######## fp16_acc_seq ########
Figure 1. Met3 routing (fp16_acc_seq).
Scale: 6 px per um.
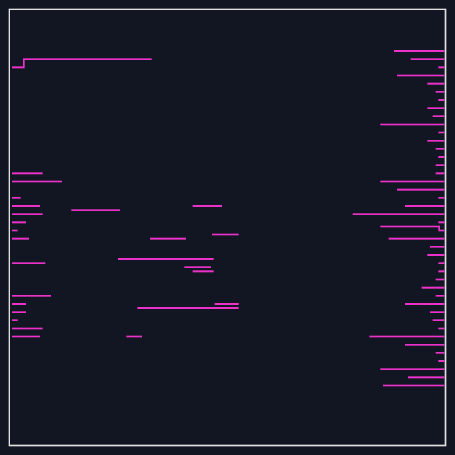

### src/rtl/fp_acc_pkg.sv
// Shared FSM state encoding and FP16 constants for the FP16 burst accumulator.
package fp_acc_pkg;

  typedef enum logic [1:0] {
    IDLE = 2'd0,
    LOAD = 2'd1,
    ACC  = 2'd2,
    DONE = 2'd3
  } acc_state_e;

  localparam logic [4:0]  FP16_EXP_MAX = 5'h1F;
  localparam logic [14:0] FP16_MAX_FIN = 15'h7BFF;
  localparam logic [15:0] FP16_ZERO    = 16'h0000;

endpackage

### src/rtl/fp16_sat.sv
// Overflow detect and optional clamp of the external adder result.
// Clamp to signed max finite is enabled by defining FP_ACC_SAT_EN.
module fp16_sat
  import fp_acc_pkg::*;
(
  input  logic [15:0] i_res,
  output logic [15:0] o_res,
  output logic        o_ovf
);

  always_comb begin
    o_ovf = (i_res[14:10] == FP16_EXP_MAX);
`ifdef FP_ACC_SAT_EN
    o_res = o_ovf ? {i_res[15], FP16_MAX_FIN} : i_res;
`else
    o_res = i_res;
`endif
  end

endmodule

### src/rtl/fp16_acc_seq.sv
// Sequencer summing a burst of i_len FP16 samples through an external combinational adder.
// Optional saturation on overflow via FP_ACC_SAT_EN (see fp16_sat).
module fp16_acc_seq
  import fp_acc_pkg::*;
#(
  parameter int LEN_W = 8
) (
  input  logic             i_clk,
  input  logic             i_rst,
  input  logic             i_start,
  input  logic [LEN_W-1:0] i_len,
  input  logic             i_valid,
  output logic             o_ready,
  input  logic [15:0]      i_data,
  output logic [15:0]      o_add_a,
  output logic [15:0]      o_add_b,
  input  logic [15:0]      i_add_res,
  output logic             o_valid,
  input  logic             i_ready,
  output logic [15:0]      o_data,
  output logic             o_busy,
  output logic [LEN_W-1:0] o_cnt,
  output logic             o_ovf
);

  acc_state_e       state_q;
  logic [15:0]      acc_q;
  logic [LEN_W-1:0] cnt_q, cnt_d;
  logic             valid_q, ovf_q;
  logic [15:0]      sum_sat;
  logic             sum_ovf;
  logic             last;

  fp16_sat u_sat (
    .i_res (i_add_res),
    .o_res (sum_sat),
    .o_ovf (sum_ovf)
  );

  always_comb begin
    cnt_d = cnt_q - {{(LEN_W-1){1'b0}}, 1'b1};
    last  = (cnt_q == {{(LEN_W-1){1'b0}}, 1'b1});
  end

  assign o_ready = (state_q == LOAD) || (state_q == ACC);
  assign o_add_a = acc_q;
  assign o_add_b = i_data;
  assign o_valid = valid_q;
  assign o_data  = acc_q;
  assign o_busy  = (state_q != IDLE);
  assign o_cnt   = cnt_q;
  assign o_ovf   = ovf_q;

  always_ff @(posedge i_clk) begin
    if (i_rst) begin
      state_q <= IDLE;
      acc_q   <= FP16_ZERO;
      cnt_q   <= '0;
      valid_q <= 1'b0;
      ovf_q   <= 1'b0;
    end else begin
      case (state_q)
        IDLE: begin
          if (i_start) begin
            ovf_q <= 1'b0;
            if (i_len == '0) begin
              acc_q   <= FP16_ZERO;
              cnt_q   <= '0;
              valid_q <= 1'b1;
              state_q <= DONE;
            end else begin
              cnt_q   <= i_len;
              state_q <= LOAD;
            end
          end
        end
        LOAD: begin
          // First sample is loaded raw: the adder cannot handle a zero seed.
          if (i_valid) begin
            acc_q <= i_data;
            cnt_q <= cnt_d;
            if (last) begin
              valid_q <= 1'b1;
              state_q <= DONE;
            end else begin
              state_q <= ACC;
            end
          end
        end
        ACC: begin
          if (i_valid) begin
            acc_q <= sum_sat;
            cnt_q <= cnt_d;
            if (sum_ovf) ovf_q <= 1'b1;
            if (last) begin
              valid_q <= 1'b1;
              state_q <= DONE;
            end
          end
        end
        DONE: begin
          if (i_ready) begin
            valid_q <= 1'b0;
            state_q <= IDLE;
          end
        end
        default: state_q <= IDLE;
      endcase
    end
  end

endmodule
### config.mk
export PLATFORM = sky130hd
export DESIGN_NAME = fp16_acc_seq
export DESIGN_NICKNAME = d
export VERILOG_FILES = /design/src/rtl/fp_acc_pkg.sv /design/src/rtl/fp16_sat.sv /design/src/rtl/fp16_acc_seq.sv
export SDC_FILE = /design/constraint.sdc
export NUM_CORES = 1
export LEC_CHECK = 0
export CORE_MARGIN = 1
export CORE_UTILIZATION = 39
export DETAILED_ROUTE_END_ITERATION = 10
export PLACE_DENSITY = 0.83
export SYNTH_ARGS = -nofsm -noshare
export SYNTH_HDL_FRONTEND = slang
export SYNTH_HIERARCHICAL = 1
export SYNTH_SLANG_ARGS = --single-unit
### constraint.sdc
create_clock -name i_clk -period 2.2 [get_ports i_clk]
set_input_delay 0.22 -clock i_clk [delete_from_list [all_inputs] [get_ports i_clk]]
set_output_delay 0.22 -clock i_clk [all_outputs]
set_load 0.01 [all_outputs]
######## spi_xfer_arbiter ########
### config.mk
export PLATFORM = sky130hd
export DESIGN_NAME = spi_xfer_arbiter
export DESIGN_NICKNAME = d
export VERILOG_FILES = /design/src/rtl/spi_xfer_arbiter.sv
export SDC_FILE = /design/constraint.sdc
export NUM_CORES = 1
export LEC_CHECK = 0
export CORE_ASPECT_RATIO = 0.9
export CORE_MARGIN = 4
export CORE_UTILIZATION = 49
export DETAILED_ROUTE_END_ITERATION = 6
export GPL_TIMING_DRIVEN = 0
export PLACE_DENSITY = 0.8
export SYNTH_ARGS = -nofsm -noshare
export SYNTH_HDL_FRONTEND = slang
export SYNTH_SLANG_ARGS = --single-unit
### constraint.sdc
create_clock -name clk -period 2.35 [get_ports clk]
set_input_delay 0.3525 -clock clk [delete_from_list [all_inputs] [get_ports clk]]
set_output_delay 0.3525 -clock clk [all_outputs]
set_load 0.01 [all_outputs]
### src/rtl/spi_xfer_arbiter.sv
// spi_xfer_arbiter: shares one byte-level SPI master between NUM_REQ clients.
// Round-robin arbitration, multi-byte transactions, per-byte timeout and inter-byte gap.
module spi_xfer_arbiter #(
   parameter int NUM_REQ    = 2,
   parameter int GAP_CYCLES = 4,
   parameter int TIMEOUT    = 1024
) (
   input  logic                   clk,
   input  logic                   rst_n,
   input  logic [NUM_REQ-1:0]     req,
   input  logic [8*NUM_REQ-1:0]   req_len,
   input  logic [8*NUM_REQ-1:0]   tx_data,
   output logic [NUM_REQ-1:0]     grant,
   output logic [NUM_REQ-1:0]     tx_ack,
   output logic [7:0]             rx_data,
   output logic [NUM_REQ-1:0]     rx_valid,
   output logic [NUM_REQ-1:0]     done,
   output logic [NUM_REQ-1:0]     err,
   output logic [7:0]             spi_data_send,
   output logic                   spi_data_valid,
   input  logic [7:0]             spi_data_recv,
   input  logic                   spi_recv_completed,
   output logic                   busy
);

   localparam int IW   = (NUM_REQ > 1) ? $clog2(NUM_REQ) : 1;
   localparam int CMAX = (TIMEOUT > GAP_CYCLES) ? TIMEOUT : GAP_CYCLES;
   localparam int CW   = $clog2(CMAX) + 1;

   typedef enum logic [2:0] {
      S_IDLE,
      S_ARB,
      S_LOAD,
      S_STROBE,
      S_WAIT,
      S_GAP,
      S_FINISH
   } state_e;

   state_e             state_q, state_d;
   logic [IW-1:0]      g_q, g_d;
   logic [IW-1:0]      last_q, last_d;
   logic [IW-1:0]      pick_idx, cand_idx;
   logic [7:0]         rem_q, rem_d;
   logic [CW-1:0]      cnt_q, cnt_d;
   logic               abort_q, abort_d;
   logic               rx_fire;
   logic [NUM_REQ-1:0] g_oh;

   logic [NUM_REQ-1:0] grant_q, tx_ack_q, rx_valid_q, done_q, err_q;
   logic [7:0]         rx_data_q, spi_send_q;
   logic               spi_valid_q, busy_q;

   assign grant          = grant_q;
   assign tx_ack         = tx_ack_q;
   assign rx_data        = rx_data_q;
   assign rx_valid       = rx_valid_q;
   assign done           = done_q;
   assign err            = err_q;
   assign spi_data_send  = spi_send_q;
   assign spi_data_valid = spi_valid_q;
   assign busy           = busy_q;

   // Round-robin pick: scan offsets high to low so the nearest requester after last_q wins.
   always_comb begin
      pick_idx = last_q;
      cand_idx = '0;
      for (int unsigned off = NUM_REQ; off > 0; off--) begin
         cand_idx = IW'((32'(last_q) + off) % NUM_REQ);
         if (req[cand_idx]) begin
            pick_idx = cand_idx;
         end
      end
   end

   // One-hot of the index owning the bus in the next state.
   always_comb begin
      g_oh      = '0;
      g_oh[g_d] = 1'b1;
   end

   // Next-state logic for the transaction sequencer.
   always_comb begin
      state_d = state_q;
      g_d     = g_q;
      last_d  = last_q;
      rem_d   = rem_q;
      cnt_d   = cnt_q;
      abort_d = abort_q;
      rx_fire = 1'b0;
      case (state_q)
         S_IDLE: begin
            if (|req) begin
               g_d     = pick_idx;
               rem_d   = req_len[{pick_idx, 3'b000} +: 8];
               abort_d = 1'b0;
               state_d = S_ARB;
            end
         end
         S_ARB: begin
            state_d = (rem_q == 8'd0) ? S_FINISH : S_LOAD;
         end
         S_LOAD: begin
            state_d = S_STROBE;
         end
         S_STROBE: begin
            cnt_d   = '0;
            state_d = S_WAIT;
         end
         S_WAIT: begin
            // Completion takes priority over a timeout landing in the same cycle.
            if (spi_recv_completed) begin
               rx_fire = 1'b1;
               rem_d   = rem_q - 8'd1;
               if (rem_q == 8'd1) begin
                  state_d = S_FINISH;
               end else begin
                  cnt_d   = '0;
                  state_d = S_GAP;
               end
            end else begin
               cnt_d = cnt_q + CW'(1);
               if (cnt_d == CW'(TIMEOUT - 1)) begin
                  abort_d = 1'b1;
                  state_d = S_FINISH;
               end
            end
         end
         S_GAP: begin
            if (cnt_q == CW'(GAP_CYCLES - 1)) begin
               state_d = S_LOAD;
            end else begin
               cnt_d = cnt_q + CW'(1);
            end
         end
         S_FINISH: begin
            last_d  = g_q;
            state_d = S_IDLE;
         end
         default: begin
            state_d = S_IDLE;
         end
      endcase
   end

   // State, counters and registered outputs; outputs are decoded from the next state.
   always_ff @(posedge clk or negedge rst_n) begin
      if (!rst_n) begin
         state_q     <= S_IDLE;
         g_q         <= '0;
         last_q      <= IW'(NUM_REQ - 1);
         rem_q       <= '0;
         cnt_q       <= '0;
         abort_q     <= 1'b0;
         grant_q     <= '0;
         tx_ack_q    <= '0;
         rx_valid_q  <= '0;
         done_q      <= '0;
         err_q       <= '0;
         rx_data_q   <= '0;
         spi_send_q  <= '0;
         spi_valid_q <= 1'b0;
         busy_q      <= 1'b0;
      end else begin
         state_q     <= state_d;
         g_q         <= g_d;
         last_q      <= last_d;
         rem_q       <= rem_d;
         cnt_q       <= cnt_d;
         abort_q     <= abort_d;
         grant_q     <= (state_d != S_IDLE) ? g_oh : '0;
         tx_ack_q    <= (state_d == S_LOAD) ? g_oh : '0;
         rx_valid_q  <= rx_fire ? g_oh : '0;
         done_q      <= (state_d == S_FINISH) ? g_oh : '0;
         err_q       <= (state_d == S_FINISH && abort_d) ? g_oh : '0;
         spi_valid_q <= (state_d == S_STROBE);
         busy_q      <= (state_d != S_IDLE);
         if (state_q == S_LOAD) begin
            spi_send_q <= tx_data[{g_q, 3'b000} +: 8];
         end
         if (rx_fire) begin
            rx_data_q <= spi_data_recv;
         end
      end
   end

endmodule
######## result_monitor ########
File: config.mk
export PLATFORM = sky130hd
export DESIGN_NAME = result_monitor
export DESIGN_NICKNAME = d
export VERILOG_FILES = /design/src/rtl/result_monitor.sv
export SDC_FILE = /design/constraint.sdc
export NUM_CORES = 1
export LEC_CHECK = 0
export CAP_MARGIN = 20
export CORE_UTILIZATION = 40
export DETAILED_ROUTE_END_ITERATION = 10
export GPL_TIMING_DRIVEN = 0
export PLACE_DENSITY = 0.81
export SYNTH_ARGS = -nofsm -noshare
export SYNTH_HDL_FRONTEND = slang
export SYNTH_SLANG_ARGS = --single-unit
File: constraint.sdc
create_clock -name clk -period 3.1 [get_ports clk]
set_clock_uncertainty 0.15 [all_clocks]
set_input_delay 0.93 -clock clk [delete_from_list [all_inputs] [get_ports clk]]
set_output_delay 0.93 -clock clk [all_outputs]
set_load 0.1 [all_outputs]
File: src/rtl/result_monitor.sv
// result_monitor
//   Snoops CPU data-memory writes to collect self-test results. Each result
//   word k lives at BASE_ADDR + 4*k. A write of zero means pass and a nonzero
//   value means fail. A full-word write to DONE_ADDR ends the run with a
//   verdict. If no such write arrives within TIMEOUT_CYCLES, the run ends in
//   TIMEOUT instead. DONE and TIMEOUT hold until reset.
//
//   Optional feature: define RESULT_MONITOR_FIRST_FAIL_EN to capture the
//   index of the first result write that carried a nonzero value. Without
//   it, first_fail_idx and first_fail_vld are tied low.
module result_monitor #(
  parameter int unsigned NUM_TESTS      = 13,
  parameter logic [31:0] BASE_ADDR      = 32'h0000_0100,
  parameter logic [31:0] DONE_ADDR      = 32'h0000_01FC,
  parameter int unsigned TIMEOUT_CYCLES = 2000,
  parameter int unsigned CNT_W          = 16
) (
  input  logic                 clk,
  input  logic                 rst_n,
  input  logic [31:0]          d_mem_addr,
  input  logic [31:0]          d_mem_wdata,
  input  logic [3:0]           d_mem_wen,
  output logic [1:0]           state,
  output logic [NUM_TESTS-1:0] written_mask,
  output logic [NUM_TESTS-1:0] fail_mask,
  output logic [CNT_W-1:0]     cycle_count,
  output logic                 done,
  output logic                 pass,
  output logic                 err_partial,
  output logic [4:0]           first_fail_idx,
  output logic                 first_fail_vld
);

  localparam logic [1:0] ST_RUN     = 2'b00;
  localparam logic [1:0] ST_DONE    = 2'b01;
  localparam logic [1:0] ST_TIMEOUT = 2'b10;

  localparam logic [31:0]      REGION_BYTES = 32'(4 * NUM_TESTS);
  localparam logic [CNT_W-1:0] LAST_CYCLE   = CNT_W'(TIMEOUT_CYCLES - 1);

  // Address and write-type decode for the current bus cycle
  logic                 running;
  logic [31:0]          offset;
  logic                 in_region;
  logic                 full_word;
  logic                 aligned;
  logic                 result_wr;
  logic                 partial_wr;
  logic                 sentinel_wr;
  logic                 timeout_hit;
  logic                 wdata_nz;
  logic [4:0]           word_idx;
  logic [NUM_TESTS-1:0] wr_hit;

  assign running   = (state == ST_RUN);
  assign offset    = d_mem_addr - BASE_ADDR;
  assign in_region = (d_mem_addr >= BASE_ADDR) && (offset < REGION_BYTES);
  assign full_word = (d_mem_wen == 4'b1111);
  assign aligned   = (d_mem_addr[1:0] == 2'b00);
  assign wdata_nz  = |d_mem_wdata;
  assign word_idx  = offset[6:2];

  // A legal result write is full-word, word-aligned, and inside the region.
  // Any other nonzero-enable access to the region is flagged as an error.
  assign result_wr   = running && in_region && full_word && aligned;
  assign partial_wr  = running && in_region && (d_mem_wen != 4'b0000) && !(full_word && aligned);
  assign sentinel_wr = running && full_word && (d_mem_addr == DONE_ADDR);
  // The sentinel takes priority if it lands on the last budgeted cycle.
  assign timeout_hit = running && !sentinel_wr && (cycle_count == LAST_CYCLE);

  // One-hot select of the result word hit by this cycle's write
  always_comb begin
    // NOTE: give every always_comb output a default first so no path leaves it unassigned and infers a latch.
    wr_hit = '0;
    for (int k = 0; k < NUM_TESTS; k++) begin
      wr_hit[k] = result_wr && (word_idx == 5'(k));
    end
  end

  // Run-state FSM; the verdict is registered on the RUN->DONE edge
  always_ff @(posedge clk) begin
    // NOTE: reset is synchronous, so rst_n is tested inside the clocked block and kept out of the sensitivity list.
    if (!rst_n) begin
      // NOTE: state uses non-blocking assignments so every flop samples pre-edge values regardless of block order.
      state <= ST_RUN;
      pass  <= 1'b0;
    end else if (sentinel_wr) begin
      state <= ST_DONE;
      pass  <= (&written_mask) && (fail_mask == '0) && !err_partial;
    end else if (timeout_hit) begin
      state <= ST_TIMEOUT;
    end
  end

  // Result masks and the sticky illegal-write flag
  always_ff @(posedge clk) begin
    if (!rst_n) begin
      written_mask <= '0;
      fail_mask    <= '0;
      err_partial  <= 1'b0;
    end else begin
      if (result_wr) begin
        written_mask <= written_mask | wr_hit;
        fail_mask    <= (fail_mask & ~wr_hit) | (wdata_nz ? wr_hit : '0);
      end
      if (partial_wr) begin
        err_partial <= 1'b1;
      end
    end
  end

  // Cycle counter: counts every cycle spent in RUN, including the exit cycle
  always_ff @(posedge clk) begin
    if (!rst_n) begin
      cycle_count <= '0;
    end else if (running) begin
      cycle_count <= cycle_count + CNT_W'(1);
    end
  end

  assign done = (state != ST_RUN);

`ifdef RESULT_MONITOR_FIRST_FAIL_EN
  // Capture the first result write carrying a nonzero value; hold until reset
  always_ff @(posedge clk) begin
    if (!rst_n) begin
      first_fail_idx <= 5'd0;
      first_fail_vld <= 1'b0;
    end else if (result_wr && wdata_nz && !first_fail_vld) begin
      first_fail_idx <= word_idx;
      first_fail_vld <= 1'b1;
    end
  end
`else
  assign first_fail_idx = 5'd0;
  assign first_fail_vld = 1'b0;
`endif

endmodule
######## mult_rr_arbiter ########
## src/rtl/mult_rr_arbiter.sv

```systemverilog
// Two-requester round-robin front end for a shared N_SLOTS-lane vector multiplier.
// The lane products are captured in one output register tagged with the
// requester id. That register can hold its value while downstream is stalled.
module mult_rr_arbiter #(
    parameter int unsigned N_SLOTS = 4,
    parameter int unsigned W_BITS  = 8,
    parameter int unsigned CNT_W   = 16,
    parameter bit          RR_INIT = 1'b1
) (
    input  logic                                 clk,
    input  logic                                 reset,
    input  logic                                 req0_valid,
    output logic                                 req0_ready,
    input  logic [N_SLOTS*W_BITS-1:0]            req0_a,
    input  logic [N_SLOTS*W_BITS-1:0]            req0_b,
    input  logic                                 req1_valid,
    output logic                                 req1_ready,
    input  logic [N_SLOTS*W_BITS-1:0]            req1_a,
    input  logic [N_SLOTS*W_BITS-1:0]            req1_b,
    output logic                                 out_valid,
    input  logic                                 out_ready,
    output logic [N_SLOTS*(2*W_BITS+1)-1:0]      out_data,
    output logic                                 out_id,
    output logic [CNT_W-1:0]                     grant_cnt0,
    output logic [CNT_W-1:0]                     grant_cnt1
);

    localparam int unsigned LANE_W = 2 * W_BITS + 1;
    localparam int unsigned VEC_W  = N_SLOTS * W_BITS;
    localparam int unsigned WIDE_W = N_SLOTS * LANE_W;

    logic              last_grant;
    logic              can_accept;
    logic              g0;
    logic              g1;
    logic              xfer0;
    logic              xfer1;
    logic [VEC_W-1:0]  sel_a;
    logic [VEC_W-1:0]  sel_b;
    logic [WIDE_W-1:0] prod;

    // The output slot is free when it is empty or is being drained this cycle.
    assign can_accept = !out_valid || out_ready;

    // Round-robin grant: when both ports request, the port that was not granted last wins.
    always_comb begin
        g0 = 1'b0;
        g1 = 1'b0;
        if (req0_valid && req1_valid) begin
            g0 = last_grant;
            g1 = !last_grant;
        end else begin
            g0 = req0_valid;
            g1 = req1_valid;
        end
    end

    assign req0_ready = g0 && can_accept && !reset;
    assign req1_ready = g1 && can_accept && !reset;
    assign xfer0      = req0_valid && req0_ready;
    assign xfer1      = req1_valid && req1_ready;

    // Steer the granted operands into the shared multiplier. Each lane is independent and zero-extended.
    always_comb begin
        sel_a = g1 ? req1_a : req0_a;
        sel_b = g1 ? req1_b : req0_b;
        prod  = '0;
        for (int i = 0; i < int'(N_SLOTS); i++) begin
            prod[i*LANE_W +: LANE_W] = LANE_W'(sel_a[i*W_BITS +: W_BITS])
                                     * LANE_W'(sel_b[i*W_BITS +: W_BITS]);
        end
    end

    // Output register, round-robin pointer and saturating grant counters.
    always_ff @(posedge clk) begin
        if (reset) begin
            out_valid  <= 1'b0;
            out_data   <= '0;
            out_id     <= 1'b0;
            last_grant <= RR_INIT;
            grant_cnt0 <= '0;
            grant_cnt1 <= '0;
        end else if (xfer0 || xfer1) begin
            out_valid  <= 1'b1;
            out_data   <= prod;
            out_id     <= xfer1;
            last_grant <= xfer1;
            if (xfer0 && (grant_cnt0 != {CNT_W{1'b1}})) begin
                grant_cnt0 <= grant_cnt0 + CNT_W'(1);
            end
            if (xfer1 && (grant_cnt1 != {CNT_W{1'b1}})) begin
                grant_cnt1 <= grant_cnt1 + CNT_W'(1);
            end
        end else if (out_ready) begin
            out_valid <= 1'b0;
        end
    end

endmodule

```

## config.mk

```make
export PLATFORM = sky130hd
export DESIGN_NAME = mult_rr_arbiter
export DESIGN_NICKNAME = d
export VERILOG_FILES = /design/src/rtl/mult_rr_arbiter.sv
export SDC_FILE = /design/constraint.sdc
export NUM_CORES = 1
export LEC_CHECK = 0
export CAP_MARGIN = 40
export CORE_MARGIN = 5
export CORE_UTILIZATION = 30
export DETAILED_ROUTE_END_ITERATION = 16
export HOLD_SLACK_MARGIN = 0.05
export SYNTH_ARGS = -nofsm -noshare
export SYNTH_HDL_FRONTEND = slang
export SYNTH_SLANG_ARGS = --single-unit
```

## constraint.sdc

```tcl
create_clock -name clk -period 16.6 [get_ports clk]
set_input_delay 3.32 -clock clk [delete_from_list [all_inputs] [get_ports clk]]
set_output_delay 3.32 -clock clk [all_outputs]
set_load 0.005 [all_outputs]
```

######## controller ########
--- src/rtl/controller.sv ---
// LC-3b multicycle control FSM: sequences fetch/decode/execute and drives every datapath select and enable.
// Latency 3 cycles (ALU/SHF/LEA/BR/JMP/JSR) or 4 cycles (loads, stores, TRAP); free-running, no backpressure.
module controller (
  input  logic        clk,
  input  logic        rst,
  input  logic [15:0] IR,
  input  logic        N,
  input  logic        Z,
  input  logic        P,
  output logic [4:0]  StateID,
  output logic        Mux1,
  output logic [1:0]  Mux2,
  output logic [2:0]  Mux3,
  output logic [1:0]  Mux4,
  output logic [1:0]  Mux5,
  output logic [1:0]  Mux6,
  output logic [1:0]  Mux7,
  output logic        Mux11,
  output logic        Mux12,
  output logic        wrf,
  output logic        wpc,
  output logic        wir,
  output logic        lccr,
  output logic [1:0]  aluop,
  output logic [1:0]  alushop,
  output logic        wmem
);

  localparam logic [4:0] S_FETCH  = 5'd0;
  localparam logic [4:0] S_DECODE = 5'd1;
  localparam logic [4:0] S_ALU    = 5'd2;
  localparam logic [4:0] S_SHF    = 5'd3;
  localparam logic [4:0] S_LEA    = 5'd4;
  localparam logic [4:0] S_BR     = 5'd5;
  localparam logic [4:0] S_JMP    = 5'd6;
  localparam logic [4:0] S_JSR    = 5'd7;
  localparam logic [4:0] S_LDWA   = 5'd8;
  localparam logic [4:0] S_LDWM   = 5'd9;
  localparam logic [4:0] S_LDBA   = 5'd10;
  localparam logic [4:0] S_LDBM   = 5'd11;
  localparam logic [4:0] S_STWA   = 5'd12;
  localparam logic [4:0] S_STWM   = 5'd13;
  localparam logic [4:0] S_STBA   = 5'd14;
  localparam logic [4:0] S_STBM   = 5'd15;
  localparam logic [4:0] S_TRAP   = 5'd16;
  localparam logic [4:0] S_TRAPV  = 5'd17;

  logic [4:0] state, state_nxt;
  logic       wrf_i, wpc_i, wir_i, lccr_i, wmem_i;
  logic       br_taken;
  logic       unused_ir;

  // Register fields consumed directly by the datapath, not by control.
  assign unused_ir = ^{IR[8:6], IR[3:0]};

  always_ff @(posedge clk) begin
    if (rst) state <= S_FETCH;
    else     state <= state_nxt;
  end

  always_comb begin
    state_nxt = S_FETCH;
    case (state)
      S_FETCH:  state_nxt = S_DECODE;
      S_DECODE: begin
        case (IR[15:12])
          4'b0001, 4'b0101, 4'b1001: state_nxt = S_ALU;
          4'b1101: state_nxt = S_SHF;
          4'b1110: state_nxt = S_LEA;
          4'b0000: state_nxt = S_BR;
          4'b1100: state_nxt = S_JMP;
          4'b0100: state_nxt = S_JSR;
          4'b0110: state_nxt = S_LDWA;
          4'b0010: state_nxt = S_LDBA;
          4'b0111: state_nxt = S_STWA;
          4'b0011: state_nxt = S_STBA;
          4'b1111: state_nxt = S_TRAP;
          default: state_nxt = S_FETCH;
        endcase
      end
      S_LDWA:  state_nxt = S_LDWM;
      S_LDBA:  state_nxt = S_LDBM;
      S_STWA:  state_nxt = S_STWM;
      S_STBA:  state_nxt = S_STBM;
      S_TRAP:  state_nxt = S_TRAPV;
      default: state_nxt = S_FETCH;
    endcase
  end

  assign br_taken = (IR[11] & N) | (IR[10] & Z) | (IR[9] & P);

  always_comb begin
    Mux1    = 1'b0;
    Mux2    = 2'd0;
    Mux3    = 3'd0;
    Mux4    = 2'd0;
    Mux5    = 2'd0;
    Mux6    = 2'd0;
    Mux7    = 2'd0;
    Mux11   = 1'b0;
    Mux12   = 1'b0;
    wrf_i   = 1'b0;
    wpc_i   = 1'b0;
    wir_i   = 1'b0;
    lccr_i  = 1'b0;
    aluop   = 2'b00;
    alushop = 2'b00;
    wmem_i  = 1'b0;
    case (state)
      S_FETCH: begin
        wir_i = 1'b1;
        Mux4  = 2'd1;
        Mux3  = 3'd6;
        wpc_i = 1'b1;
      end
      S_ALU: begin
        Mux3   = IR[5] ? 3'd1 : 3'd0;
        aluop  = (IR[15:12] == 4'b0101) ? 2'b01 :
                 (IR[15:12] == 4'b1001) ? 2'b10 : 2'b00;
        wrf_i  = 1'b1;
        lccr_i = 1'b1;
      end
      S_SHF: begin
        Mux11   = 1'b1;
        alushop = IR[5:4];
        wrf_i   = 1'b1;
        lccr_i  = 1'b1;
      end
      S_LEA: begin
        Mux4  = 2'd1;
        Mux3  = 3'd4;
        wrf_i = 1'b1;
      end
      S_BR: begin
        Mux4  = 2'd1;
        Mux3  = 3'd4;
        wpc_i = br_taken;
      end
      S_JMP: begin
        Mux6  = 2'd1;
        wpc_i = 1'b1;
      end
      S_JSR: begin
        // BaseR is read in this same cycle, so JSRR R7 sees the old R7.
        Mux2  = 2'd3;
        Mux5  = 2'd1;
        wrf_i = 1'b1;
        wpc_i = 1'b1;
        if (IR[11]) begin
          Mux4 = 2'd1;
          Mux3 = 3'd5;
        end else begin
          Mux6 = 2'd1;
        end
      end
      S_LDWA, S_STWA: Mux3 = 3'd3;
      S_LDBA, S_STBA: Mux3 = 3'd2;
      S_LDWM: begin
        Mux1   = 1'b1;
        Mux2   = 2'd1;
        wrf_i  = 1'b1;
        lccr_i = 1'b1;
      end
      S_LDBM: begin
        Mux1   = 1'b1;
        Mux2   = 2'd2;
        wrf_i  = 1'b1;
        lccr_i = 1'b1;
      end
      S_STWM: begin
        Mux1   = 1'b1;
        Mux7   = 2'd1;
        wmem_i = 1'b1;
      end
      S_STBM: begin
        Mux1   = 1'b1;
        Mux7   = 2'd1;
        Mux12  = 1'b1;
        wmem_i = 1'b1;
      end
      S_TRAP: begin
        Mux2  = 2'd3;
        Mux5  = 2'd1;
        wrf_i = 1'b1;
        Mux4  = 2'd2;
        Mux3  = 3'd7;
      end
      S_TRAPV: begin
        Mux1  = 1'b1;
        Mux6  = 2'd2;
        wpc_i = 1'b1;
      end
      default: ;
    endcase
  end

  assign StateID = state;
  assign wrf     = wrf_i  & ~rst;
  assign wpc     = wpc_i  & ~rst;
  assign wir     = wir_i  & ~rst;
  assign lccr    = lccr_i & ~rst;
  assign wmem    = wmem_i & ~rst;

endmodule

--- config.mk ---
export PLATFORM = sky130hd
export DESIGN_NAME = controller
export DESIGN_NICKNAME = d
export VERILOG_FILES = /design/src/rtl/controller.sv
export SDC_FILE = /design/constraint.sdc
export NUM_CORES = 1
export LEC_CHECK = 0
export CAP_MARGIN = 10
export CORE_UTILIZATION = 39
export DETAILED_ROUTE_END_ITERATION = 8
export PLACE_DENSITY = 0.85
export SETUP_SLACK_MARGIN = 0.1
export SLEW_MARGIN = 20
export SYNTH_ARGS = -nofsm -noshare
export SYNTH_HDL_FRONTEND = slang
export SYNTH_SLANG_ARGS = --single-unit
--- constraint.sdc ---
create_clock -name clk -period 2.1 [get_ports clk]
set_clock_uncertainty 0.15 [all_clocks]
set_input_delay 0.21 -clock clk [delete_from_list [all_inputs] [get_ports clk]]
set_output_delay 0.21 -clock clk [all_outputs]
set_load 0.1 [all_outputs]
Figure 2. Where the registers sit (mult_rr_arbiter).
Scale: 1.5 px per um. Other sequential cells in the stronger grey, the rest of the logic in the fainter grey.
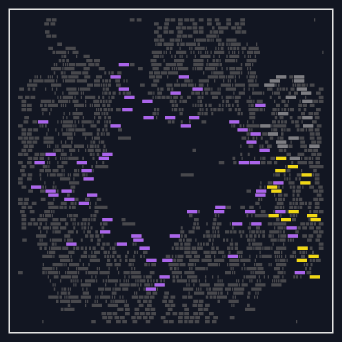
Yellow shows `grant_cnt0`, sequential cells 16. Purple shows `out_data`, sequential cells 64.

==> results_slide.txt, mult_rr_arbiter <==
Synthesis and Place & Route Summary

Die
  – Die width: about 210 um

Critical path
  – Instance count on the critical path: 18
  – Crit path max-delay cell type: mux2i_1
  – Critical path type: primary input to flip-flop

Logic synthesis
  – XOR Share, Synth: 2.02%
  – Dominant register cell in the synthesized netlist: dfxtp_1
  – Top cells by count: nor2_1 (252), inv_1 (212), ha_1 (146)
  – Synth Area in Adders: 37.5%
  – Count leader, synth: nor2_1

Power
  – PwrDens: 122 nW/um2
  – Leakage Power: 7.17 nW
  – Logic pwr share: 72.5%

Final timing
  – Least-Margin Pin Slew: 0.879 ns
  – Final TNS setup: 0 ns
  – RSZ-0062 raised after global routing: false
  – Skew final: 0.00917 ns
  – Hold Violations, Final: 0

Clock network
  – Root buffer cell: clkbuf_16
  – CTS Hold Bufs: 0
  – TritonCTS clock tree: yes

Cells and area
  – Final net count: 2134
  – Logic cell area: 9640 um2
  – Most numerous logic cells after layout: nor2_1 (251), clkdlybuf4s50_1 (231), inv_1 (212)

Global routing
  – Gr ovfl total: 0
  – Vias in the first global route: around 12000
  – Met3 Use GR: 2.88%
  – Gr busiest metal: met2

Outcome
  – Status: finished clean

Route
  – Via count: 11089
  – Vias per inst: about 5

Hold path
  – Hold Crit Start: out_data[22]
  – HP Class: flip-flop to flip-flop

Placement
  – Placer congestion estimate: 0.852
mult_rr_arbiter: how the worst min path moves through the flow:
| stage | to | slack (ns) | cells after the start |
|---|---|---|---|
| 2_1_floorplan | out_data[23] | 0.45 | 2 |
| 3_3_place_gp | out_data[57] | 0.44 | 2 |
| 3_5_place_dp | out_data[22] | 0.45 | 2 |
| 4_1_cts | out_data[22] | 0.46 | 2 |
| 5_1_grt | out_data[5] | 0.49 | 2 |
| 6_report | out_data[22] | 0.45 | 2 |
Figure 3. Wiring heat map (fp16_acc_seq).
Scale: 4 px per um. The die is cut into 14 by 14 equal tiles; black is low, pale yellow is high, scaled to the fullest tile. Values are wire area over tile area, all layers added.
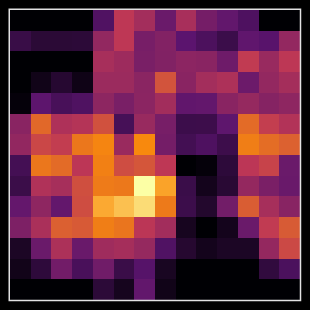
The mean over all tiles is 0.16. The fullest tile reaches 0.49. 15% of the tiles are nearly empty. 20% of the tiles are over half the peak.

About Figure 1:
The longest straight run is 21.2 um. The layer carries 323 um of wire.

==> results_slide.txt, fp16_acc_seq <==
Synthesis and Place & Route Summary

Global routing
  – Met3 Use GR: 3.89%
  – Largest net degree at the start of global routing: 18
  – Total GRT Usage: 18.9%

Logic synthesis
  – Synth Seq Share: 29.0%
  – Main area contributors: dfxtp_1 (29%), buf_4 (19%), o2bb2ai_1 (6.8%)
  – Flop and latch count out of synthesis: 28
  – Count leader, synth: buf_4
  – Compound-Gate Fraction of Synth Area: about 29%

Power
  – Sw Pwr: 1.13 mW
  – Internal: approximately 1.7 mW
  – PwrDens: roughly 1000 nW/um2

Placement
  – Post-DP HPWL: 3990 um
  – Port bufs: around 100

Critical path
  – Register-to-register path setup slack: 0.14 ns
  – WP buf/inv: 4
  – Cell Chain, Critical Path: inv_1, ha_1, buf_6, clkinv_1, or4_1, buf_4, o2bb2ai_1
  – Reg-to-Reg End: o_add_a[9]
  – Reg2reg start: state_q[1]
  – Crit path launch type: flip-flop
  – Crit. End Element: flip-flop

Outcome
  – Status: finished clean

Cells and area
  – Final net count: approximately 330
  – Fraction of area in multi-input gates: 32.6%

Route
  – Initial detailed-routing violation count: 42
  – Total wire length: 5130 um
  – Top Layer Used: met4

Final timing
  – Final min period: 2.06 ns
  – Least-Margin Pin Slew: 0.490 ns

Hold path
  – HP Class: flip-flop to flip-flop
  – Endpoint, Worst Hold: o_valid

Clock network
  – Root buffer cell: clkbuf_8
[fp16_acc_seq: metrics by stage]
| step | std cells | hold WS [ns] | util (%) |
|---|---|---|---|
| 3_3_place_gp | 338 | 0.460 | 57.4 |
| 2_1_floorplan | 215 | 0.286 | - |
| 3_5_place_dp | 338 | 0.469 | 57.4 |
| 6_report | 342 | 0.485 | 59.0 |
| 4_1_cts | 342 | 0.484 | 58.9 |
| 5_1_grt | 342 | 0.513 | 59.0 |
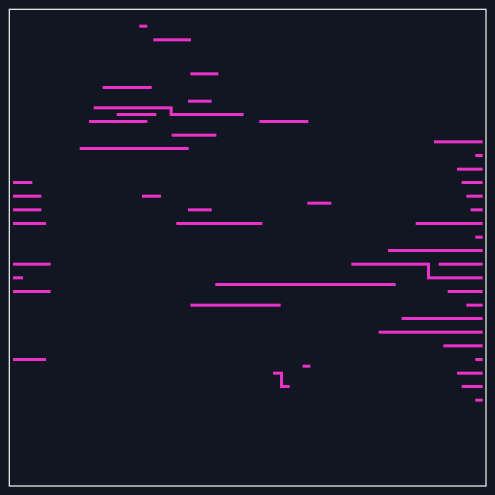
Figure 4: controller, met3 routing.
Scale: 10 px per um.
The longest straight run is 17.7 um. 39 nets have wire on it.

==> results_slide.txt, controller <==
Synthesis and Place & Route Summary

Logic synthesis
  – Top cells by count: inv_1 (8), a21oi_1 (7), nand2_1 (7)
  – Post-synth area from yosys stat: 808 um2
  – Area leader share: 12.4%
  – Count leader, synth: inv_1
  – XOR Share, Synth: under 10%
  – Flop and latch count out of synthesis: 5
  – Post-synth mux share: 2.48%
  – Dominant register cell in the synthesized netlist: dfxtp_1
  – Netlist cell types: roughly 45
  – Synth Cell Area: about 800 um2

Cells and area
  – Final net count: 186
  – Flop share of the area: ~6.7%
  – Inverters, non-clock: 8
  – Diode count: 0
  – Top cell category: combinational gates
  – Fraction of area in multi-input gates: a little under half
  – Layout cell share with drive strength beyond 1: 54.7%

Route
  – Initial detailed-routing violation count: 21
  – # DRC: 0
  – WL/cell: 17.7 um
  – Total wire length: 3300 um

Clock network
  – Setup Fix Bufs, Post-CTS: 1
  – TritonCTS clock tree: yes

Global routing
  – Met3 Use GR: 2.26%
  – Gr busiest metal: met2
  – Gr ovfl total: 0
  – Initial antenna violation count: 0

Power
  – PwrDens: 659 nW/um2
  – Max VDD drop: about 0.65 mV
  – Clk. pwr: 0.127 mW
  – Seq pwr: approximately 0.15 mW
  – Sequential power share: 13.1%
  – Clk network pwr share: 10.9%

Outcome
  – Status: finished clean

Die
  – Tapcells: 27
  – Chip area: roughly 2300 um2
  – Die height: 47.5 um

Run
  – Max-Cap Viols: 0

Final timing
  – Period utilisation layout: 96.4%

Hold path
  – Endpoint, Worst Hold: StateID[1]
  – Hold depth: 5

Critical path
  – Cell Chain, Critical Path: clkdlybuf4s50_1, a222oi_1, o32ai_4, buf_12
  – Crit path max-delay cell type: a222oi_1
  – Reg2reg start: StateID[3]
  – WP buf/inv: 2

Placement
  – Port bufs: 41
[controller: per-stage QoR]
stage	instance area (um2)	setup TNS [ns]	hold WS [ns]	cells	setup slack, ns
4_1_cts	1650	0	0.460	175	0.100
3_5_place_dp	1610	0	0.452	170	0.0884
3_3_place_gp	1610	0	0.440	170	0.121
2_1_floorplan	1040	-1.29	0.245	110	-0.314
6_report	1760	0	0.339	186	0.0753
5_1_grt	1760	0	0.369	186	0.0331
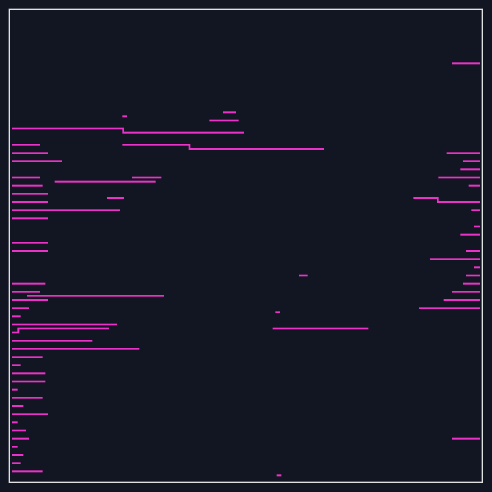
Figure 5: result_monitor, met3 routing.
Scale: 6 px per um.
The longest straight run is 22.5 um. The layer carries 426 um of wire. The wires run mostly horizontal. 63 nets have wire on it. The layer holds 6.5% of the routed length.

==> results_slide.txt, result_monitor <==
Synthesis and Place & Route Summary

Outcome
  – Status: finished clean

Cells and area
  – CLK BUF: 7
  – Final core utilization: 70.7%
  – Final net count: about 450
  – Diode count: 0
  – Mi-comb count: 191

Global routing
  – Vias in the first global route: 2284

Logic synthesis
  – Compound-Gate Fraction of Synth Area: 7.41%
  – Syn Inst Count: 248
  – Synth warn: 0

Power
  – Clk network pwr share: 34.5%
  – Sw Pwr: around 0.33 mW
  – Sw Share: 25.7%
  – Top power group: registers
  – Seq pwr: 0.597 mW

Critical path
  – Cell Chain, Critical Path: clkdlybuf4s50_1, nor4b_4, nand4_1, or4_4, clkbuf_16, nor4_4, mux2i_1
  – Register-to-register path setup slack: 0.70 ns
  – Critical path type: primary input to flip-flop

Clock network
  – Clock Path Buffers: 2
  – Clock latency (worst-skew pair): around 0.30 ns
  – H-tree depth: 2

Run
  – Max-Cap Viols: 0

Final timing
  – Final TNS setup: 0 ns
  – Worst relative slew slack: around 33%

Placement
  – Post-DP HPWL: between 5000 and 6000 um

Die
  – I/O pins: roughly 120

Route
  – Initial detailed-routing violation count: 70
  – Met2 WL post-DR: 3390 um
-- result_monitor: placed cells by master (no fill, tap or decap), drive strengths merged, types with 6 or more instances in the layout --
master and instances:
nand2 23, dlymetal6s2s 9, clkdlybuf4s50 105, mux2i 14
o21a 14, xnor2 8, nor4 32, and2 16
conb 6, nand4 11, nor2 10, nor3 7
clkbuf 14, dfxtp 46, buf 11, xor2 6
-- result_monitor: metal layers --
layer / track usage [%] / vias up
met5: 0 / -
met4: 4.07 / 0
met3: 5.23 / 7
met2: 39.1 / 75
met1: 23.6 / 1122
li1: - / 1165
Figure 6. Where the registers sit (spi_xfer_arbiter).
Scale: 4 px per um. Other sequential cells in the stronger grey, the rest of the logic in the fainter grey.
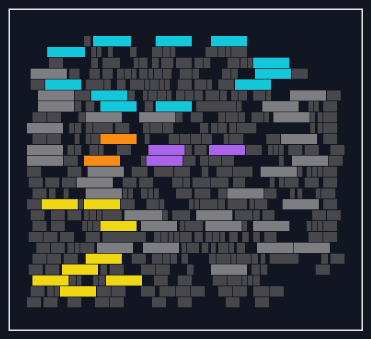
Cyan shows `cnt_q`, sequential cells 11. Purple shows `state_q`, sequential cells 3. Yellow shows `spi_data_send`, sequential cells 8, where south-west. Orange shows `tx_ack`, sequential cells 2.
Another 29 sequential cells are not coloured.

==> results_slide.txt, spi_xfer_arbiter <==
Synthesis and Place & Route Summary

Cells and area
  – Number of non-clock buffers: 89
  – Inverters, non-clock: 7
  – Fraction of area in multi-input gates: 35.9%
  – CLK BUF: 5
  – Final net count: ~420

Logic synthesis
  – Floorplan Nets: between 300 and 400
  – Synth async-reset ratio: 100%
  – Netlist cell types: 58
  – Synth warn: 0

Final timing
  – RSZ-0062 raised after global routing: false
  – Worst setup margin: 0.247 ns
  – Fmax: 475 MHz
  – Final min period: 2.10 ns

Route
  – Met3 wire length: 696 um
  – # DRC: 0
  – WL/cell: about 15 um

Critical path
  – Worst Setup EP: rem_q[7]
  – CP required: roughly 2.6 ns
  – CP dominant cell by count: buf_2

Placement
  – Port bufs: 72

Die
  – Chip area: around 7000 um2

Clock network
  – TritonCTS clock tree: yes
  – Root buffer cell: clkbuf_8

Outcome
  – Status: finished clean

Hold path
  – Hold depth: 2

Run
  – Max-Cap Viols: 0
spi_xfer_arbiter: sequential cells by signal, summed over array words and instances, names as in the netlist:
register,flops
g_q,1
rem_q,8
tx_ack,2
grant,2
rx_data,8
cnt_q,11
abort_q,1
rx_valid,2
err,2
done,2
spi_data_send,8
busy,1
state_q,3
last_q,1
spi_data_valid,1
spi_xfer_arbiter: where the power goes:
group	switching (mW)	internal (mW)	leakage, nW
Clock	0.314	0.325	0.0591
Combinational	1.05	0.927	0.901
Sequential	0.195	1.23	0.665
Total	1.56	2.48	1.63

######## mem_access_ctrl ########
Figure 7. The clock network (mem_access_ctrl).
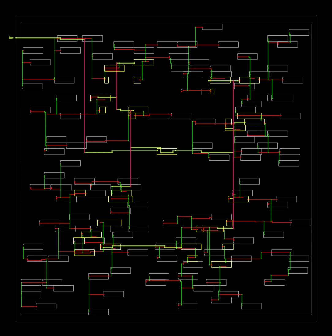

[src/rtl/mem_pkg.sv]
// Shared types and constants for the load/store bus sequencer.
package mem_pkg;

    typedef enum logic [1:0] {
        S_IDLE,
        S_REQ,
        S_RESP,
        S_DONE
    } state_e;

    localparam logic [2:0] F3_B  = 3'b000;
    localparam logic [2:0] F3_H  = 3'b001;
    localparam logic [2:0] F3_W  = 3'b010;
    localparam logic [2:0] F3_BU = 3'b100;
    localparam logic [2:0] F3_HU = 3'b101;

    localparam int DATA_W = 32;
    localparam int STRB_W = DATA_W / 8;

    localparam logic [STRB_W-1:0] STRB_NONE = 4'b0000;
    localparam logic [STRB_W-1:0] STRB_BYTE = 4'b0001;
    localparam logic [STRB_W-1:0] STRB_HALF = 4'b0011;
    localparam logic [STRB_W-1:0] STRB_WORD = 4'b1111;

    // Unsigned widths exist only for loads.
    function automatic logic f3_supported(input logic [2:0] f3, input logic is_store);
        case (f3)
            F3_B, F3_H, F3_W: return 1'b1;
            F3_BU, F3_HU:     return !is_store;
            default:          return 1'b0;
        endcase
    endfunction

endpackage

[src/rtl/mem_lane_align.sv]
// Combinational lane steering: store strobes/data replication, load extraction
// and extension, plus alignment and width legality checks.
module mem_lane_align
    import mem_pkg::*;
(
    input  logic [2:0]        funct3_i,
    input  logic [1:0]        off_i,
    input  logic              is_store_i,
    input  logic [DATA_W-1:0] wdata_i,
    input  logic [DATA_W-1:0] bus_rdata_i,
    output logic [STRB_W-1:0] wstrb_o,
    output logic [DATA_W-1:0] bus_wdata_o,
    output logic [DATA_W-1:0] rdata_ext_o,
    output logic              misaligned_o,
    output logic              illegal_o
);

    logic [DATA_W-1:0] byte_rep;
    logic [DATA_W-1:0] half_rep;
    logic [DATA_W-1:0] lane_shifted;
    logic [7:0]        byte_lane;
    logic [15:0]       half_lane;

    genvar gi;
    generate
        for (gi = 0; gi < STRB_W; gi++) begin : g_byte_rep
            assign byte_rep[gi*8 +: 8] = wdata_i[7:0];
        end
        for (gi = 0; gi < STRB_W / 2; gi++) begin : g_half_rep
            assign half_rep[gi*16 +: 16] = wdata_i[15:0];
        end
    endgenerate

    assign lane_shifted = bus_rdata_i >> {off_i, 3'b000};
    assign byte_lane    = lane_shifted[7:0];
    assign half_lane    = lane_shifted[15:0];

    always_comb begin
        wstrb_o      = STRB_NONE;
        bus_wdata_o  = wdata_i;
        rdata_ext_o  = bus_rdata_i;
        misaligned_o = 1'b0;
        illegal_o    = !f3_supported(funct3_i, is_store_i);
        // funct3[2] selects zero extension for BU/HU.
        case (funct3_i[1:0])
            2'b00: begin
                wstrb_o     = STRB_BYTE << off_i;
                bus_wdata_o = byte_rep;
                rdata_ext_o = {{24{byte_lane[7] & ~funct3_i[2]}}, byte_lane};
            end
            2'b01: begin
                wstrb_o      = STRB_HALF << off_i;
                bus_wdata_o  = half_rep;
                misaligned_o = off_i[0];
                rdata_ext_o  = {{16{half_lane[15] & ~funct3_i[2]}}, half_lane};
            end
            2'b10: begin
                wstrb_o      = STRB_WORD;
                misaligned_o = |off_i;
            end
            default: ;
        endcase
        if (illegal_o) begin
            misaligned_o = 1'b0;
        end
    end

endmodule

[src/rtl/mem_access_ctrl.sv]
// Load/store sequencer: decodes the access, runs the req/gnt/rvalid handshake,
// stalls the core meanwhile and reports completion, illegal access or timeout.
module mem_access_ctrl
    import mem_pkg::*;
#(
    parameter int ADDR_W  = 32,
    parameter int TIMEOUT = 255,
    parameter int CNT_W   = 8
) (
    input  logic              clk,
    input  logic              rst_n,
    input  logic              mem_read,
    input  logic              mem_write,
    input  logic [2:0]        funct3,
    input  logic [ADDR_W-1:0] addr,
    input  logic [31:0]       wdata,
    output logic [31:0]       rdata_out,
    output logic              stall,
    output logic              done,
    output logic              err,
    output logic              bus_req,
    output logic              bus_we,
    output logic [ADDR_W-1:0] bus_addr,
    output logic [3:0]        bus_wstrb,
    output logic [31:0]       bus_wdata,
    input  logic              bus_gnt,
    input  logic              bus_rvalid,
    input  logic [31:0]       bus_rdata
);

    localparam logic             TMO_EN    = (TIMEOUT != 0);
    localparam logic [CNT_W-1:0] TMO_LIMIT = CNT_W'(TIMEOUT);

    state_e            state_q, state_d;
    logic [2:0]        f3_q, f3_d;
    logic [1:0]        off_q, off_d;
    logic              we_q, we_d;
    logic [3:0]        wstrb_q, wstrb_d;
    logic [ADDR_W-1:0] addr_q, addr_d;
    logic [31:0]       wdata_q, wdata_d;
    logic [31:0]       rdata_q, rdata_d;
    logic [CNT_W-1:0]  cnt_q, cnt_d;
    logic              tmo_q, tmo_d;

    logic              in_idle;
    logic [2:0]        f3_sel;
    logic [1:0]        off_sel;
    logic              store_sel;
    logic [3:0]        lane_wstrb;
    logic [31:0]       lane_wdata;
    logic [31:0]       lane_rdata;
    logic              lane_misaligned;
    logic              lane_illegal;
    logic              legal;
    logic              start;
    logic              reject;
    logic [CNT_W-1:0]  cnt_inc;
    logic              tmo_hit;

    // One aligner serves both the decode in IDLE and the load capture later,
    // so it sees the live inputs only while idle and the latched copy otherwise.
    assign in_idle   = (state_q == S_IDLE);
    assign f3_sel    = in_idle ? funct3    : f3_q;
    assign off_sel   = in_idle ? addr[1:0] : off_q;
    assign store_sel = in_idle ? mem_write : we_q;

    mem_lane_align u_align (
        .funct3_i     (f3_sel),
        .off_i        (off_sel),
        .is_store_i   (store_sel),
        .wdata_i      (wdata),
        .bus_rdata_i  (bus_rdata),
        .wstrb_o      (lane_wstrb),
        .bus_wdata_o  (lane_wdata),
        .rdata_ext_o  (lane_rdata),
        .misaligned_o (lane_misaligned),
        .illegal_o    (lane_illegal)
    );

    assign legal   = (mem_read ^ mem_write) && !lane_illegal && !lane_misaligned;
    assign start   = in_idle && legal;
    assign reject  = in_idle && (mem_read | mem_write) && !legal;
    assign cnt_inc = cnt_q + CNT_W'(1);
    assign tmo_hit = TMO_EN && (cnt_inc == TMO_LIMIT);

    always_comb begin
        state_d = state_q;
        f3_d    = f3_q;
        off_d   = off_q;
        we_d    = we_q;
        wstrb_d = wstrb_q;
        addr_d  = addr_q;
        wdata_d = wdata_q;
        rdata_d = rdata_q;
        cnt_d   = cnt_q;
        tmo_d   = 1'b0;
        case (state_q)
            S_IDLE: begin
                if (start) begin
                    state_d = S_REQ;
                    cnt_d   = '0;
                    f3_d    = funct3;
                    off_d   = addr[1:0];
                    we_d    = mem_write;
                    wstrb_d = mem_write ? lane_wstrb : STRB_NONE;
                    addr_d  = {addr[ADDR_W-1:2], 2'b00};
                    wdata_d = lane_wdata;
                end
            end
            S_REQ: begin
                cnt_d = cnt_inc;
                // A timeout wins over a late grant; rvalid here is ignored.
                if (tmo_hit) begin
                    state_d = S_DONE;
                    tmo_d   = 1'b1;
                end else if (bus_gnt) begin
                    state_d = S_RESP;
                end
            end
            S_RESP: begin
                cnt_d = cnt_inc;
                if (bus_rvalid) begin
                    state_d = S_DONE;
                    if (!we_q) begin
                        rdata_d = lane_rdata;
                    end
                end else if (tmo_hit) begin
                    state_d = S_DONE;
                    tmo_d   = 1'b1;
                end
            end
            S_DONE: begin
                state_d = S_IDLE;
            end
            default: begin
                state_d = S_IDLE;
            end
        endcase
    end

    always_ff @(posedge clk or negedge rst_n) begin
        if (!rst_n) begin
            state_q <= S_IDLE;
            f3_q    <= 3'b000;
            off_q   <= 2'b00;
            we_q    <= 1'b0;
            wstrb_q <= STRB_NONE;
            addr_q  <= '0;
            wdata_q <= '0;
            rdata_q <= '0;
            cnt_q   <= '0;
            tmo_q   <= 1'b0;
        end else begin
            state_q <= state_d;
            f3_q    <= f3_d;
            off_q   <= off_d;
            we_q    <= we_d;
            wstrb_q <= wstrb_d;
            addr_q  <= addr_d;
            wdata_q <= wdata_d;
            rdata_q <= rdata_d;
            cnt_q   <= cnt_d;
            tmo_q   <= tmo_d;
        end
    end

    // stall and err are gated by reset so a held request cannot leak through it.
    assign stall     = rst_n && (start || state_q == S_REQ || state_q == S_RESP);
    assign err       = rst_n && (reject || (state_q == S_DONE && tmo_q));
    assign done      = (state_q == S_DONE);
    assign bus_req   = (state_q == S_REQ);
    assign bus_we    = we_q;
    assign bus_addr  = addr_q;
    assign bus_wstrb = wstrb_q;
    assign bus_wdata = wdata_q;
    assign rdata_out = rdata_q;

endmodule

[config.mk]
export PLATFORM = sky130hd
export DESIGN_NAME = mem_access_ctrl
export DESIGN_NICKNAME = d
export VERILOG_FILES = /design/src/rtl/mem_pkg.sv /design/src/rtl/mem_lane_align.sv /design/src/rtl/mem_access_ctrl.sv
export SDC_FILE = /design/constraint.sdc
export NUM_CORES = 1
export LEC_CHECK = 0
export ABC_AREA = 1
export CAP_MARGIN = 15
export CELL_PAD_IN_SITES_DETAIL_PLACEMENT = 0
export CELL_PAD_IN_SITES_GLOBAL_PLACEMENT = 1
export CORE_AREA = 2 2 136 138
export CTS_CLUSTER_DIAMETER = 200
export DETAILED_ROUTE_END_ITERATION = 8
export DIE_AREA = 0 0 138 140
export PLACE_DENSITY_LB_ADDON = 0.1
export SLEW_MARGIN = 10
export SYNTH_ARGS = -nofsm -noshare
export SYNTH_HDL_FRONTEND = slang
export SYNTH_SLANG_ARGS = --single-unit
[constraint.sdc]
create_clock -name clk -period 7.4 [get_ports clk]
set_input_delay 1.48 -clock clk [delete_from_list [all_inputs] [get_ports clk]]
set_output_delay 1.48 -clock clk [all_outputs]
set_load 0.03 [all_outputs]
######## csa_accumulator ########
**src/rtl/csa_accumulator.sv**
```systemverilog
// Carry-save multi-operand accumulator.
// Operands are folded into a redundant sum/carry pair, one CSA level per
// operand. At the end of a packet a chunked ripple adder resolves the pair
// over R cycles, and the exact W-bit total is then held until downstream
// takes it.
module csa_accumulator #(
    parameter int N         = 32,
    parameter int MAX_TERMS = 16,
    parameter int CHUNK     = 8,
    parameter int SIGNED    = 0,
    localparam int W        = N + $clog2(MAX_TERMS),
    localparam int R        = (W + CHUNK - 1) / CHUNK,
    localparam int CW       = $clog2(MAX_TERMS + 1)
) (
    input  logic          clk,
    input  logic          rst_n,
    input  logic          in_valid_i,
    output logic          in_ready_o,
    input  logic [N-1:0]  in_data_i,
    input  logic          in_last_i,
    output logic          out_valid_o,
    input  logic          out_ready_i,
    output logic [W-1:0]  out_sum_o,
    output logic [CW-1:0] out_count_o
);

    localparam int G  = W - N;
    localparam int KW = (R > 1) ? $clog2(R) : 1;

    typedef enum logic [1:0] {
        ACCUM   = 2'd0,
        RESOLVE = 2'd1,
        DONE    = 2'd2
    } state_t;

    state_t         state_q, state_d;
    logic [W-1:0]   s_q, s_d;
    logic [W-1:0]   c_q, c_d;
    logic [CW-1:0]  cnt_q, cnt_d;
    logic [KW-1:0]  k_q, k_d;
    logic           cy_q, cy_d;
    logic [W-1:0]   res_q, res_d;

    // Operand extended to the full accumulator width (guard bits on top).
    logic [W-1:0]   x_w;
    generate
        if (SIGNED != 0) begin : g_sext
            assign x_w = {{G{in_data_i[N-1]}}, in_data_i};
        end else begin : g_zext
            assign x_w = {{G{1'b0}}, in_data_i};
        end
    endgenerate

    // Majority of the low W-1 bits only: the carry out of the top bit is
    // dropped, which keeps the redundant pair modulo 2^W.
    logic [W-2:0]   maj_lo;
    assign maj_lo = (s_q[W-2:0] & c_q[W-2:0])
                  | (s_q[W-2:0] & x_w[W-2:0])
                  | (c_q[W-2:0] & x_w[W-2:0]);

    // One adder per chunk position; only the chunk selected by k_q is
    // written back, so each position behaves as one ripple step in time.
    logic [R-1:0]   chunk_cy;
    logic [W-1:0]   res_resolve;
    genvar gi;
    generate
        for (gi = 0; gi < R; gi++) begin : g_chunk
            localparam int LO = gi * CHUNK;
            localparam int WI = ((W - LO) < CHUNK) ? (W - LO) : CHUNK;
            logic [WI:0] sum_w;
            assign sum_w = {1'b0, s_q[LO +: WI]} + {1'b0, c_q[LO +: WI]}
                         + {{WI{1'b0}}, cy_q};
            assign chunk_cy[gi] = sum_w[WI];
            assign res_resolve[LO +: WI] = (k_q == KW'(gi)) ? sum_w[WI-1:0]
                                                            : res_q[LO +: WI];
        end
    endgenerate

    // State register and datapath registers; reset abandons any packet.
    always_ff @(posedge clk or negedge rst_n) begin
        if (!rst_n) begin
            state_q <= ACCUM;
            s_q     <= '0;
            c_q     <= '0;
            cnt_q   <= '0;
            k_q     <= '0;
            cy_q    <= 1'b0;
            res_q   <= '0;
        end else begin
            state_q <= state_d;
            s_q     <= s_d;
            c_q     <= c_d;
            cnt_q   <= cnt_d;
            k_q     <= k_d;
            cy_q    <= cy_d;
            res_q   <= res_d;
        end
    end

    // Next-state logic: CSA fold in ACCUM, one chunk per cycle in RESOLVE,
    // hold and clear-on-handshake in DONE.
    always_comb begin
        state_d = state_q;
        s_d     = s_q;
        c_d     = c_q;
        cnt_d   = cnt_q;
        k_d     = k_q;
        cy_d    = cy_q;
        res_d   = res_q;
        case (state_q)
            ACCUM: begin
                if (in_valid_i) begin
                    s_d   = s_q ^ c_q ^ x_w;
                    c_d   = {maj_lo, 1'b0};
                    cnt_d = cnt_q + CW'(1);
                    if (in_last_i || (cnt_q == CW'(MAX_TERMS - 1))) begin
                        state_d = RESOLVE;
                        k_d     = '0;
                        cy_d    = 1'b0;
                    end
                end
            end
            RESOLVE: begin
                res_d = res_resolve;
                cy_d  = chunk_cy[k_q];
                k_d   = k_q + KW'(1);
                if (k_q == KW'(R - 1)) begin
                    state_d = DONE;
                end
            end
            DONE: begin
                if (out_ready_i) begin
                    s_d     = '0;
                    c_d     = '0;
                    cnt_d   = '0;
                    res_d   = '0;
                    k_d     = '0;
                    cy_d    = 1'b0;
                    state_d = ACCUM;
                end
            end
            default: begin
                state_d = ACCUM;
            end
        endcase
    end

    // Outputs are decoded from state and registers only.
    assign in_ready_o  = (state_q == ACCUM);
    assign out_valid_o = (state_q == DONE);
    assign out_sum_o   = (state_q == DONE) ? res_q : '0;
    assign out_count_o = (state_q == DONE) ? cnt_q : '0;

endmodule
```
**config.mk**
```make
export PLATFORM = sky130hd
export DESIGN_NAME = csa_accumulator
export DESIGN_NICKNAME = d
export VERILOG_FILES = /design/src/rtl/csa_accumulator.sv
export SDC_FILE = /design/constraint.sdc
export NUM_CORES = 1
export LEC_CHECK = 0
export ABC_AREA = 1
export CAP_MARGIN = 20
export CORE_ASPECT_RATIO = 1.4
export CORE_MARGIN = 1.5
export CORE_UTILIZATION = 40
export DETAILED_ROUTE_END_ITERATION = 16
export GPL_ROUTABILITY_DRIVEN = 0
export PLACE_DENSITY = 0.68
export SETUP_SLACK_MARGIN = 0.2
export SLEW_MARGIN = 40
export SYNTH_ARGS = -nofsm -noshare
export SYNTH_HDL_FRONTEND = slang
export SYNTH_SLANG_ARGS = --single-unit
```
**constraint.sdc**
```tcl
create_clock -name clk -period 2.29 [get_ports clk]
set_clock_uncertainty 0.05 [all_clocks]
set_input_delay 0.458 -clock clk [delete_from_list [all_inputs] [get_ports clk]]
set_output_delay 0.458 -clock clk [all_outputs]
set_load 0.01 [all_outputs]
```
######## pong_game_ctrl ########
**config.mk**
```make
export PLATFORM = sky130hd
export DESIGN_NAME = pong_game_ctrl
export DESIGN_NICKNAME = d
export VERILOG_FILES = /design/src/rtl/pong_game_ctrl.sv
export SDC_FILE = /design/constraint.sdc
export NUM_CORES = 1
export LEC_CHECK = 0
export ABC_CLOCK_PERIOD_IN_PS = 3600
export CAP_MARGIN = 40
export CORE_UTILIZATION = 55
export CTS_CLUSTER_SIZE = 8
export DETAILED_ROUTE_END_ITERATION = 10
export PLACE_DENSITY = 0.82
export SETUP_SLACK_MARGIN = 0.3
export SLEW_MARGIN = 20
export SYNTH_ARGS = -nofsm -noshare
export SYNTH_HDL_FRONTEND = slang
export SYNTH_SLANG_ARGS = --single-unit
```
**constraint.sdc**
```tcl
create_clock -name clk -period 3.6 [get_ports clk]
set_input_delay 0.9 -clock clk [delete_from_list [all_inputs] [get_ports clk]]
set_output_delay 0.9 -clock clk [all_outputs]
set_load 0.005 [all_outputs]
```
**src/rtl/pong_game_ctrl.sv**
```systemverilog
// Pong game-state sequencer: freezes/releases the graphics engine, keeps both
// scores and the rally count, times the post-point pause and the game-over hold.
//
//  state | meaning
//  ------+-----------------------------------------------------------
//  IDLE  | waiting for start press, graphics frozen
//  PLAY  | ball in motion, hits counted, misses score a point
//  PAUSE | frozen for PAUSE_FRAMES frame_ticks after a point
//  OVER  | winner shown; restart accepted once OVER_FRAMES have elapsed
module pong_game_ctrl #(
    parameter int WIN_SCORE    = 9,
    parameter int PAUSE_FRAMES = 120,
    parameter int OVER_FRAMES  = 60,
    parameter int SCORE_W      = 4
) (
    input  logic               clk,
    input  logic               reset,
    input  logic               frame_tick,
    input  logic               btn_start,
    input  logic               hit,
    input  logic               miss_left,
    input  logic               miss_right,
    output logic               gra_still,
    output logic [SCORE_W-1:0] score_left,
    output logic [SCORE_W-1:0] score_right,
    output logic [7:0]         rally_cnt,
    output logic               game_over,
    output logic [1:0]         winner,
    output logic [1:0]         state_o
);

    typedef enum logic [1:0] {
        S_IDLE  = 2'd0,
        S_PLAY  = 2'd1,
        S_PAUSE = 2'd2,
        S_OVER  = 2'd3
    } state_t;

    localparam int TMAX = (PAUSE_FRAMES > OVER_FRAMES) ? PAUSE_FRAMES : OVER_FRAMES;
    localparam int TW   = $clog2(TMAX + 1);
    localparam logic [TW-1:0]      PAUSE_LOAD = TW'(PAUSE_FRAMES);
    localparam logic [TW-1:0]      OVER_LOAD  = TW'(OVER_FRAMES);
    localparam logic [SCORE_W-1:0] WIN        = SCORE_W'(WIN_SCORE);
    localparam logic [SCORE_W-1:0] ONE        = SCORE_W'(1);

    state_t         state;
    logic [TW-1:0]  timer;
    logic           btn_s1, btn_s2, btn_d;
    logic           start_p;
    logic [SCORE_W-1:0] left_inc, right_inc;

    assign start_p   = btn_s2 & ~btn_d;
    assign left_inc  = score_left + ONE;
    assign right_inc = score_right + ONE;
    assign state_o   = state;

    // Two-flop synchroniser on the button plus a delayed copy for edge detection
    always_ff @(posedge clk or negedge reset) begin
        if (!reset) begin
            btn_s1 <= 1'b0;
            btn_s2 <= 1'b0;
            btn_d  <= 1'b0;
        end else begin
            btn_s1 <= btn_start;
            btn_s2 <= btn_s1;
            btn_d  <= btn_s2;
        end
    end

    // Game sequencer with registered outputs
    always_ff @(posedge clk or negedge reset) begin
        if (!reset) begin
            state       <= S_IDLE;
            gra_still   <= 1'b1;
            score_left  <= '0;
            score_right <= '0;
            rally_cnt   <= 8'd0;
            game_over   <= 1'b0;
            winner      <= 2'b00;
            timer       <= '0;
        end else begin
            case (state)
                S_IDLE: begin
                    if (start_p) begin
                        state     <= S_PLAY;
                        rally_cnt <= 8'd0;
                        gra_still <= 1'b0;
                    end
                end
                S_PLAY: begin
                    // miss_left has priority; a miss always overrides a hit
                    if (miss_left) begin
                        score_right <= right_inc;
                        gra_still   <= 1'b1;
                        if (right_inc == WIN) begin
                            state     <= S_OVER;
                            winner    <= 2'b10;
                            game_over <= 1'b1;
                            timer     <= OVER_LOAD;
                        end else begin
                            state <= S_PAUSE;
                            timer <= PAUSE_LOAD;
                        end
                    end else if (miss_right) begin
                        score_left <= left_inc;
                        gra_still  <= 1'b1;
                        if (left_inc == WIN) begin
                            state     <= S_OVER;
                            winner    <= 2'b01;
                            game_over <= 1'b1;
                            timer     <= OVER_LOAD;
                        end else begin
                            state <= S_PAUSE;
                            timer <= PAUSE_LOAD;
                        end
                    end else if (hit && rally_cnt != 8'hFF) begin
                        rally_cnt <= rally_cnt + 8'd1;
                    end
                end
                S_PAUSE: begin
                    if (frame_tick && timer != '0) begin
                        timer <= timer - 1'b1;
                        if (timer == TW'(1)) begin
                            state     <= S_PLAY;
                            rally_cnt <= 8'd0;
                            gra_still <= 1'b0;
                        end
                    end
                end
                S_OVER: begin
                    if (timer == '0) begin
                        if (start_p) begin
                            state       <= S_IDLE;
                            score_left  <= '0;
                            score_right <= '0;
                            winner      <= 2'b00;
                            rally_cnt   <= 8'd0;
                            game_over   <= 1'b0;
                        end
                    end else if (frame_tick) begin
                        timer <= timer - 1'b1;
                    end
                end
                default: state <= S_IDLE;
            endcase
        end
    end

endmodule

```
######## code_entry_sequencer ########
$ cat config.mk
export PLATFORM = sky130hd
export DESIGN_NAME = code_entry_sequencer
export DESIGN_NICKNAME = d
export VERILOG_FILES = /design/src/rtl/safe_pkg.sv /design/src/rtl/key_debouncer.sv /design/src/rtl/code_entry_sequencer.sv
export SDC_FILE = /design/constraint.sdc
export NUM_CORES = 1
export LEC_CHECK = 0
export CORE_ASPECT_RATIO = 1.75
export CORE_MARGIN = 2
export CORE_UTILIZATION = 30
export DETAILED_ROUTE_END_ITERATION = 12
export PLACE_DENSITY_LB_ADDON = 0.2
export SLEW_MARGIN = 20
export SYNTH_ARGS = -nofsm -noshare
export SYNTH_HDL_FRONTEND = slang
export SYNTH_SLANG_ARGS = --single-unit
$ cat constraint.sdc
create_clock -name clk -period 2.25 [get_ports clk]
set_input_delay 0.675 -clock clk [delete_from_list [all_inputs] [get_ports clk]]
set_output_delay 0.675 -clock clk [all_outputs]
set_load 0.02 [all_outputs]
$ cat src/rtl/safe_pkg.sv
// rtl/safe_pkg.sv - shared key encodings, state enum and key helpers for the safe sequencer
package safe_pkg;

  localparam logic [3:0] KEY_STAR = 4'hA;
  localparam logic [3:0] KEY_HASH = 4'hB;
  localparam logic [3:0] KEY_NONE = 4'hF;

  typedef enum logic [2:0] {
    LOCKED  = 3'd0,
    ENTRY   = 3'd1,
    CHECK   = 3'd2,
    OPEN    = 3'd3,
    PROG    = 3'd4,
    LOCKOUT = 3'd5
  } safe_state_e;

  function automatic logic is_digit(input logic [3:0] k);
    return (k <= 4'd9);
  endfunction

  function automatic logic is_key(input logic [3:0] k);
    return is_digit(k) || (k == KEY_STAR) || (k == KEY_HASH);
  endfunction

endpackage

$ cat src/rtl/key_debouncer.sv
// rtl/key_debouncer.sv - turns raw scanner codes into one event per stable press
module key_debouncer
  import safe_pkg::*;
#(
  parameter int DEBOUNCE_CYCLES = 4
) (
  input  logic       clk,
  input  logic       rst_n,
  input  logic [3:0] key_code,
  output logic       key_event,
  output logic [3:0] key_value
);

  localparam int CNT_W = $clog2(DEBOUNCE_CYCLES + 1);
  localparam logic [CNT_W-1:0] CNT_MAX = CNT_W'(DEBOUNCE_CYCLES);

  logic [3:0]       prev_code;
  logic [CNT_W-1:0] stable_cnt;
  logic [CNT_W-1:0] cnt_nxt;
  logic             armed;

  // Run length of the current sample value, saturating once it is stable.
  always_comb begin
    cnt_nxt = CNT_W'(1);
    if (key_code == prev_code) begin
      cnt_nxt = (stable_cnt == CNT_MAX) ? CNT_MAX : stable_cnt + 1'b1;
    end
  end

  always_ff @(posedge clk or negedge rst_n) begin
    if (!rst_n) begin
      prev_code  <= KEY_NONE;
      stable_cnt <= '0;
      armed      <= 1'b1;
      key_event  <= 1'b0;
      key_value  <= KEY_NONE;
    end else begin
      prev_code  <= key_code;
      stable_cnt <= cnt_nxt;
      key_event  <= 1'b0;
      if (cnt_nxt == CNT_MAX) begin
        if (key_code == KEY_NONE) begin
          armed <= 1'b1;
        end else if (armed && is_key(key_code)) begin
          key_event <= 1'b1;
          key_value <= key_code;
          armed     <= 1'b0;
        end
      end
    end
  end

endmodule

$ cat src/rtl/code_entry_sequencer.sv
// rtl/code_entry_sequencer.sv - safe code entry, check, lockout and reprogramming FSM
module code_entry_sequencer
  import safe_pkg::*;
#(
  parameter int                      CODE_LEN        = 4,
  parameter logic [4*CODE_LEN-1:0]   DEFAULT_CODE    = 16'h1234,
  parameter int                      MAX_FAILS       = 3,
  parameter int                      DEBOUNCE_CYCLES = 4,
  parameter int                      LOCKOUT_CYCLES  = 1000,
  parameter int                      OPEN_TIMEOUT    = 5000
) (
  input  logic       clk,
  input  logic       rst_n,
  input  logic [3:0] key_code,
  output logic       lock,
  output logic       green,
  output logic       blue,
  output logic       lockout,
  output logic [2:0] fail_count,
  output logic       err_pulse,
  output logic       key_event,
  output logic [2:0] state_dbg
);

  localparam int BUF_W   = 4 * CODE_LEN;
  localparam int CNT_W   = $clog2(CODE_LEN + 1);
  localparam int TIMER_W = $clog2((LOCKOUT_CYCLES > OPEN_TIMEOUT) ? LOCKOUT_CYCLES : OPEN_TIMEOUT) + 1;
  localparam logic [CNT_W-1:0]   FULL_CNT  = CNT_W'(CODE_LEN);
  localparam logic [2:0]         MAX_F     = 3'(MAX_FAILS);
  localparam logic [TIMER_W-1:0] OPEN_LAST = TIMER_W'(OPEN_TIMEOUT - 1);
  localparam logic [TIMER_W-1:0] LOCK_LAST = TIMER_W'(LOCKOUT_CYCLES - 1);

  logic [3:0] key_value;

  key_debouncer #(
    .DEBOUNCE_CYCLES(DEBOUNCE_CYCLES)
  ) u_debouncer (
    .clk      (clk),
    .rst_n    (rst_n),
    .key_code (key_code),
    .key_event(key_event),
    .key_value(key_value)
  );

  safe_state_e        state, nxt_state;
  logic [BUF_W-1:0]   code_buf, nxt_buf;
  logic [BUF_W-1:0]   stored, nxt_stored;
  logic [CNT_W-1:0]   digit_cnt, nxt_cnt;
  logic [TIMER_W-1:0] timer, nxt_timer;
  logic [2:0]         nxt_fail;
  logic               nxt_err;
  logic               is_dig, is_star, is_hash;

  assign is_dig  = key_event && is_digit(key_value);
  assign is_star = key_event && (key_value == KEY_STAR);
  assign is_hash = key_event && (key_value == KEY_HASH);

  always_comb begin
    nxt_state  = state;
    nxt_buf    = code_buf;
    nxt_cnt    = digit_cnt;
    nxt_stored = stored;
    nxt_fail   = fail_count;
    nxt_err    = 1'b0;
    nxt_timer  = '0;
    case (state)
      LOCKED: begin
        if (is_dig) begin
          nxt_buf   = BUF_W'(key_value);
          nxt_cnt   = CNT_W'(1);
          nxt_state = ENTRY;
        end
      end
      ENTRY: begin
        if (is_dig) begin
          if (digit_cnt < FULL_CNT) begin
            nxt_buf = {code_buf[BUF_W-5:0], key_value};
            nxt_cnt = digit_cnt + 1'b1;
          end
        end else if (is_star) begin
          nxt_buf   = '0;
          nxt_cnt   = '0;
          nxt_state = LOCKED;
        end else if (is_hash) begin
          nxt_state = CHECK;
        end
      end
      CHECK: begin
        nxt_buf = '0;
        nxt_cnt = '0;
        if (digit_cnt == FULL_CNT && code_buf == stored) begin
          nxt_fail  = '0;
          nxt_state = OPEN;
        end else begin
          nxt_err = 1'b1;
          if (fail_count >= MAX_F - 3'd1) begin
            nxt_fail  = MAX_F;
            nxt_state = LOCKOUT;
          end else begin
            nxt_fail  = fail_count + 3'd1;
            nxt_state = LOCKED;
          end
        end
      end
      OPEN: begin
        // Expiry has priority over a key arriving on the same cycle.
        if (timer == OPEN_LAST) begin
          nxt_state = LOCKED;
        end else if (key_event) begin
          if (is_star) begin
            nxt_state = LOCKED;
          end else if (is_hash) begin
            nxt_buf   = '0;
            nxt_cnt   = '0;
            nxt_state = PROG;
          end
        end else begin
          nxt_timer = timer + 1'b1;
        end
      end
      PROG: begin
        if (timer == OPEN_LAST) begin
          nxt_buf   = '0;
          nxt_cnt   = '0;
          nxt_state = LOCKED;
        end else if (key_event) begin
          if (is_dig) begin
            if (digit_cnt < FULL_CNT) begin
              nxt_buf = {code_buf[BUF_W-5:0], key_value};
              nxt_cnt = digit_cnt + 1'b1;
            end
          end else if (is_hash || is_star) begin
            if (is_hash && digit_cnt == FULL_CNT) begin
              nxt_stored = code_buf;
            end else if (is_hash) begin
              nxt_err = 1'b1;
            end
            nxt_buf   = '0;
            nxt_cnt   = '0;
            nxt_state = OPEN;
          end
        end else begin
          nxt_timer = timer + 1'b1;
        end
      end
      LOCKOUT: begin
        if (timer == LOCK_LAST) begin
          nxt_fail  = '0;
          nxt_state = LOCKED;
        end else begin
          nxt_timer = timer + 1'b1;
        end
      end
      default: begin
        nxt_state = LOCKED;
      end
    endcase
    if (nxt_state != state) begin
      nxt_timer = '0;
    end
  end

  always_ff @(posedge clk or negedge rst_n) begin
    if (!rst_n) begin
      state      <= LOCKED;
      code_buf   <= '0;
      digit_cnt  <= '0;
      stored     <= DEFAULT_CODE;
      timer      <= '0;
      fail_count <= '0;
      err_pulse  <= 1'b0;
      lock       <= 1'b1;
      green      <= 1'b0;
      blue       <= 1'b0;
      lockout    <= 1'b0;
    end else begin
      state      <= nxt_state;
      code_buf   <= nxt_buf;
      digit_cnt  <= nxt_cnt;
      stored     <= nxt_stored;
      timer      <= nxt_timer;
      fail_count <= nxt_fail;
      err_pulse  <= nxt_err;
      lock       <= !(nxt_state == OPEN || nxt_state == PROG);
      green      <= (nxt_state == OPEN || nxt_state == PROG);
      blue       <= (nxt_state == ENTRY || nxt_state == CHECK || nxt_state == PROG);
      lockout    <= (nxt_state == LOCKOUT);
    end
  end

  assign state_dbg = state;

endmodule

Figure 8. Cells by drive strength (mem_access_ctrl).
Scale: 3 px per um.
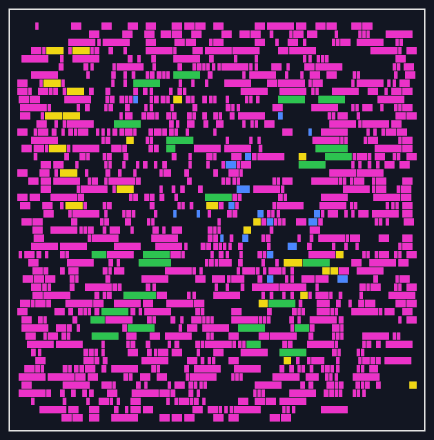
Magenta shows x1 and smaller, cells 944, share 93%. Yellow shows x3 and x4, cells 24, share 2.4%. Green shows x6 and larger, cells 25, share 2.5%. Blue shows x2, cells 19, share 1.9%.

About Figure 7:
CTS sink cnt: 115
Clk. pwr: 0.872 mW
skew final: 0.00838 ns
clock latency (worst-skew pair): 0.42 ns

==> results_slide.txt, mem_access_ctrl <==
Synthesis and Place & Route Summary

Logic synthesis
  – Netlist cell types: 31
  – Dominant register cell in the synthesized netlist: dfrtp_1

Critical path
  – Crit path launch type: primary input
  – Critical path arrival: 4.83 ns
  – Worst Setup EP: stall

Global routing
  – Grt met1 use: 27.5%

Outcome
  – Status: finished clean

Clock network
  – Setup Fix Bufs, Post-CTS: 0
  – CTS Hold Bufs: 0

Final timing
  – Fmax: 158 MHz
  – Worst setup margin: 1.09 ns

Placement
  – Post-DP HPWL: 13100 um

Cells and area
  – Layout cell share with drive strength beyond 1: 6.72%
  – Flop count: 115

Power
  – Max VDD drop: 0.256 mV

Route
  – Vias per inst: around 4.7
[mem_access_ctrl: logic make-up (layout without fill, tap and decap cells)]
logic type      Yosys count  in the layout  synth area share, %
buf+inv                 127            329                 9.51
compound gates          160            160                 15.6
fa+ha+maj                12             12                 2.43
other cells               1              2               0.0608
xor+xnor                  1              1                0.142
flops                   115            115                 46.6
simple gates            393            393                 25.6
[mem_access_ctrl: routing by layer]
layer | vias to the layer above | routed length [um]
li1 | 2947 | -
met1 | 2680 | 9250
met2 | 156 | 8120
met3 | 16 | 1130
met4 | 0 | 197
met5 | - | 0
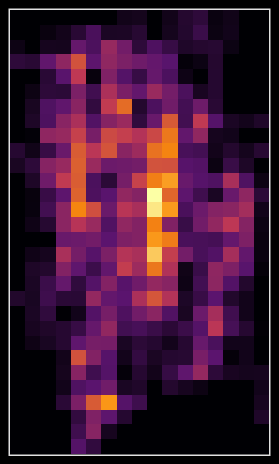
Figure 9: code_entry_sequencer, wiring heat map.
Scale: 3 px per um. The die is cut into 17 by 30 equal tiles; black is low, pale yellow is high, scaled to the fullest tile. Values are wire area over tile area, all layers added.
The fullest tile reaches 0.54. The mean over all tiles is 0.10. 8.0% of the tiles are over half the peak. 25% of the tiles are nearly empty.

==> results_slide.txt, code_entry_sequencer <==
Synthesis and Place & Route Summary

Outcome
  – Status: finished clean

Logic synthesis
  – Synth async-reset ratio: 100%
  – Largest area contributor in the netlist: dfrtp_1
  – Synth warn: 0
  – Dominant register cell in the synthesized netlist: dfrtp_1
  – Main area contributors: dfrtp_1 (41%), dfstp_2 (11%), mux2_2 (5.7%)
  – Netlist cell types: ~59

Cells and area
  – Top cell category: flip-flops and latches
  – Mi-comb count: around 220
  – Most numerous logic cells after layout: dfrtp_1 (57), buf_4 (38), nor2_1 (23)
  – CLK BUF: 10
  – Flop count: 73
  – FF/Latch Area: 1850 um2

Route
  – WL/cell: 16.8 um
  – Pre-Repair DR Iteration Count: 4

Clock network
  – H-tree depth: 3
  – Post-cts sizing count: 7

Global routing
  – Gr ovfl total: 0

Power
  – Max VDD drop: 0.274 mV

Placement
  – Pre-CTS setup slack: -0.421 ns

Run
  – Tool warnings: 30

Critical path
  – Slowest stage delay, CP: 0.38 ns
  – Cell Chain, Critical Path: ha_2, nor4bb_4, buf_4, and3_4, a21oi_4, nor3b_4, buf_6, mux2_2

Die
  – Die height: 148 um
  – Die width: roughly 86 um

Final timing
  – Final min period: roughly 2.2 ns
==> code_entry_sequencer: worst paths after layout <==
check	cells past startpoint	from	end	slack, ns
hold / removal	1	rst_n	timer[4]	0.28
setup reg to reg	8	timer[0]	stored[6]	0.02
max in group asynchronous	2	rst_n	stored[5]	1.34
setup / recovery	8	timer[0]	stored[6]	0.02
min in group clk	1	stored[13]	stored[13]	0.54
hold reg to reg	1	stored[13]	stored[13]	0.54
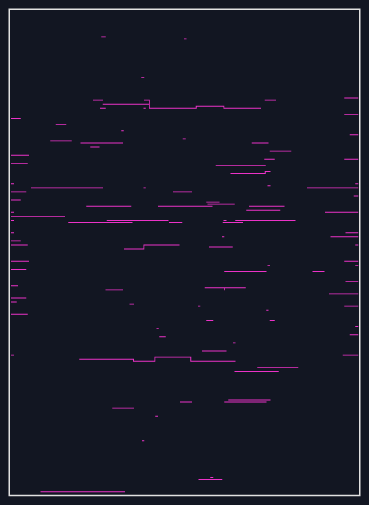
Figure 10: csa_accumulator, met3 routing.
Scale: 3 px per um.
The layer holds 4.0% of the routed length. The layer carries 715 um of wire. The wires run mostly horizontal. The longest straight run is 27.8 um. 72 nets have wire on it.

==> results_slide.txt, csa_accumulator <==
Synthesis and Place & Route Summary

Power
  – Power, Total: 11.3 mW
  – Clk network pwr share: between 20% and 30%
  – Sequential power share: between 30% and 40%
  – Logic pwr share: 46.3%
  – Seq pwr: 3.62 mW

Global routing
  – Initial antenna violation count: 0
  – Gr busiest metal: met2

Die
  – Row Count: 57
  – Die height: 162 um

Clock network
  – Post-cts sizing count: approximately 100
  – Clk pin slew, worst setup/hold paths: 0.06 ns

Final timing
  – Fmax: 481 MHz
  – Final setup violation count: 0
  – Final min period: 2.08 ns

Placement
  – Pre-CTS setup slack: 0.143 ns
  – Placed Instances: 1132

Route
  – Top Layer Used: met4
  – Via count: 6021
  – Total wire length: 17800 um

Cells and area
  – Inverters, non-clock: about 98
  – Logic cell area: 3750 um2

Critical path
  – Instance count on the critical path: 5
  – Reg2reg start: cy_q
  – Crit. End Element: primary output

Logic synthesis
  – Main area contributors: dfrtp_1 (41%), fa_1 (11%), nand3_1 (11%)

Outcome
  – Status: finished clean
-- csa_accumulator: cells by family after synthesis --
kind of cell	Yosys count	synth area share (%)
simple gates	385	24.2
xor+xnor	11	1.34
flops	118	41.1
fa+ha+maj	81	18.3
compound gates	105	8.04
buf+inv	132	7.08
-- csa_accumulator: state kept, by name, summed over array words and instances, names as in the netlist --
name / cells
cnt_q: 5
k_q: 3
res_q: 36
cy_q: 1
c_q: 35
state_q: 2
s_q: 36
Figure 11. Cells by drive strength (pong_game_ctrl).
Scale: 8 px per um.
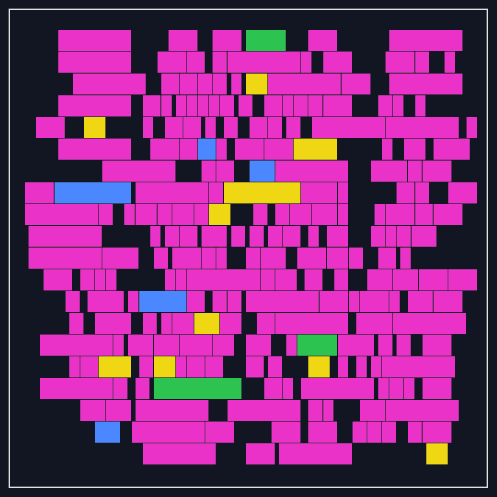
Yellow shows x3 and x4, cells 10, share 4.3%. Blue shows x2, cells 5, share 2.2%. Magenta shows x1 and smaller, cells 213, share 92%. Green shows x6 and larger, cells 3, share 1.3%.

==> results_slide.txt, pong_game_ctrl <==
Synthesis and Place & Route Summary

Outcome
  – Status: finished clean

Logic synthesis
  – Basic Gates by Area: 19.7%
  – Dominant register cell in the synthesized netlist: dfrtp_1
  – Compound-Gate Fraction of Synth Area: 23.9%
  – Syn Inst Count: 198
  – Synth async-reset ratio: 100%
  – Synth Seq Share: around 44%
  – Area leader share: around 43%
  – Post-synth mux share: less than 1%
  – Main area contributors: dfrtp_1 (43%), o21ai_0 (6.0%), ha_1 (5.5%)
  – Post-synth area from yosys stat: 1820 um2
  – Synth Cell Area: 1820 um2

Cells and area
  – Inverters, non-clock: 14
  – Final core utilization: 72.4%
  – Fraction of area in multi-input gates: 42.5%
  – Mi-comb count: about 150
  – Signal buffers share of area: between 10 and 15%
  – Final net count: 245
  – Non-Filler Instances: around 280
  – Clk tree area frac: under 10%
  – Max reg flops: 8
  – Flop count: 32
  – FF/Latch Area: 802 um2

Global routing
  – GRT met2 Usage: 41.7%
  – Met3 Use GR: 6.33%
  – First-pass GRT wire length: 6560 um
  – Total GRT Usage: 25.3%
  – Gr busiest metal: met2
  – Vias in the first global route: between 1000 and 1500
  – Gr ovfl total: 0
  – Grt met1 use: 31.6%
  – Largest net degree at the start of global routing: 33

Placement
  – Pre-CTS setup slack: 0.749 ns
  – Post-DP HPWL: 2970 um

Power
  – Power, Total: 1.54 mW
  – PwrDens: 687 nW/um2

Route
  – Met1 wire length: roughly 1800 um
  – WL/cell: roughly 15 um
  – Routed Antenna Nets: 0
  – Pre-Repair DR Iteration Count: 4

Final timing
  – Max-slew violation count: 0
  – Hold Slack: 0.364 ns
  – Fmax: 367 MHz
  – Skew final: 0.0146 ns
  – Final setup violation count: 0
  – Period utilisation layout: 75.7%

Hold path
  – Hold depth: 0
  – Hold Crit Start: btn_s1

Die
  – Die height: 59.6 um

Clock network
  – Clock latency (worst-skew pair): 0.34 ns
  – Setup Fix Bufs, Post-CTS: 0
  – Root buffer cell: clkbuf_4

Critical path
  – Instance count on the critical path: 1
  – Cell Chain, Critical Path: clkdlybuf4s50_1
  – Critical path type: flip-flop to primary output
  – Crit. End Element: primary output
  – Reg2reg start: state_o[1]
  – Slowest stage delay, CP: about 0.84 ns
  – CP required: 2.70 ns
  – Crit path max-delay cell type: dfrtp_1

Run
  – Max-Cap Viols: 0
-- pong_game_ctrl: kinds of logic (layout without fill, tap and decap cells) --
group,Yosys count,in the layout
AND-OR/OR-AND,66,66
multiplexers,1,1
buffers and inverters,18,51
flip-flops,32,32
XOR/XNOR,5,5
adder cells (fa/ha/maj),8,8
AND/OR/NAND/NOR,68,68
-- pong_game_ctrl: where the power goes --
| part | internal (mW) | total, mW | leakage [nW] | switching [mW] |
|---|---|---|---|---|
| Clock | 0.184 | 0.308 | 0.0515 | 0.124 |
| Sequential | 0.463 | 0.623 | 0.396 | 0.161 |
| Combinational | 0.302 | 0.611 | 0.466 | 0.309 |

######## demux4x1_tdm ########
Figure 12. Where the registers sit (demux4x1_tdm).
Scale: 4 px per um. Other sequential cells in the stronger grey, the rest of the logic in the fainter grey.
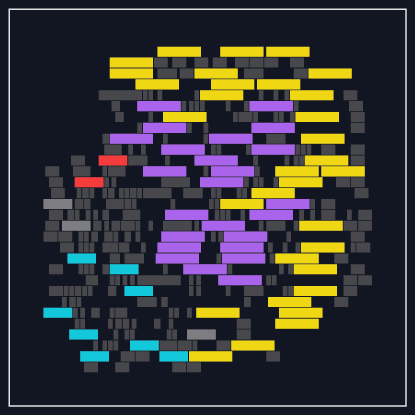

==> src/rtl/demux4x1_tdm.sv <==
// Time-division 1-to-4 demultiplexer: locks to a frame-sync flag, stages the
// serial beats per channel and publishes a complete four-word frame atomically.
module demux4x1_tdm #(
    parameter int WIDTH = 8
) (
    input  logic             clk,
    input  logic             rst,
    input  logic [WIDTH-1:0] din,
    input  logic             din_valid,
    input  logic             frame_sync,
    output logic [WIDTH-1:0] out0,
    output logic [WIDTH-1:0] out1,
    output logic [WIDTH-1:0] out2,
    output logic [WIDTH-1:0] out3,
    output logic             frame_valid,
    output logic [1:0]       slot,
    output logic             locked,
    output logic             sync_err,
    output logic [7:0]       frame_count
);

    typedef enum logic {
        HUNT   = 1'b0,
        LOCKED = 1'b1
    } state_t;

    state_t           state_q;
    logic [1:0]       slot_q;
    logic [1:0]       slot_d;
    logic             frame_valid_q;
    logic             sync_err_q;
    logic [7:0]       frame_count_q;
    logic [7:0]       frame_count_d;
    logic [WIDTH-1:0] stage_q [0:2];
    logic [WIDTH-1:0] out_q   [0:3];

    // Beat classification, decoded once and shared by the stage, output and FSM logic.
    logic is_locked;
    logic sync_beat_d;
    logic data_beat_d;
    logic start_d;
    logic mid_d;
    logic complete_d;
    logic misalign_d;

    always_comb begin
        is_locked     = (state_q == LOCKED);
        sync_beat_d   = din_valid && frame_sync;
        data_beat_d   = is_locked && din_valid && !frame_sync;
        start_d       = sync_beat_d || (data_beat_d && (slot_q == 2'd0));
        mid_d         = data_beat_d && ((slot_q == 2'd1) || (slot_q == 2'd2));
        complete_d    = data_beat_d && (slot_q == 2'd3);
        misalign_d    = is_locked && sync_beat_d && (slot_q != 2'd0);
        slot_d        = slot_q + 2'd1;
        frame_count_d = frame_count_q + 8'd1;
    end

    // Channel 0 staging is loaded on every frame start (sync or free-running).
    for (genvar gi = 0; gi < 3; gi++) begin : g_stage
        logic load_d;
        if (gi == 0) begin : g_first
            assign load_d = start_d;
        end else begin : g_rest
            assign load_d = mid_d && (slot_q == 2'(gi));
        end

        always_ff @(posedge clk) begin
            if (rst) begin
                stage_q[gi] <= '0;
            end else if (load_d) begin
                stage_q[gi] <= din;
            end
        end
    end

    // Outputs only move on the completing beat, so consumers never see a torn frame.
    for (genvar gi = 0; gi < 4; gi++) begin : g_out
        logic [WIDTH-1:0] src_d;
        if (gi == 3) begin : g_last
            assign src_d = din;
        end else begin : g_staged
            assign src_d = stage_q[gi];
        end

        always_ff @(posedge clk) begin
            if (rst) begin
                out_q[gi] <= '0;
            end else if (complete_d) begin
                out_q[gi] <= src_d;
            end
        end
    end

    always_ff @(posedge clk) begin
        if (rst) begin
            state_q       <= HUNT;
            slot_q        <= 2'd0;
            frame_valid_q <= 1'b0;
            sync_err_q    <= 1'b0;
            frame_count_q <= 8'd0;
        end else begin
            frame_valid_q <= 1'b0;
            sync_err_q    <= 1'b0;
            case (state_q)
                HUNT: begin
                    if (sync_beat_d) begin
                        state_q <= LOCKED;
                        slot_q  <= 2'd1;
                    end
                end
                LOCKED: begin
                    if (sync_beat_d) begin
                        slot_q     <= 2'd1;
                        sync_err_q <= misalign_d;
                    end else if (complete_d) begin
                        slot_q        <= 2'd0;
                        frame_valid_q <= 1'b1;
                        frame_count_q <= frame_count_d;
                    end else if (data_beat_d) begin
                        slot_q <= slot_d;
                    end
                end
                default: begin
                    state_q <= HUNT;
                    slot_q  <= 2'd0;
                end
            endcase
        end
    end

    assign out0        = out_q[0];
    assign out1        = out_q[1];
    assign out2        = out_q[2];
    assign out3        = out_q[3];
    assign frame_valid = frame_valid_q;
    assign sync_err    = sync_err_q;
    assign slot        = slot_q;
    assign locked      = (state_q == LOCKED);
    assign frame_count = frame_count_q;

endmodule

==> config.mk <==
export PLATFORM = sky130hd
export DESIGN_NAME = demux4x1_tdm
export DESIGN_NICKNAME = d
export VERILOG_FILES = /design/src/rtl/demux4x1_tdm.sv
export SDC_FILE = /design/constraint.sdc
export NUM_CORES = 1
export LEC_CHECK = 0
export ABC_AREA = 1
export CORE_MARGIN = 8
export CORE_UTILIZATION = 40
export CTS_CLUSTER_SIZE = 30
export DETAILED_ROUTE_END_ITERATION = 7
export GPL_ROUTABILITY_DRIVEN = 0
export PLACE_DENSITY = 0.67
export SYNTH_ARGS = -nofsm -noshare
export SYNTH_HDL_FRONTEND = slang
export SYNTH_SLANG_ARGS = --single-unit
==> constraint.sdc <==
create_clock -name clk -period 2.1 [get_ports clk]
set_clock_uncertainty 0.15 [all_clocks]
set_input_delay 0.42 -clock clk [delete_from_list [all_inputs] [get_ports clk]]
set_output_delay 0.42 -clock clk [all_outputs]
set_load 0.02 [all_outputs]
######## blake2_feeder ########
## src/rtl/blake2_pkg.sv

```systemverilog
`default_nettype none
// ============================================================================
// Module      : blake2_pkg
// Description : Shared definitions for the BLAKE2 block feeder and hash core:
//               feeder FSM state type and default word/block geometry.
// Revision    : 1.0 - initial release
// ============================================================================
package blake2_pkg;

    // Default word width in bits and bytes per compression block.
    localparam int BLAKE2_W  = 64;
    localparam int BLAKE2_BB = BLAKE2_W * 2;

    // Feeder sequencing states.
    typedef enum logic [2:0] {
        IDLE      = 3'd0,
        KEY       = 3'd1,
        MSG       = 3'd2,
        PAD       = 3'd3,
        WAIT_HASH = 3'd4
    } e_feed_fsm;

endpackage : blake2_pkg
`default_nettype wire

```

## src/rtl/blake2_feeder.sv

```systemverilog
`default_nettype none
// ============================================================================
// Module      : blake2_feeder
// Description : Turns a BLAKE2 command (key length, digest length, message
//               length) plus an upstream byte stream into a block-framed byte
//               stream for the hash core. The key, if any, occupies a whole
//               zero-padded block; the message is zero-padded to a block
//               boundary; an empty unkeyed message becomes one zero block.
//               After the last block, digest-byte strobes from the core are
//               counted and done_o pulses once nn bytes have been returned.
// Ports       :
//   clk, reset                 single clock, synchronous active-high reset
//   cmd_v_i/cmd_ready_o        command handshake (kk, nn, ll); err_o pulses
//                              when an illegal command is dropped
//   s_v_i/s_ready_o/s_data_i   upstream bytes: kk key bytes then ll bytes
//   core_ready_i, data_v_o,    zero-latency byte transfer to the core with
//   data_idx_o, data_o,        in-block index and first/last block flags
//   block_first_o/_last_o
//   kk_o, nn_o, ll_o           latched command parameters (ll_o includes the
//                              key block length when keyed)
//   h_v_i, done_o              digest-byte strobe in, completion pulse out
// Revision    : 1.0 - initial release
// ============================================================================
module blake2_feeder
    import blake2_pkg::*;
#(
    parameter  int W    = BLAKE2_W,
    parameter  int BB   = W * 2,
    parameter  int LL_W = 64,
    localparam int KW   = $clog2(W + 1),
    localparam int IW   = $clog2(BB)
) (
    input  logic            clk,
    input  logic            reset,
    input  logic            cmd_v_i,
    output logic            cmd_ready_o,
    input  logic [KW-1:0]   cmd_kk_i,
    input  logic [KW-1:0]   cmd_nn_i,
    input  logic [LL_W-1:0] cmd_ll_i,
    output logic            err_o,
    input  logic            s_v_i,
    output logic            s_ready_o,
    input  logic [7:0]      s_data_i,
    input  logic            core_ready_i,
    output logic            data_v_o,
    output logic [IW-1:0]   data_idx_o,
    output logic [7:0]      data_o,
    output logic            block_first_o,
    output logic            block_last_o,
    output logic [KW-1:0]   kk_o,
    output logic [KW-1:0]   nn_o,
    output logic [BB-1:0]   ll_o,
    input  logic            h_v_i,
    output logic            done_o
);

    localparam logic [IW-1:0]   IDX_LAST = IW'(BB - 1);
    localparam logic [LL_W-1:0] BB_LL    = LL_W'(BB);
    localparam logic [KW-1:0]   W_KW     = KW'(W);

    e_feed_fsm       state;
    e_feed_fsm       state_nxt;
    logic [IW-1:0]   idx;
    logic [LL_W-1:0] rem;
    logic [LL_W-1:0] rem_after;
    logic [KW-1:0]   key_cnt;
    logic [KW-1:0]   hash_cnt;
    logic            first_blk;
    logic            last_blk;
    logic            cmd_bad;
    logic            accept;
    logic            drop;
    logic            hash_hit;
    logic            blk_end;

    assign cmd_bad   = (cmd_nn_i == '0) || (cmd_nn_i > W_KW) || (cmd_kk_i > W_KW);
    assign blk_end   = data_v_o && (idx == IDX_LAST);
    // Bytes still owed after the current transfer; only MSG consumes them.
    assign rem_after = (state == MSG) ? rem - LL_W'(1) : rem;

    assign data_idx_o    = idx;
    assign block_first_o = first_blk;
    assign block_last_o  = last_blk;

    always_ff @(posedge clk) begin
        if (reset) begin
            state <= IDLE;
        end else begin
            state <= state_nxt;
        end
    end

    always_comb begin
        state_nxt   = state;
        cmd_ready_o = 1'b0;
        s_ready_o   = 1'b0;
        data_v_o    = 1'b0;
        data_o      = 8'h00;
        accept      = 1'b0;
        drop        = 1'b0;
        hash_hit    = 1'b0;
        case (state)
            IDLE: begin
                cmd_ready_o = 1'b1;
                if (cmd_v_i) begin
                    if (cmd_bad) begin
                        drop = 1'b1;
                    end else begin
                        accept = 1'b1;
                        if (cmd_kk_i != '0) begin
                            state_nxt = KEY;
                        end else if (cmd_ll_i != '0) begin
                            state_nxt = MSG;
                        end else begin
                            state_nxt = PAD;
                        end
                    end
                end
            end
            KEY: begin
                s_ready_o = core_ready_i;
                data_v_o  = s_v_i & core_ready_i;
                data_o    = s_data_i;
                // kk <= W < BB, so the key never fills its block.
                if (data_v_o && (key_cnt == kk_o - KW'(1))) begin
                    state_nxt = PAD;
                end
            end
            MSG: begin
                s_ready_o = core_ready_i;
                data_v_o  = s_v_i & core_ready_i;
                data_o    = s_data_i;
                if (data_v_o && (rem == LL_W'(1))) begin
                    state_nxt = (idx == IDX_LAST) ? WAIT_HASH : PAD;
                end
            end
            PAD: begin
                data_v_o = core_ready_i;
                // Leaving a non-last padded block only happens after the key block.
                if (blk_end) begin
                    state_nxt = last_blk ? WAIT_HASH : MSG;
                end
            end
            WAIT_HASH: begin
                if (h_v_i && (hash_cnt == nn_o - KW'(1))) begin
                    hash_hit  = 1'b1;
                    state_nxt = IDLE;
                end
            end
            default: state_nxt = IDLE;
        endcase
    end

    always_ff @(posedge clk) begin
        if (reset) begin
            idx       <= '0;
            rem       <= '0;
            key_cnt   <= '0;
            hash_cnt  <= '0;
            first_blk <= 1'b0;
            last_blk  <= 1'b0;
            kk_o      <= '0;
            nn_o      <= '0;
            ll_o      <= '0;
            err_o     <= 1'b0;
            done_o    <= 1'b0;
        end else begin
            err_o  <= drop;
            done_o <= hash_hit;
            if (accept) begin
                kk_o      <= cmd_kk_i;
                nn_o      <= cmd_nn_i;
                ll_o      <= BB'(cmd_ll_i) + ((cmd_kk_i != '0) ? BB'(BB) : '0);
                idx       <= '0;
                rem       <= cmd_ll_i;
                key_cnt   <= '0;
                hash_cnt  <= '0;
                first_blk <= 1'b1;
                // Keyed: key block is last only with no message.
                // Unkeyed: first message block (or the empty block).
                last_blk  <= (cmd_kk_i != '0) ? (cmd_ll_i == '0) : (cmd_ll_i <= BB_LL);
            end
            if (data_v_o) begin
                idx <= (idx == IDX_LAST) ? '0 : idx + IW'(1);
                if (state == KEY) begin
                    key_cnt <= key_cnt + KW'(1);
                end
                if (state == MSG) begin
                    rem <= rem_after;
                end
            end
            // The next block always starts at idx 0, so it is last when the
            // outstanding bytes fit in one block.
            if (blk_end) begin
                first_blk <= 1'b0;
                last_blk  <= (rem_after <= BB_LL);
            end
            if ((state == WAIT_HASH) && h_v_i) begin
                hash_cnt <= hash_cnt + KW'(1);
            end
        end
    end

endmodule : blake2_feeder
`default_nettype wire

```

## config.mk

```make
export PLATFORM = sky130hd
export DESIGN_NAME = blake2_feeder
export DESIGN_NICKNAME = d
export VERILOG_FILES = /design/src/rtl/blake2_pkg.sv /design/src/rtl/blake2_feeder.sv
export SDC_FILE = /design/constraint.sdc
export NUM_CORES = 1
export LEC_CHECK = 0
export CORE_ASPECT_RATIO = 1.5
export CORE_MARGIN = 5
export CORE_UTILIZATION = 55
export DETAILED_ROUTE_END_ITERATION = 10
export GPL_ROUTABILITY_DRIVEN = 0
export GPL_TIMING_DRIVEN = 0
export PLACE_DENSITY_LB_ADDON = 0.05
export SLEW_MARGIN = 30
export SYNTH_ARGS = -nofsm -noshare
export SYNTH_HDL_FRONTEND = slang
export SYNTH_SLANG_ARGS = --single-unit
```

## constraint.sdc

```tcl
create_clock -name clk -period 6.6 [get_ports clk]
set_clock_uncertainty 0.2 [all_clocks]
set_input_delay 1.32 -clock clk [delete_from_list [all_inputs] [get_ports clk]]
set_output_delay 1.32 -clock clk [all_outputs]
set_load 0.02 [all_outputs]
```

Figure 13. Wiring heat map (demux4x1_tdm).
Scale: 4 px per um. The die is cut into 20 by 20 equal tiles; black is low, pale yellow is high, scaled to the fullest tile. Values are wire area over tile area, all layers added.
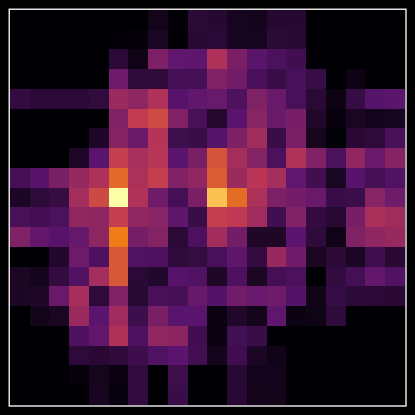
4.3% of the tiles are over half the peak. The mean over all tiles is 0.090. The fullest tile reaches 0.51. 28% of the tiles are nearly empty. The emptiest ninth of the die: south-east. The densest ninth of the die: centre.

Notes on Figure 12 above:
Yellow shows `out_q`, sequential cells 32. Purple shows `stage_q`, sequential cells 24, where centre. Cyan shows `frame_count`, sequential cells 8, where south-west. Red shows `slot`, sequential cells 2.

==> results_slide.txt, demux4x1_tdm <==
Synthesis and Place & Route Summary

Route
  – WL/cell: 13.4 um
  – Met3 wire length: 393 um
  – Top Layer Used: met4
  – Via count: 1822
  – Initial detailed-routing violation count: 53
  – Met1 wire length: ~2300 um
  – Vias per inst: 4.57

Critical path
  – Critical path type: flip-flop to primary output
  – CP delay by family, top: buffers and inverters
  – Critical path arrival: 1.39 ns

Cells and area
  – Most numerous logic cell after layout: nor2_1
  – Area growth syn-to-layout: 33.0%
  – Diode count: 0
  – Signal buffers share of area: 17.4%
  – Logic cell area: around 590 um2
  – Fraction of area in multi-input gates: around 16%
  – Flop count: 69
  – Non-Filler Instances: 399
  – FF/Latch Area: 1940 um2
  – Design area: 3650 um2
  – Final core utilization: 54.3%
  – CLK BUF: 10

Clock network
  – H-tree depth: 3
  – Root buffer cell: clkbuf_8
  – Clock Path Buffers: 2
  – Post-cts sizing count: 0
  – TritonCTS clock tree: yes
  – Clk pin slew, worst setup/hold paths: 0.07 ns
  – Cts bufs inserted: 9

Logic synthesis
  – Yosys stat cell total: 246
  – Synth warn: 0
  – XOR Share, Synth: less than 1%
  – Largest area contributor in the netlist: edfxtp_1
  – Number of enable flip-flop cells: 56
  – Floorplan Nets: around 260
  – Post-Syn Area per Cell: 11.2 um2
  – Dominant register cell in the synthesized netlist: edfxtp_1
  – Syn Inst Count: 246

Final timing
  – Worst setup margin: approximately 0.14 ns
  – Max-slew violation count: 0
  – Final setup violation count: 0

Power
  – Sw Pwr: 0.598 mW
  – Internal: 2.27 mW
  – Clk network pwr share: 39.2%

Global routing
  – Gr ovfl total: 0
  – Initial antenna violation count: 0
  – Gr busiest metal: met2

Hold path
  – HP Class: flip-flop to flip-flop

Outcome
  – Status: finished clean

Placement
  – Pre-CTS setup slack: -0.0196 ns
demux4x1_tdm: sequential cells by signal, indices dropped and copies added (netlist names):
name / cells
frame_valid: 1
out_q: 32
sync_err: 1
stage_q: 24
slot: 2
frame_count: 8
locked: 1
demux4x1_tdm: worst paths after layout:
check                 startpoint              to  slack (ns)  depth (start not counted)
hold / removal    frame_count[1]  frame_count[1]        0.34                          2
setup reg to reg         slot[1]   stage_q[1][6]        0.40                          4
hold reg to reg   frame_count[1]  frame_count[1]        0.34                          2
setup / recovery  frame_count[2]  frame_count[2]        0.14                          1
Figure 14. Met3 routing (blake2_feeder).
Scale: 2 px per um.
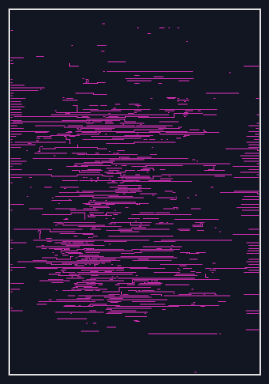
The longest straight run is 59.1 um. The layer holds 12% of the routed length. 349 nets have wire on it. The wires run mostly horizontal.

==> results_slide.txt, blake2_feeder <==
Synthesis and Place & Route Summary

Power
  – Clk. pwr: 1.00 mW
  – Leakage Power: 4.97 nW

Final timing
  – Final TNS setup: 0 ns
  – Worst relative slew slack: 33.4%
  – Worst setup margin: 1.40 ns
  – Hold Violations, Final: 0
  – Period utilisation layout: 78.7%

Cells and area
  – Layout cell share with drive strength beyond 1: 7.01%
  – Flop count: 171
  – Final net count: between 1500 and 2000
  – Non-Filler Instances: 2015
  – Top cell category: combinational gates
  – Biggest register: ll_o
  – Diode count: 0

Route
  – Vias per inst: 6.35
  – Met3 wire length: 5190 um
  – Routed Antenna Nets: 0
  – Total wire length: 44700 um
  – # DRC: 0

Logic synthesis
  – XOR Share, Synth: 8.31%
  – Number of enable flip-flop cells: 0
  – Synth Cell Area: about 11000 um2
  – Synth warn: 0
  – Yosys stat cell total: 1475
  – Flop and latch count out of synthesis: 171

Die
  – FP Util: ~55%
  – Row Count: 63

Placement
  – Area after DPL: 13300 um2
  – Port bufs: 186

Critical path
  – Reg-to-Reg End: block_last_o
  – Reg2reg start: rem[13]
  – Critical-path maximum fanout: 10

Global routing
  – Total GRT Usage: a little under two fifths

Outcome
  – Status: finished clean

Clock network
  – TritonCTS clock tree: yes
## blake2_feeder: cell usage in the layout (no fill, tap or decap), types with 22 or more instances in the layout
master           count
xnor2_1             54
clkdlybuf4s50_1    186
nand3_1             45
nor2_1             196
dfxtp_1            171
clkbuf_1            83
a211oi_1            49
xor2_1              49
nand4_1             34
and3_1              22
buf_4               63
or3_1               25
conb_1              63
nor4_1              62
a21oi_1             99
nand2_1            166
nor3_1              56
o21ai_0             62
## blake2_feeder: metal layers
metal  up-vias  GRT usage [%]
met2       920           63.2
li1       5733              -
met5         -              0
met4         0           30.6
met3       313           11.7
met1      5832           38.7

######## secuenciador_multiciclo ########
File: src/rtl/secuenciador_multiciclo.sv
// Multicycle control sequencer: drives PC, IR, register bank, ALU and data memory strobes.
// States: IDLE 0 | FETCH 1 | DECODE 2 | EXECUTE 3 | MEMORY 4 | WRITEBACK 5 | HALT 6
module secuenciador_multiciclo #(
   parameter int MEM_TIMEOUT = 15,
   parameter int CNT_W       = 16
) (
   input  logic             clk,
   input  logic             rst_n,
   input  logic [5:0]       opCode,
   input  logic             alu_zero,
   input  logic             mem_ready,
   input  logic             run,
   input  logic             step,
   output logic             pc_we,
   output logic             pc_src,
   output logic             ir_we,
   output logic             reg_we,
   output logic             reg_dst,
   output logic             alu_src,
   output logic [2:0]       alu_op,
   output logic             mem_to_reg,
   output logic             mem_en_r,
   output logic             mem_en_w,
   output logic [2:0]       state,
   output logic             halted,
   output logic             illegal,
   output logic             mem_err,
   output logic [CNT_W-1:0] instr_count
);

   localparam int TMR_W = (MEM_TIMEOUT > 1) ? $clog2(MEM_TIMEOUT) : 1;
   localparam logic [TMR_W-1:0] TMR_LOAD = TMR_W'(MEM_TIMEOUT - 1);

   localparam logic [5:0] OP_R    = 6'b000000;
   localparam logic [5:0] OP_ADDI = 6'b001000;
   localparam logic [5:0] OP_LW   = 6'b100011;
   localparam logic [5:0] OP_SW   = 6'b101011;
   localparam logic [5:0] OP_BEQ  = 6'b000100;
   localparam logic [5:0] OP_HALT = 6'b111111;

   typedef enum logic [2:0] {
      S_IDLE    = 3'd0,
      S_FETCH   = 3'd1,
      S_DECODE  = 3'd2,
      S_EXECUTE = 3'd3,
      S_MEMORY  = 3'd4,
      S_WB      = 3'd5,
      S_HALT    = 3'd6
   } state_t;

   state_t           state_q, state_d;
   logic             step_pend_q, step_pend_d;
   logic             illegal_q, illegal_d;
   logic             mem_err_q, mem_err_d;
   logic [CNT_W-1:0] cnt_q, cnt_d;
   logic [TMR_W-1:0] tmr_q, tmr_d;
   logic             retire;
   logic             is_r, is_addi, is_lw, is_sw, is_beq, is_halt, is_legal;

   assign is_r     = (opCode == OP_R);
   assign is_addi  = (opCode == OP_ADDI);
   assign is_lw    = (opCode == OP_LW);
   assign is_sw    = (opCode == OP_SW);
   assign is_beq   = (opCode == OP_BEQ);
   assign is_halt  = (opCode == OP_HALT);
   assign is_legal = is_r | is_addi | is_lw | is_sw | is_beq;

   always_comb begin
      state_d     = state_q;
      step_pend_d = step_pend_q;
      illegal_d   = illegal_q;
      mem_err_d   = mem_err_q;
      cnt_d       = cnt_q;
      tmr_d       = tmr_q;
      retire      = 1'b0;
      case (state_q)
         S_IDLE: begin
            if (step) step_pend_d = 1'b1;
            if (run || step) state_d = S_FETCH;
         end
         S_FETCH: state_d = S_DECODE;
         S_DECODE: begin
            if (is_halt) begin
               state_d = S_HALT;
            end else if (is_legal) begin
               state_d = S_EXECUTE;
            end else begin
               illegal_d = 1'b1;
               retire    = 1'b1;
            end
         end
         S_EXECUTE: begin
            if (is_r || is_addi) begin
               state_d = S_WB;
            end else if (is_lw || is_sw) begin
               state_d = S_MEMORY;
               tmr_d   = TMR_LOAD;
            end else begin
               retire = 1'b1;
            end
         end
         S_MEMORY: begin
            // mem_ready on the final allowed cycle still counts as success
            if (mem_ready) begin
               if (is_lw) state_d = S_WB;
               else       retire  = 1'b1;
            end else if (tmr_q == '0) begin
               mem_err_d = 1'b1;
               retire    = 1'b1;
            end else begin
               tmr_d = tmr_q - 1'b1;
            end
         end
         S_WB:   retire  = 1'b1;
         S_HALT: state_d = S_HALT;
         default: state_d = S_IDLE;
      endcase
      if (retire) begin
         if (cnt_q != '1) cnt_d = cnt_q + 1'b1;
         state_d     = (run && !step_pend_q) ? S_FETCH : S_IDLE;
         step_pend_d = 1'b0;
      end
   end

   always_ff @(posedge clk) begin
      if (!rst_n) begin
         state_q     <= S_IDLE;
         step_pend_q <= 1'b0;
         illegal_q   <= 1'b0;
         mem_err_q   <= 1'b0;
         cnt_q       <= '0;
         tmr_q       <= '0;
      end else begin
         state_q     <= state_d;
         step_pend_q <= step_pend_d;
         illegal_q   <= illegal_d;
         mem_err_q   <= mem_err_d;
         cnt_q       <= cnt_d;
         tmr_q       <= tmr_d;
      end
   end

   always_comb begin
      pc_we      = 1'b0;
      pc_src     = 1'b0;
      ir_we      = 1'b0;
      reg_we     = 1'b0;
      reg_dst    = 1'b0;
      alu_src    = 1'b0;
      alu_op     = 3'b000;
      mem_to_reg = 1'b0;
      mem_en_r   = 1'b0;
      mem_en_w   = 1'b0;
      halted     = 1'b0;
      case (state_q)
         S_FETCH: begin
            ir_we = 1'b1;
            pc_we = 1'b1;
         end
         S_EXECUTE: begin
            if (is_r) begin
               alu_op = 3'b010;
            end else if (is_addi || is_lw || is_sw) begin
               alu_src = 1'b1;
            end else if (is_beq) begin
               alu_op = 3'b001;
               pc_src = 1'b1;
               pc_we  = alu_zero;
            end
         end
         S_MEMORY: begin
            mem_en_r = is_lw;
            mem_en_w = is_sw;
         end
         S_WB: begin
            reg_we     = 1'b1;
            reg_dst    = is_r;
            mem_to_reg = is_lw;
         end
         S_HALT: halted = 1'b1;
         default: ;
      endcase
   end

   assign state       = state_q;
   assign illegal     = illegal_q;
   assign mem_err     = mem_err_q;
   assign instr_count = cnt_q;

endmodule

File: config.mk
export PLATFORM = sky130hd
export DESIGN_NAME = secuenciador_multiciclo
export DESIGN_NICKNAME = d
export VERILOG_FILES = /design/src/rtl/secuenciador_multiciclo.sv
export SDC_FILE = /design/constraint.sdc
export NUM_CORES = 1
export LEC_CHECK = 0
export CORE_UTILIZATION = 27
export DETAILED_ROUTE_END_ITERATION = 7
export MAX_ROUTING_LAYER = met4
export PLACE_DENSITY = 0.62
export SLEW_MARGIN = 30
export SYNTH_ARGS = -nofsm -noshare
export SYNTH_HDL_FRONTEND = slang
export SYNTH_SLANG_ARGS = --single-unit
File: constraint.sdc
create_clock -name clk -period 6.35 [get_ports clk]
set_input_delay 1.27 -clock clk [delete_from_list [all_inputs] [get_ports clk]]
set_output_delay 1.27 -clock clk [all_outputs]
set_load 0.02 [all_outputs]
######## muldiv_ctrl ########
==> src/rtl/muldiv_ctrl.sv <==
`default_nettype none
// ============================================================================
// Module      : muldiv_ctrl
// Description : Iterative 32x32 multiply / divide unit with HI/LO registers.
//               It takes 34 cycles from accepting an operation to Done_out.
// Revision    : 1.0 - initial release
// ============================================================================
module muldiv_ctrl (
    input  logic        clk,
    input  logic        reset,
    input  logic        Start_in,
    input  logic [1:0]  Op_in,
    input  logic [31:0] A_in,
    input  logic [31:0] B_in,
    input  logic        HiWe_in,
    input  logic        LoWe_in,
    output logic        Busy_out,
    output logic        Done_out,
    output logic [31:0] Hi_out,
    output logic [31:0] Lo_out
);

    typedef enum logic [1:0] {
        IDLE  = 2'd0,
        RUN   = 2'd1,
        FIXUP = 2'd2
    } state_t;

    state_t      state;
    state_t      state_nxt;
    logic [4:0]  cnt;
    logic [63:0] acc;
    logic [31:0] opnd;
    logic        is_div;
    logic        sign_a;
    logic        sign_b;
    logic        b_zero;
    logic [31:0] hi;
    logic [31:0] lo;
    logic        done;

    logic        a_neg_in;
    logic        b_neg_in;
    logic [31:0] a_abs;
    logic [31:0] b_abs;
    logic [32:0] mul_sum;
    logic [32:0] rem_sh;
    logic        no_borrow;
    logic [31:0] diff;
    logic [63:0] step_acc;
    logic        neg;
    logic [63:0] prod_fix;
    logic [31:0] quo_fix;
    logic [31:0] rem_fix;

    always_ff @(posedge clk or posedge reset) begin
        if (reset) state <= IDLE;
        else       state <= state_nxt;
    end

    always_comb begin
        state_nxt = state;
        case (state)
            IDLE:    if (Start_in) state_nxt = RUN;
            RUN:     if (cnt == 5'd31) state_nxt = FIXUP;
            FIXUP:   state_nxt = IDLE;
            default: state_nxt = IDLE;
        endcase
    end

    always_comb begin
        a_neg_in = ~Op_in[0] & A_in[31];
        b_neg_in = ~Op_in[0] & B_in[31];
        a_abs    = a_neg_in ? (~A_in + 32'd1) : A_in;
        b_abs    = b_neg_in ? (~B_in + 32'd1) : B_in;

        // Multiply: acc = {partial, multiplier}, shift right after each add.
        mul_sum  = {1'b0, acc[63:32]} + (acc[0] ? {1'b0, opnd} : 33'd0);

        // Divide: acc = {remainder, dividend/quotient}, shift left each step.
        // The shifted remainder needs 33 bits when the divisor exceeds 2^31.
        rem_sh    = acc[63:31];
        no_borrow = (rem_sh >= {1'b0, opnd});
        diff      = rem_sh[31:0] - opnd;

        if (is_div)
            step_acc = no_borrow ? {diff, acc[30:0], 1'b1}
                                 : {rem_sh[31:0], acc[30:0], 1'b0};
        else
            step_acc = {mul_sum, acc[31:1]};

        neg      = sign_a ^ sign_b;
        prod_fix = neg ? (~acc + 64'd1) : acc;
        quo_fix  = neg ? (~acc[31:0] + 32'd1) : acc[31:0];
        rem_fix  = sign_a ? (~acc[63:32] + 32'd1) : acc[63:32];
    end

    always_ff @(posedge clk or posedge reset) begin
        if (reset) begin
            cnt    <= 5'd0;
            acc    <= 64'd0;
            opnd   <= 32'd0;
            is_div <= 1'b0;
            sign_a <= 1'b0;
            sign_b <= 1'b0;
            b_zero <= 1'b0;
            hi     <= 32'd0;
            lo     <= 32'd0;
            done   <= 1'b0;
        end else begin
            done <= (state == FIXUP);
            case (state)
                IDLE: begin
                    if (Start_in) begin
                        is_div <= Op_in[1];
                        sign_a <= a_neg_in;
                        sign_b <= b_neg_in;
                        b_zero <= (B_in == 32'd0);
                        cnt    <= 5'd0;
                        opnd   <= Op_in[1] ? b_abs : a_abs;
                        acc    <= {32'd0, (Op_in[1] ? a_abs : b_abs)};
                    end else begin
                        if (HiWe_in) hi <= A_in;
                        if (LoWe_in) lo <= A_in;
                    end
                end
                RUN: begin
                    acc <= step_acc;
                    cnt <= cnt + 5'd1;
                end
                FIXUP: begin
                    // A zero divisor leaves HI/LO untouched.
                    if (!is_div) begin
                        hi <= prod_fix[63:32];
                        lo <= prod_fix[31:0];
                    end else if (!b_zero) begin
                        hi <= rem_fix;
                        lo <= quo_fix;
                    end
                end
                default: ;
            endcase
        end
    end

    assign Busy_out = (state != IDLE);
    assign Done_out = done;
    assign Hi_out   = hi;
    assign Lo_out   = lo;

endmodule
`default_nettype wire
==> config.mk <==
export PLATFORM = sky130hd
export DESIGN_NAME = muldiv_ctrl
export DESIGN_NICKNAME = d
export VERILOG_FILES = /design/src/rtl/muldiv_ctrl.sv
export SDC_FILE = /design/constraint.sdc
export NUM_CORES = 1
export LEC_CHECK = 0
export ABC_CLOCK_PERIOD_IN_PS = 13800
export CELL_PAD_IN_SITES_DETAIL_PLACEMENT = 1
export CELL_PAD_IN_SITES_GLOBAL_PLACEMENT = 1
export CORE_ASPECT_RATIO = 0.9
export CORE_MARGIN = 4
export CORE_UTILIZATION = 30
export DETAILED_ROUTE_END_ITERATION = 10
export MAX_ROUTING_LAYER = met4
export PLACE_DENSITY_LB_ADDON = 0.08
export SLEW_MARGIN = 20
export SYNTH_ARGS = -nofsm -noshare
export SYNTH_HDL_FRONTEND = slang
export SYNTH_SLANG_ARGS = --single-unit
==> constraint.sdc <==
create_clock -name clk -period 13.8 [get_ports clk]
set_clock_uncertainty 0.1 [all_clocks]
set_input_delay 2.07 -clock clk [delete_from_list [all_inputs] [get_ports clk]]
set_output_delay 2.07 -clock clk [all_outputs]
set_load 0.1 [all_outputs]
Figure 15. The clock network (secuenciador_multiciclo).
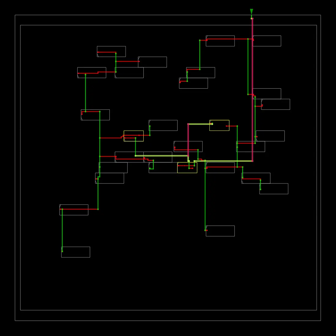
cts bufs inserted: 3
clock latency (worst-skew pair): 0.27 ns
CLK BUF: 3

==> results_slide.txt, secuenciador_multiciclo <==
Synthesis and Place & Route Summary

Outcome
  – Status: finished clean

Final timing
  – Final min period: 4.69 ns
  – Worst relative slew slack: 56.0%
  – Final TNS setup: 0 ns
  – Hold Slack: 0.478 ns
  – Hold Violations, Final: 0
  – Least-Margin Pin Slew: 0.659 ns

Clock network
  – Clock Path Buffers: 2
  – CTS sink cnt: 26
  – Setup Fix Bufs, Post-CTS: 0

Placement
  – Placed Instances: 307
  – Placer congestion estimate: 0.785
  – Pre-CTS setup slack: 1.66 ns

Critical path
  – Crit path launch type: primary input
  – Critical path arrival: 3.42 ns
  – Instance count on the critical path: 6
  – CP required: 5.08 ns
  – WP buf/inv: 2
  – Worst r2r path cells: 6

Global routing
  – First-pass GRT wire length: 6390 um

Logic synthesis
  – Post-synth area from yosys stat: 1590 um2

Die
  – Die width: a little under 80 um
  – Tapcells: 72
  – I/O pins: around 46

Cells and area
  – Area growth syn-to-layout: 31.2%
  – # fillers: 598
  – Logic cell area: 951 um2
  – Diode count: 0

Route
  – Vias per inst: 5.14
  – WL/cell: 12.5 um
==> secuenciador_multiciclo: final timing paths <==
| kind | to | slack [ns] |
|---|---|---|
| worst max-delay path | pc_we | 1.66 |
| worst min-delay path | illegal | 0.48 |
| worst max register to register | instr_count[14] | 3.88 |
| worst min register to register | illegal | 0.48 |
Figure 16. Cells by drive strength (muldiv_ctrl).
Scale: 2 px per um.
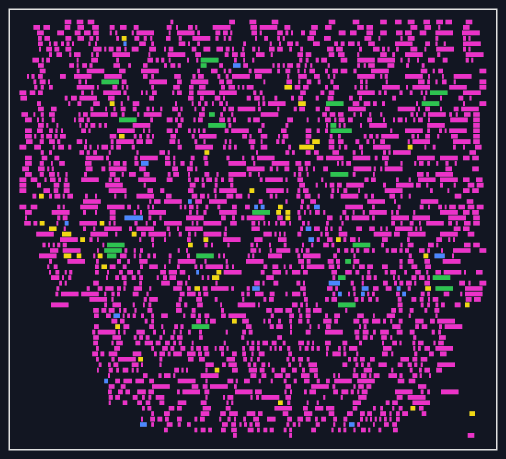
Blue shows x2, cells 24, share 1.2%. Green shows x6 and larger, cells 24, share 1.2%. Magenta shows x1 and smaller, cells 1919, share 96%. Yellow shows x3 and x4, cells 41, share 2.0%.

==> results_slide.txt, muldiv_ctrl <==
Synthesis and Place & Route Summary

Outcome
  – Status: finished clean

Logic synthesis
  – Synth Seq Share: 28.9%
  – Synth Cell Area: 14900 um2
  – Largest area contributor in the netlist: dfrtp_1
  – Post-synth area from yosys stat: between 10000 and 15000 um2
  – Main logic family: AND-OR/OR-AND gates
  – Syn Inst Count: 1940
  – Netlist cell types: 75
  – XOR Share, Synth: 10.1%

Clock network
  – TritonCTS clock tree: yes
  – Clock latency (worst-skew pair): 0.47 ns
  – CTS Hold Bufs: 0
  – Clk pin slew, worst setup/hold paths: 0.08 ns

Die
  – Row Count: 77
  – Tapcells: 632

Critical path
  – Register-to-register path setup slack: 9.37 ns
  – Slowest stage delay, CP: 0.77 ns
  – Critical path type: primary input to flip-flop
  – Critical path arrival: 5.15 ns
  – Reg-to-Reg End: acc[63]

Cells and area
  – Layout cell share with drive strength beyond 1: 4.43%
  – Flop share of the area: 24.8%
  – Most numerous logic cell after layout: nor2_1
  – Diode count: 1
  – Non-Filler Instances: between 2000 and 3000
  – Number of non-clock buffers: 162
  – Signal buffers share of area: 8.92%

Route
  – Pre-Repair DR Iteration Count: 5
  – Routed Antenna Nets: 0
  – Via count: 15125

Global routing
  – Largest net degree at the start of global routing: 103

Final timing
  – Worst relative slew slack: 28.7%
  – Hold Slack: 0.384 ns
  – Final min period: 4.92 ns

Placement
  – Post-DP HPWL: between 50000 and 60000 um
## muldiv_ctrl: per-layer routing
layer	part of all wire, %	up-vias	track usage (%)
met5	0	-	-
met4	1.0	0	4.25
met3	4.7	41	3.53
met2	43	346	37.7
met1	51	7646	38.9
li1	-	7092	-
## muldiv_ctrl: sequential cells by signal, indices dropped and copies added (netlist names)
signal / cells
state: 2
is_div: 1
sign_a: 1
b_zero: 1
cnt: 5
opnd: 32
sign_b: 1
Done_out: 1
Lo_out: 32
Hi_out: 32
acc: 64


==> gallery <==
The clock network.
image #1
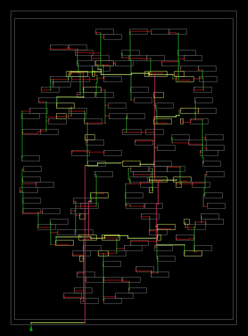
image #2
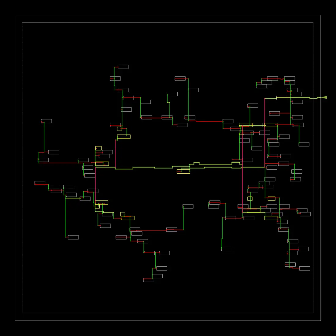
image #3
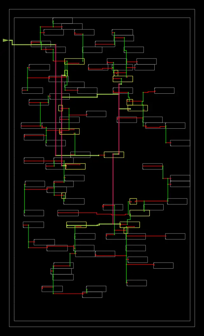
image #4
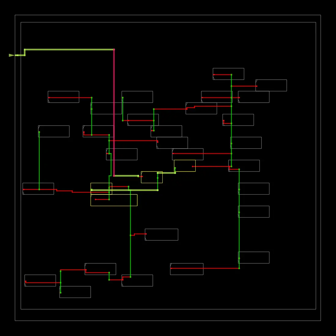
image #5
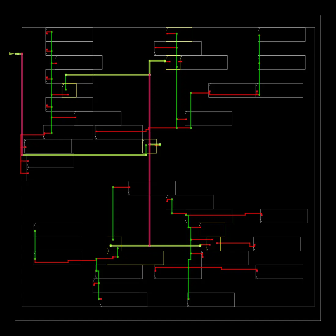
image #6
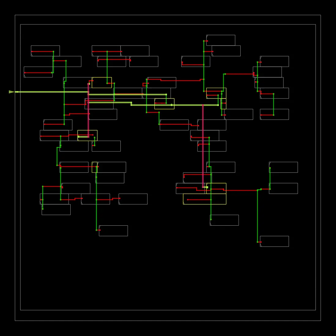
| picture | from |
|---|---|
| image #2 | mult_rr_arbiter |
| image #6 | result_monitor |
| image #1 | csa_accumulator |
| image #3 | code_entry_sequencer |
| image #4 | fp16_acc_seq |
| image #5 | pong_game_ctrl |
Of these, fewest clock buffers: image #4
Of these, most sequential cells: image #1


## Gallery

Cells by drive strength.
picture 1
Scale: 6 px per um.
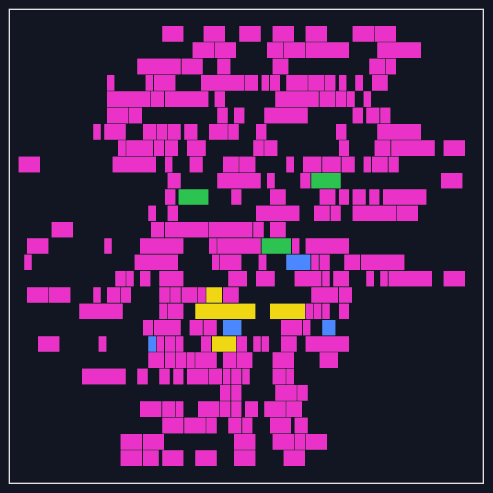
picture 2
Scale: 6 px per um.
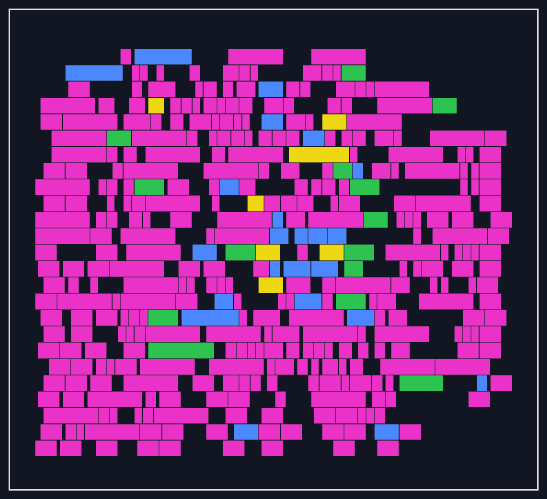
picture 3
Scale: 6 px per um.
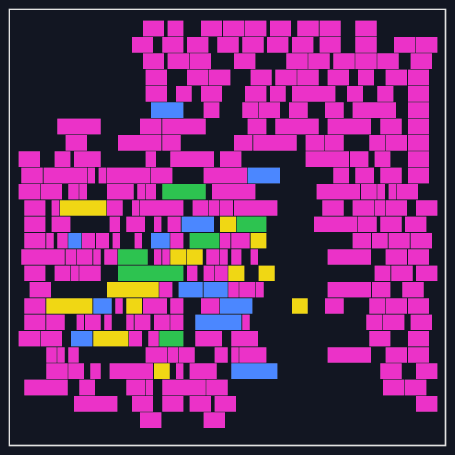
picture 4
Scale: 10 px per um.
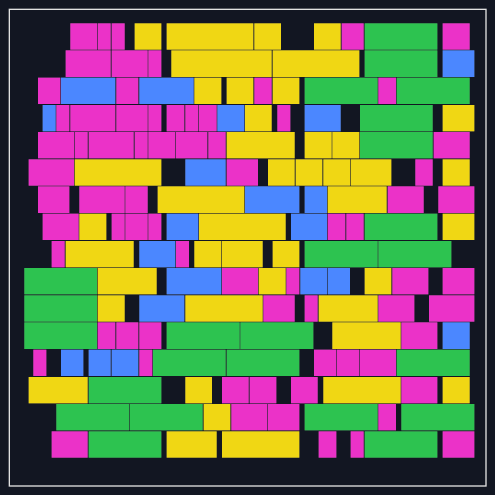
picture 5
Scale: 4 px per um.
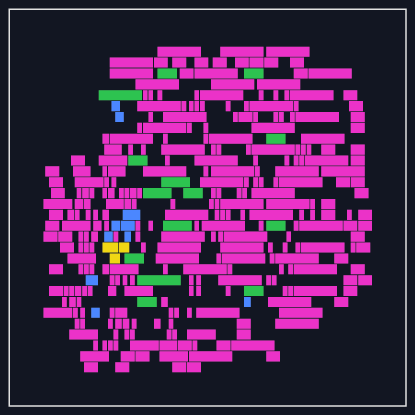
picture 6
Scale: 2 px per um.
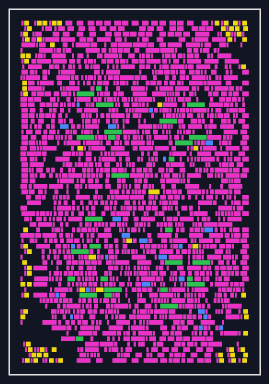
| picture | from |
|---|---|
| picture 6 | blake2_feeder |
| picture 4 | controller |
| picture 3 | fp16_acc_seq |
| picture 1 | secuenciador_multiciclo |
| picture 5 | demux4x1_tdm |
| picture 2 | spi_xfer_arbiter |
- fewest cells: picture 4
- most cells: picture 6

No activity file was given, so power comes from the tool's default toggle rates.
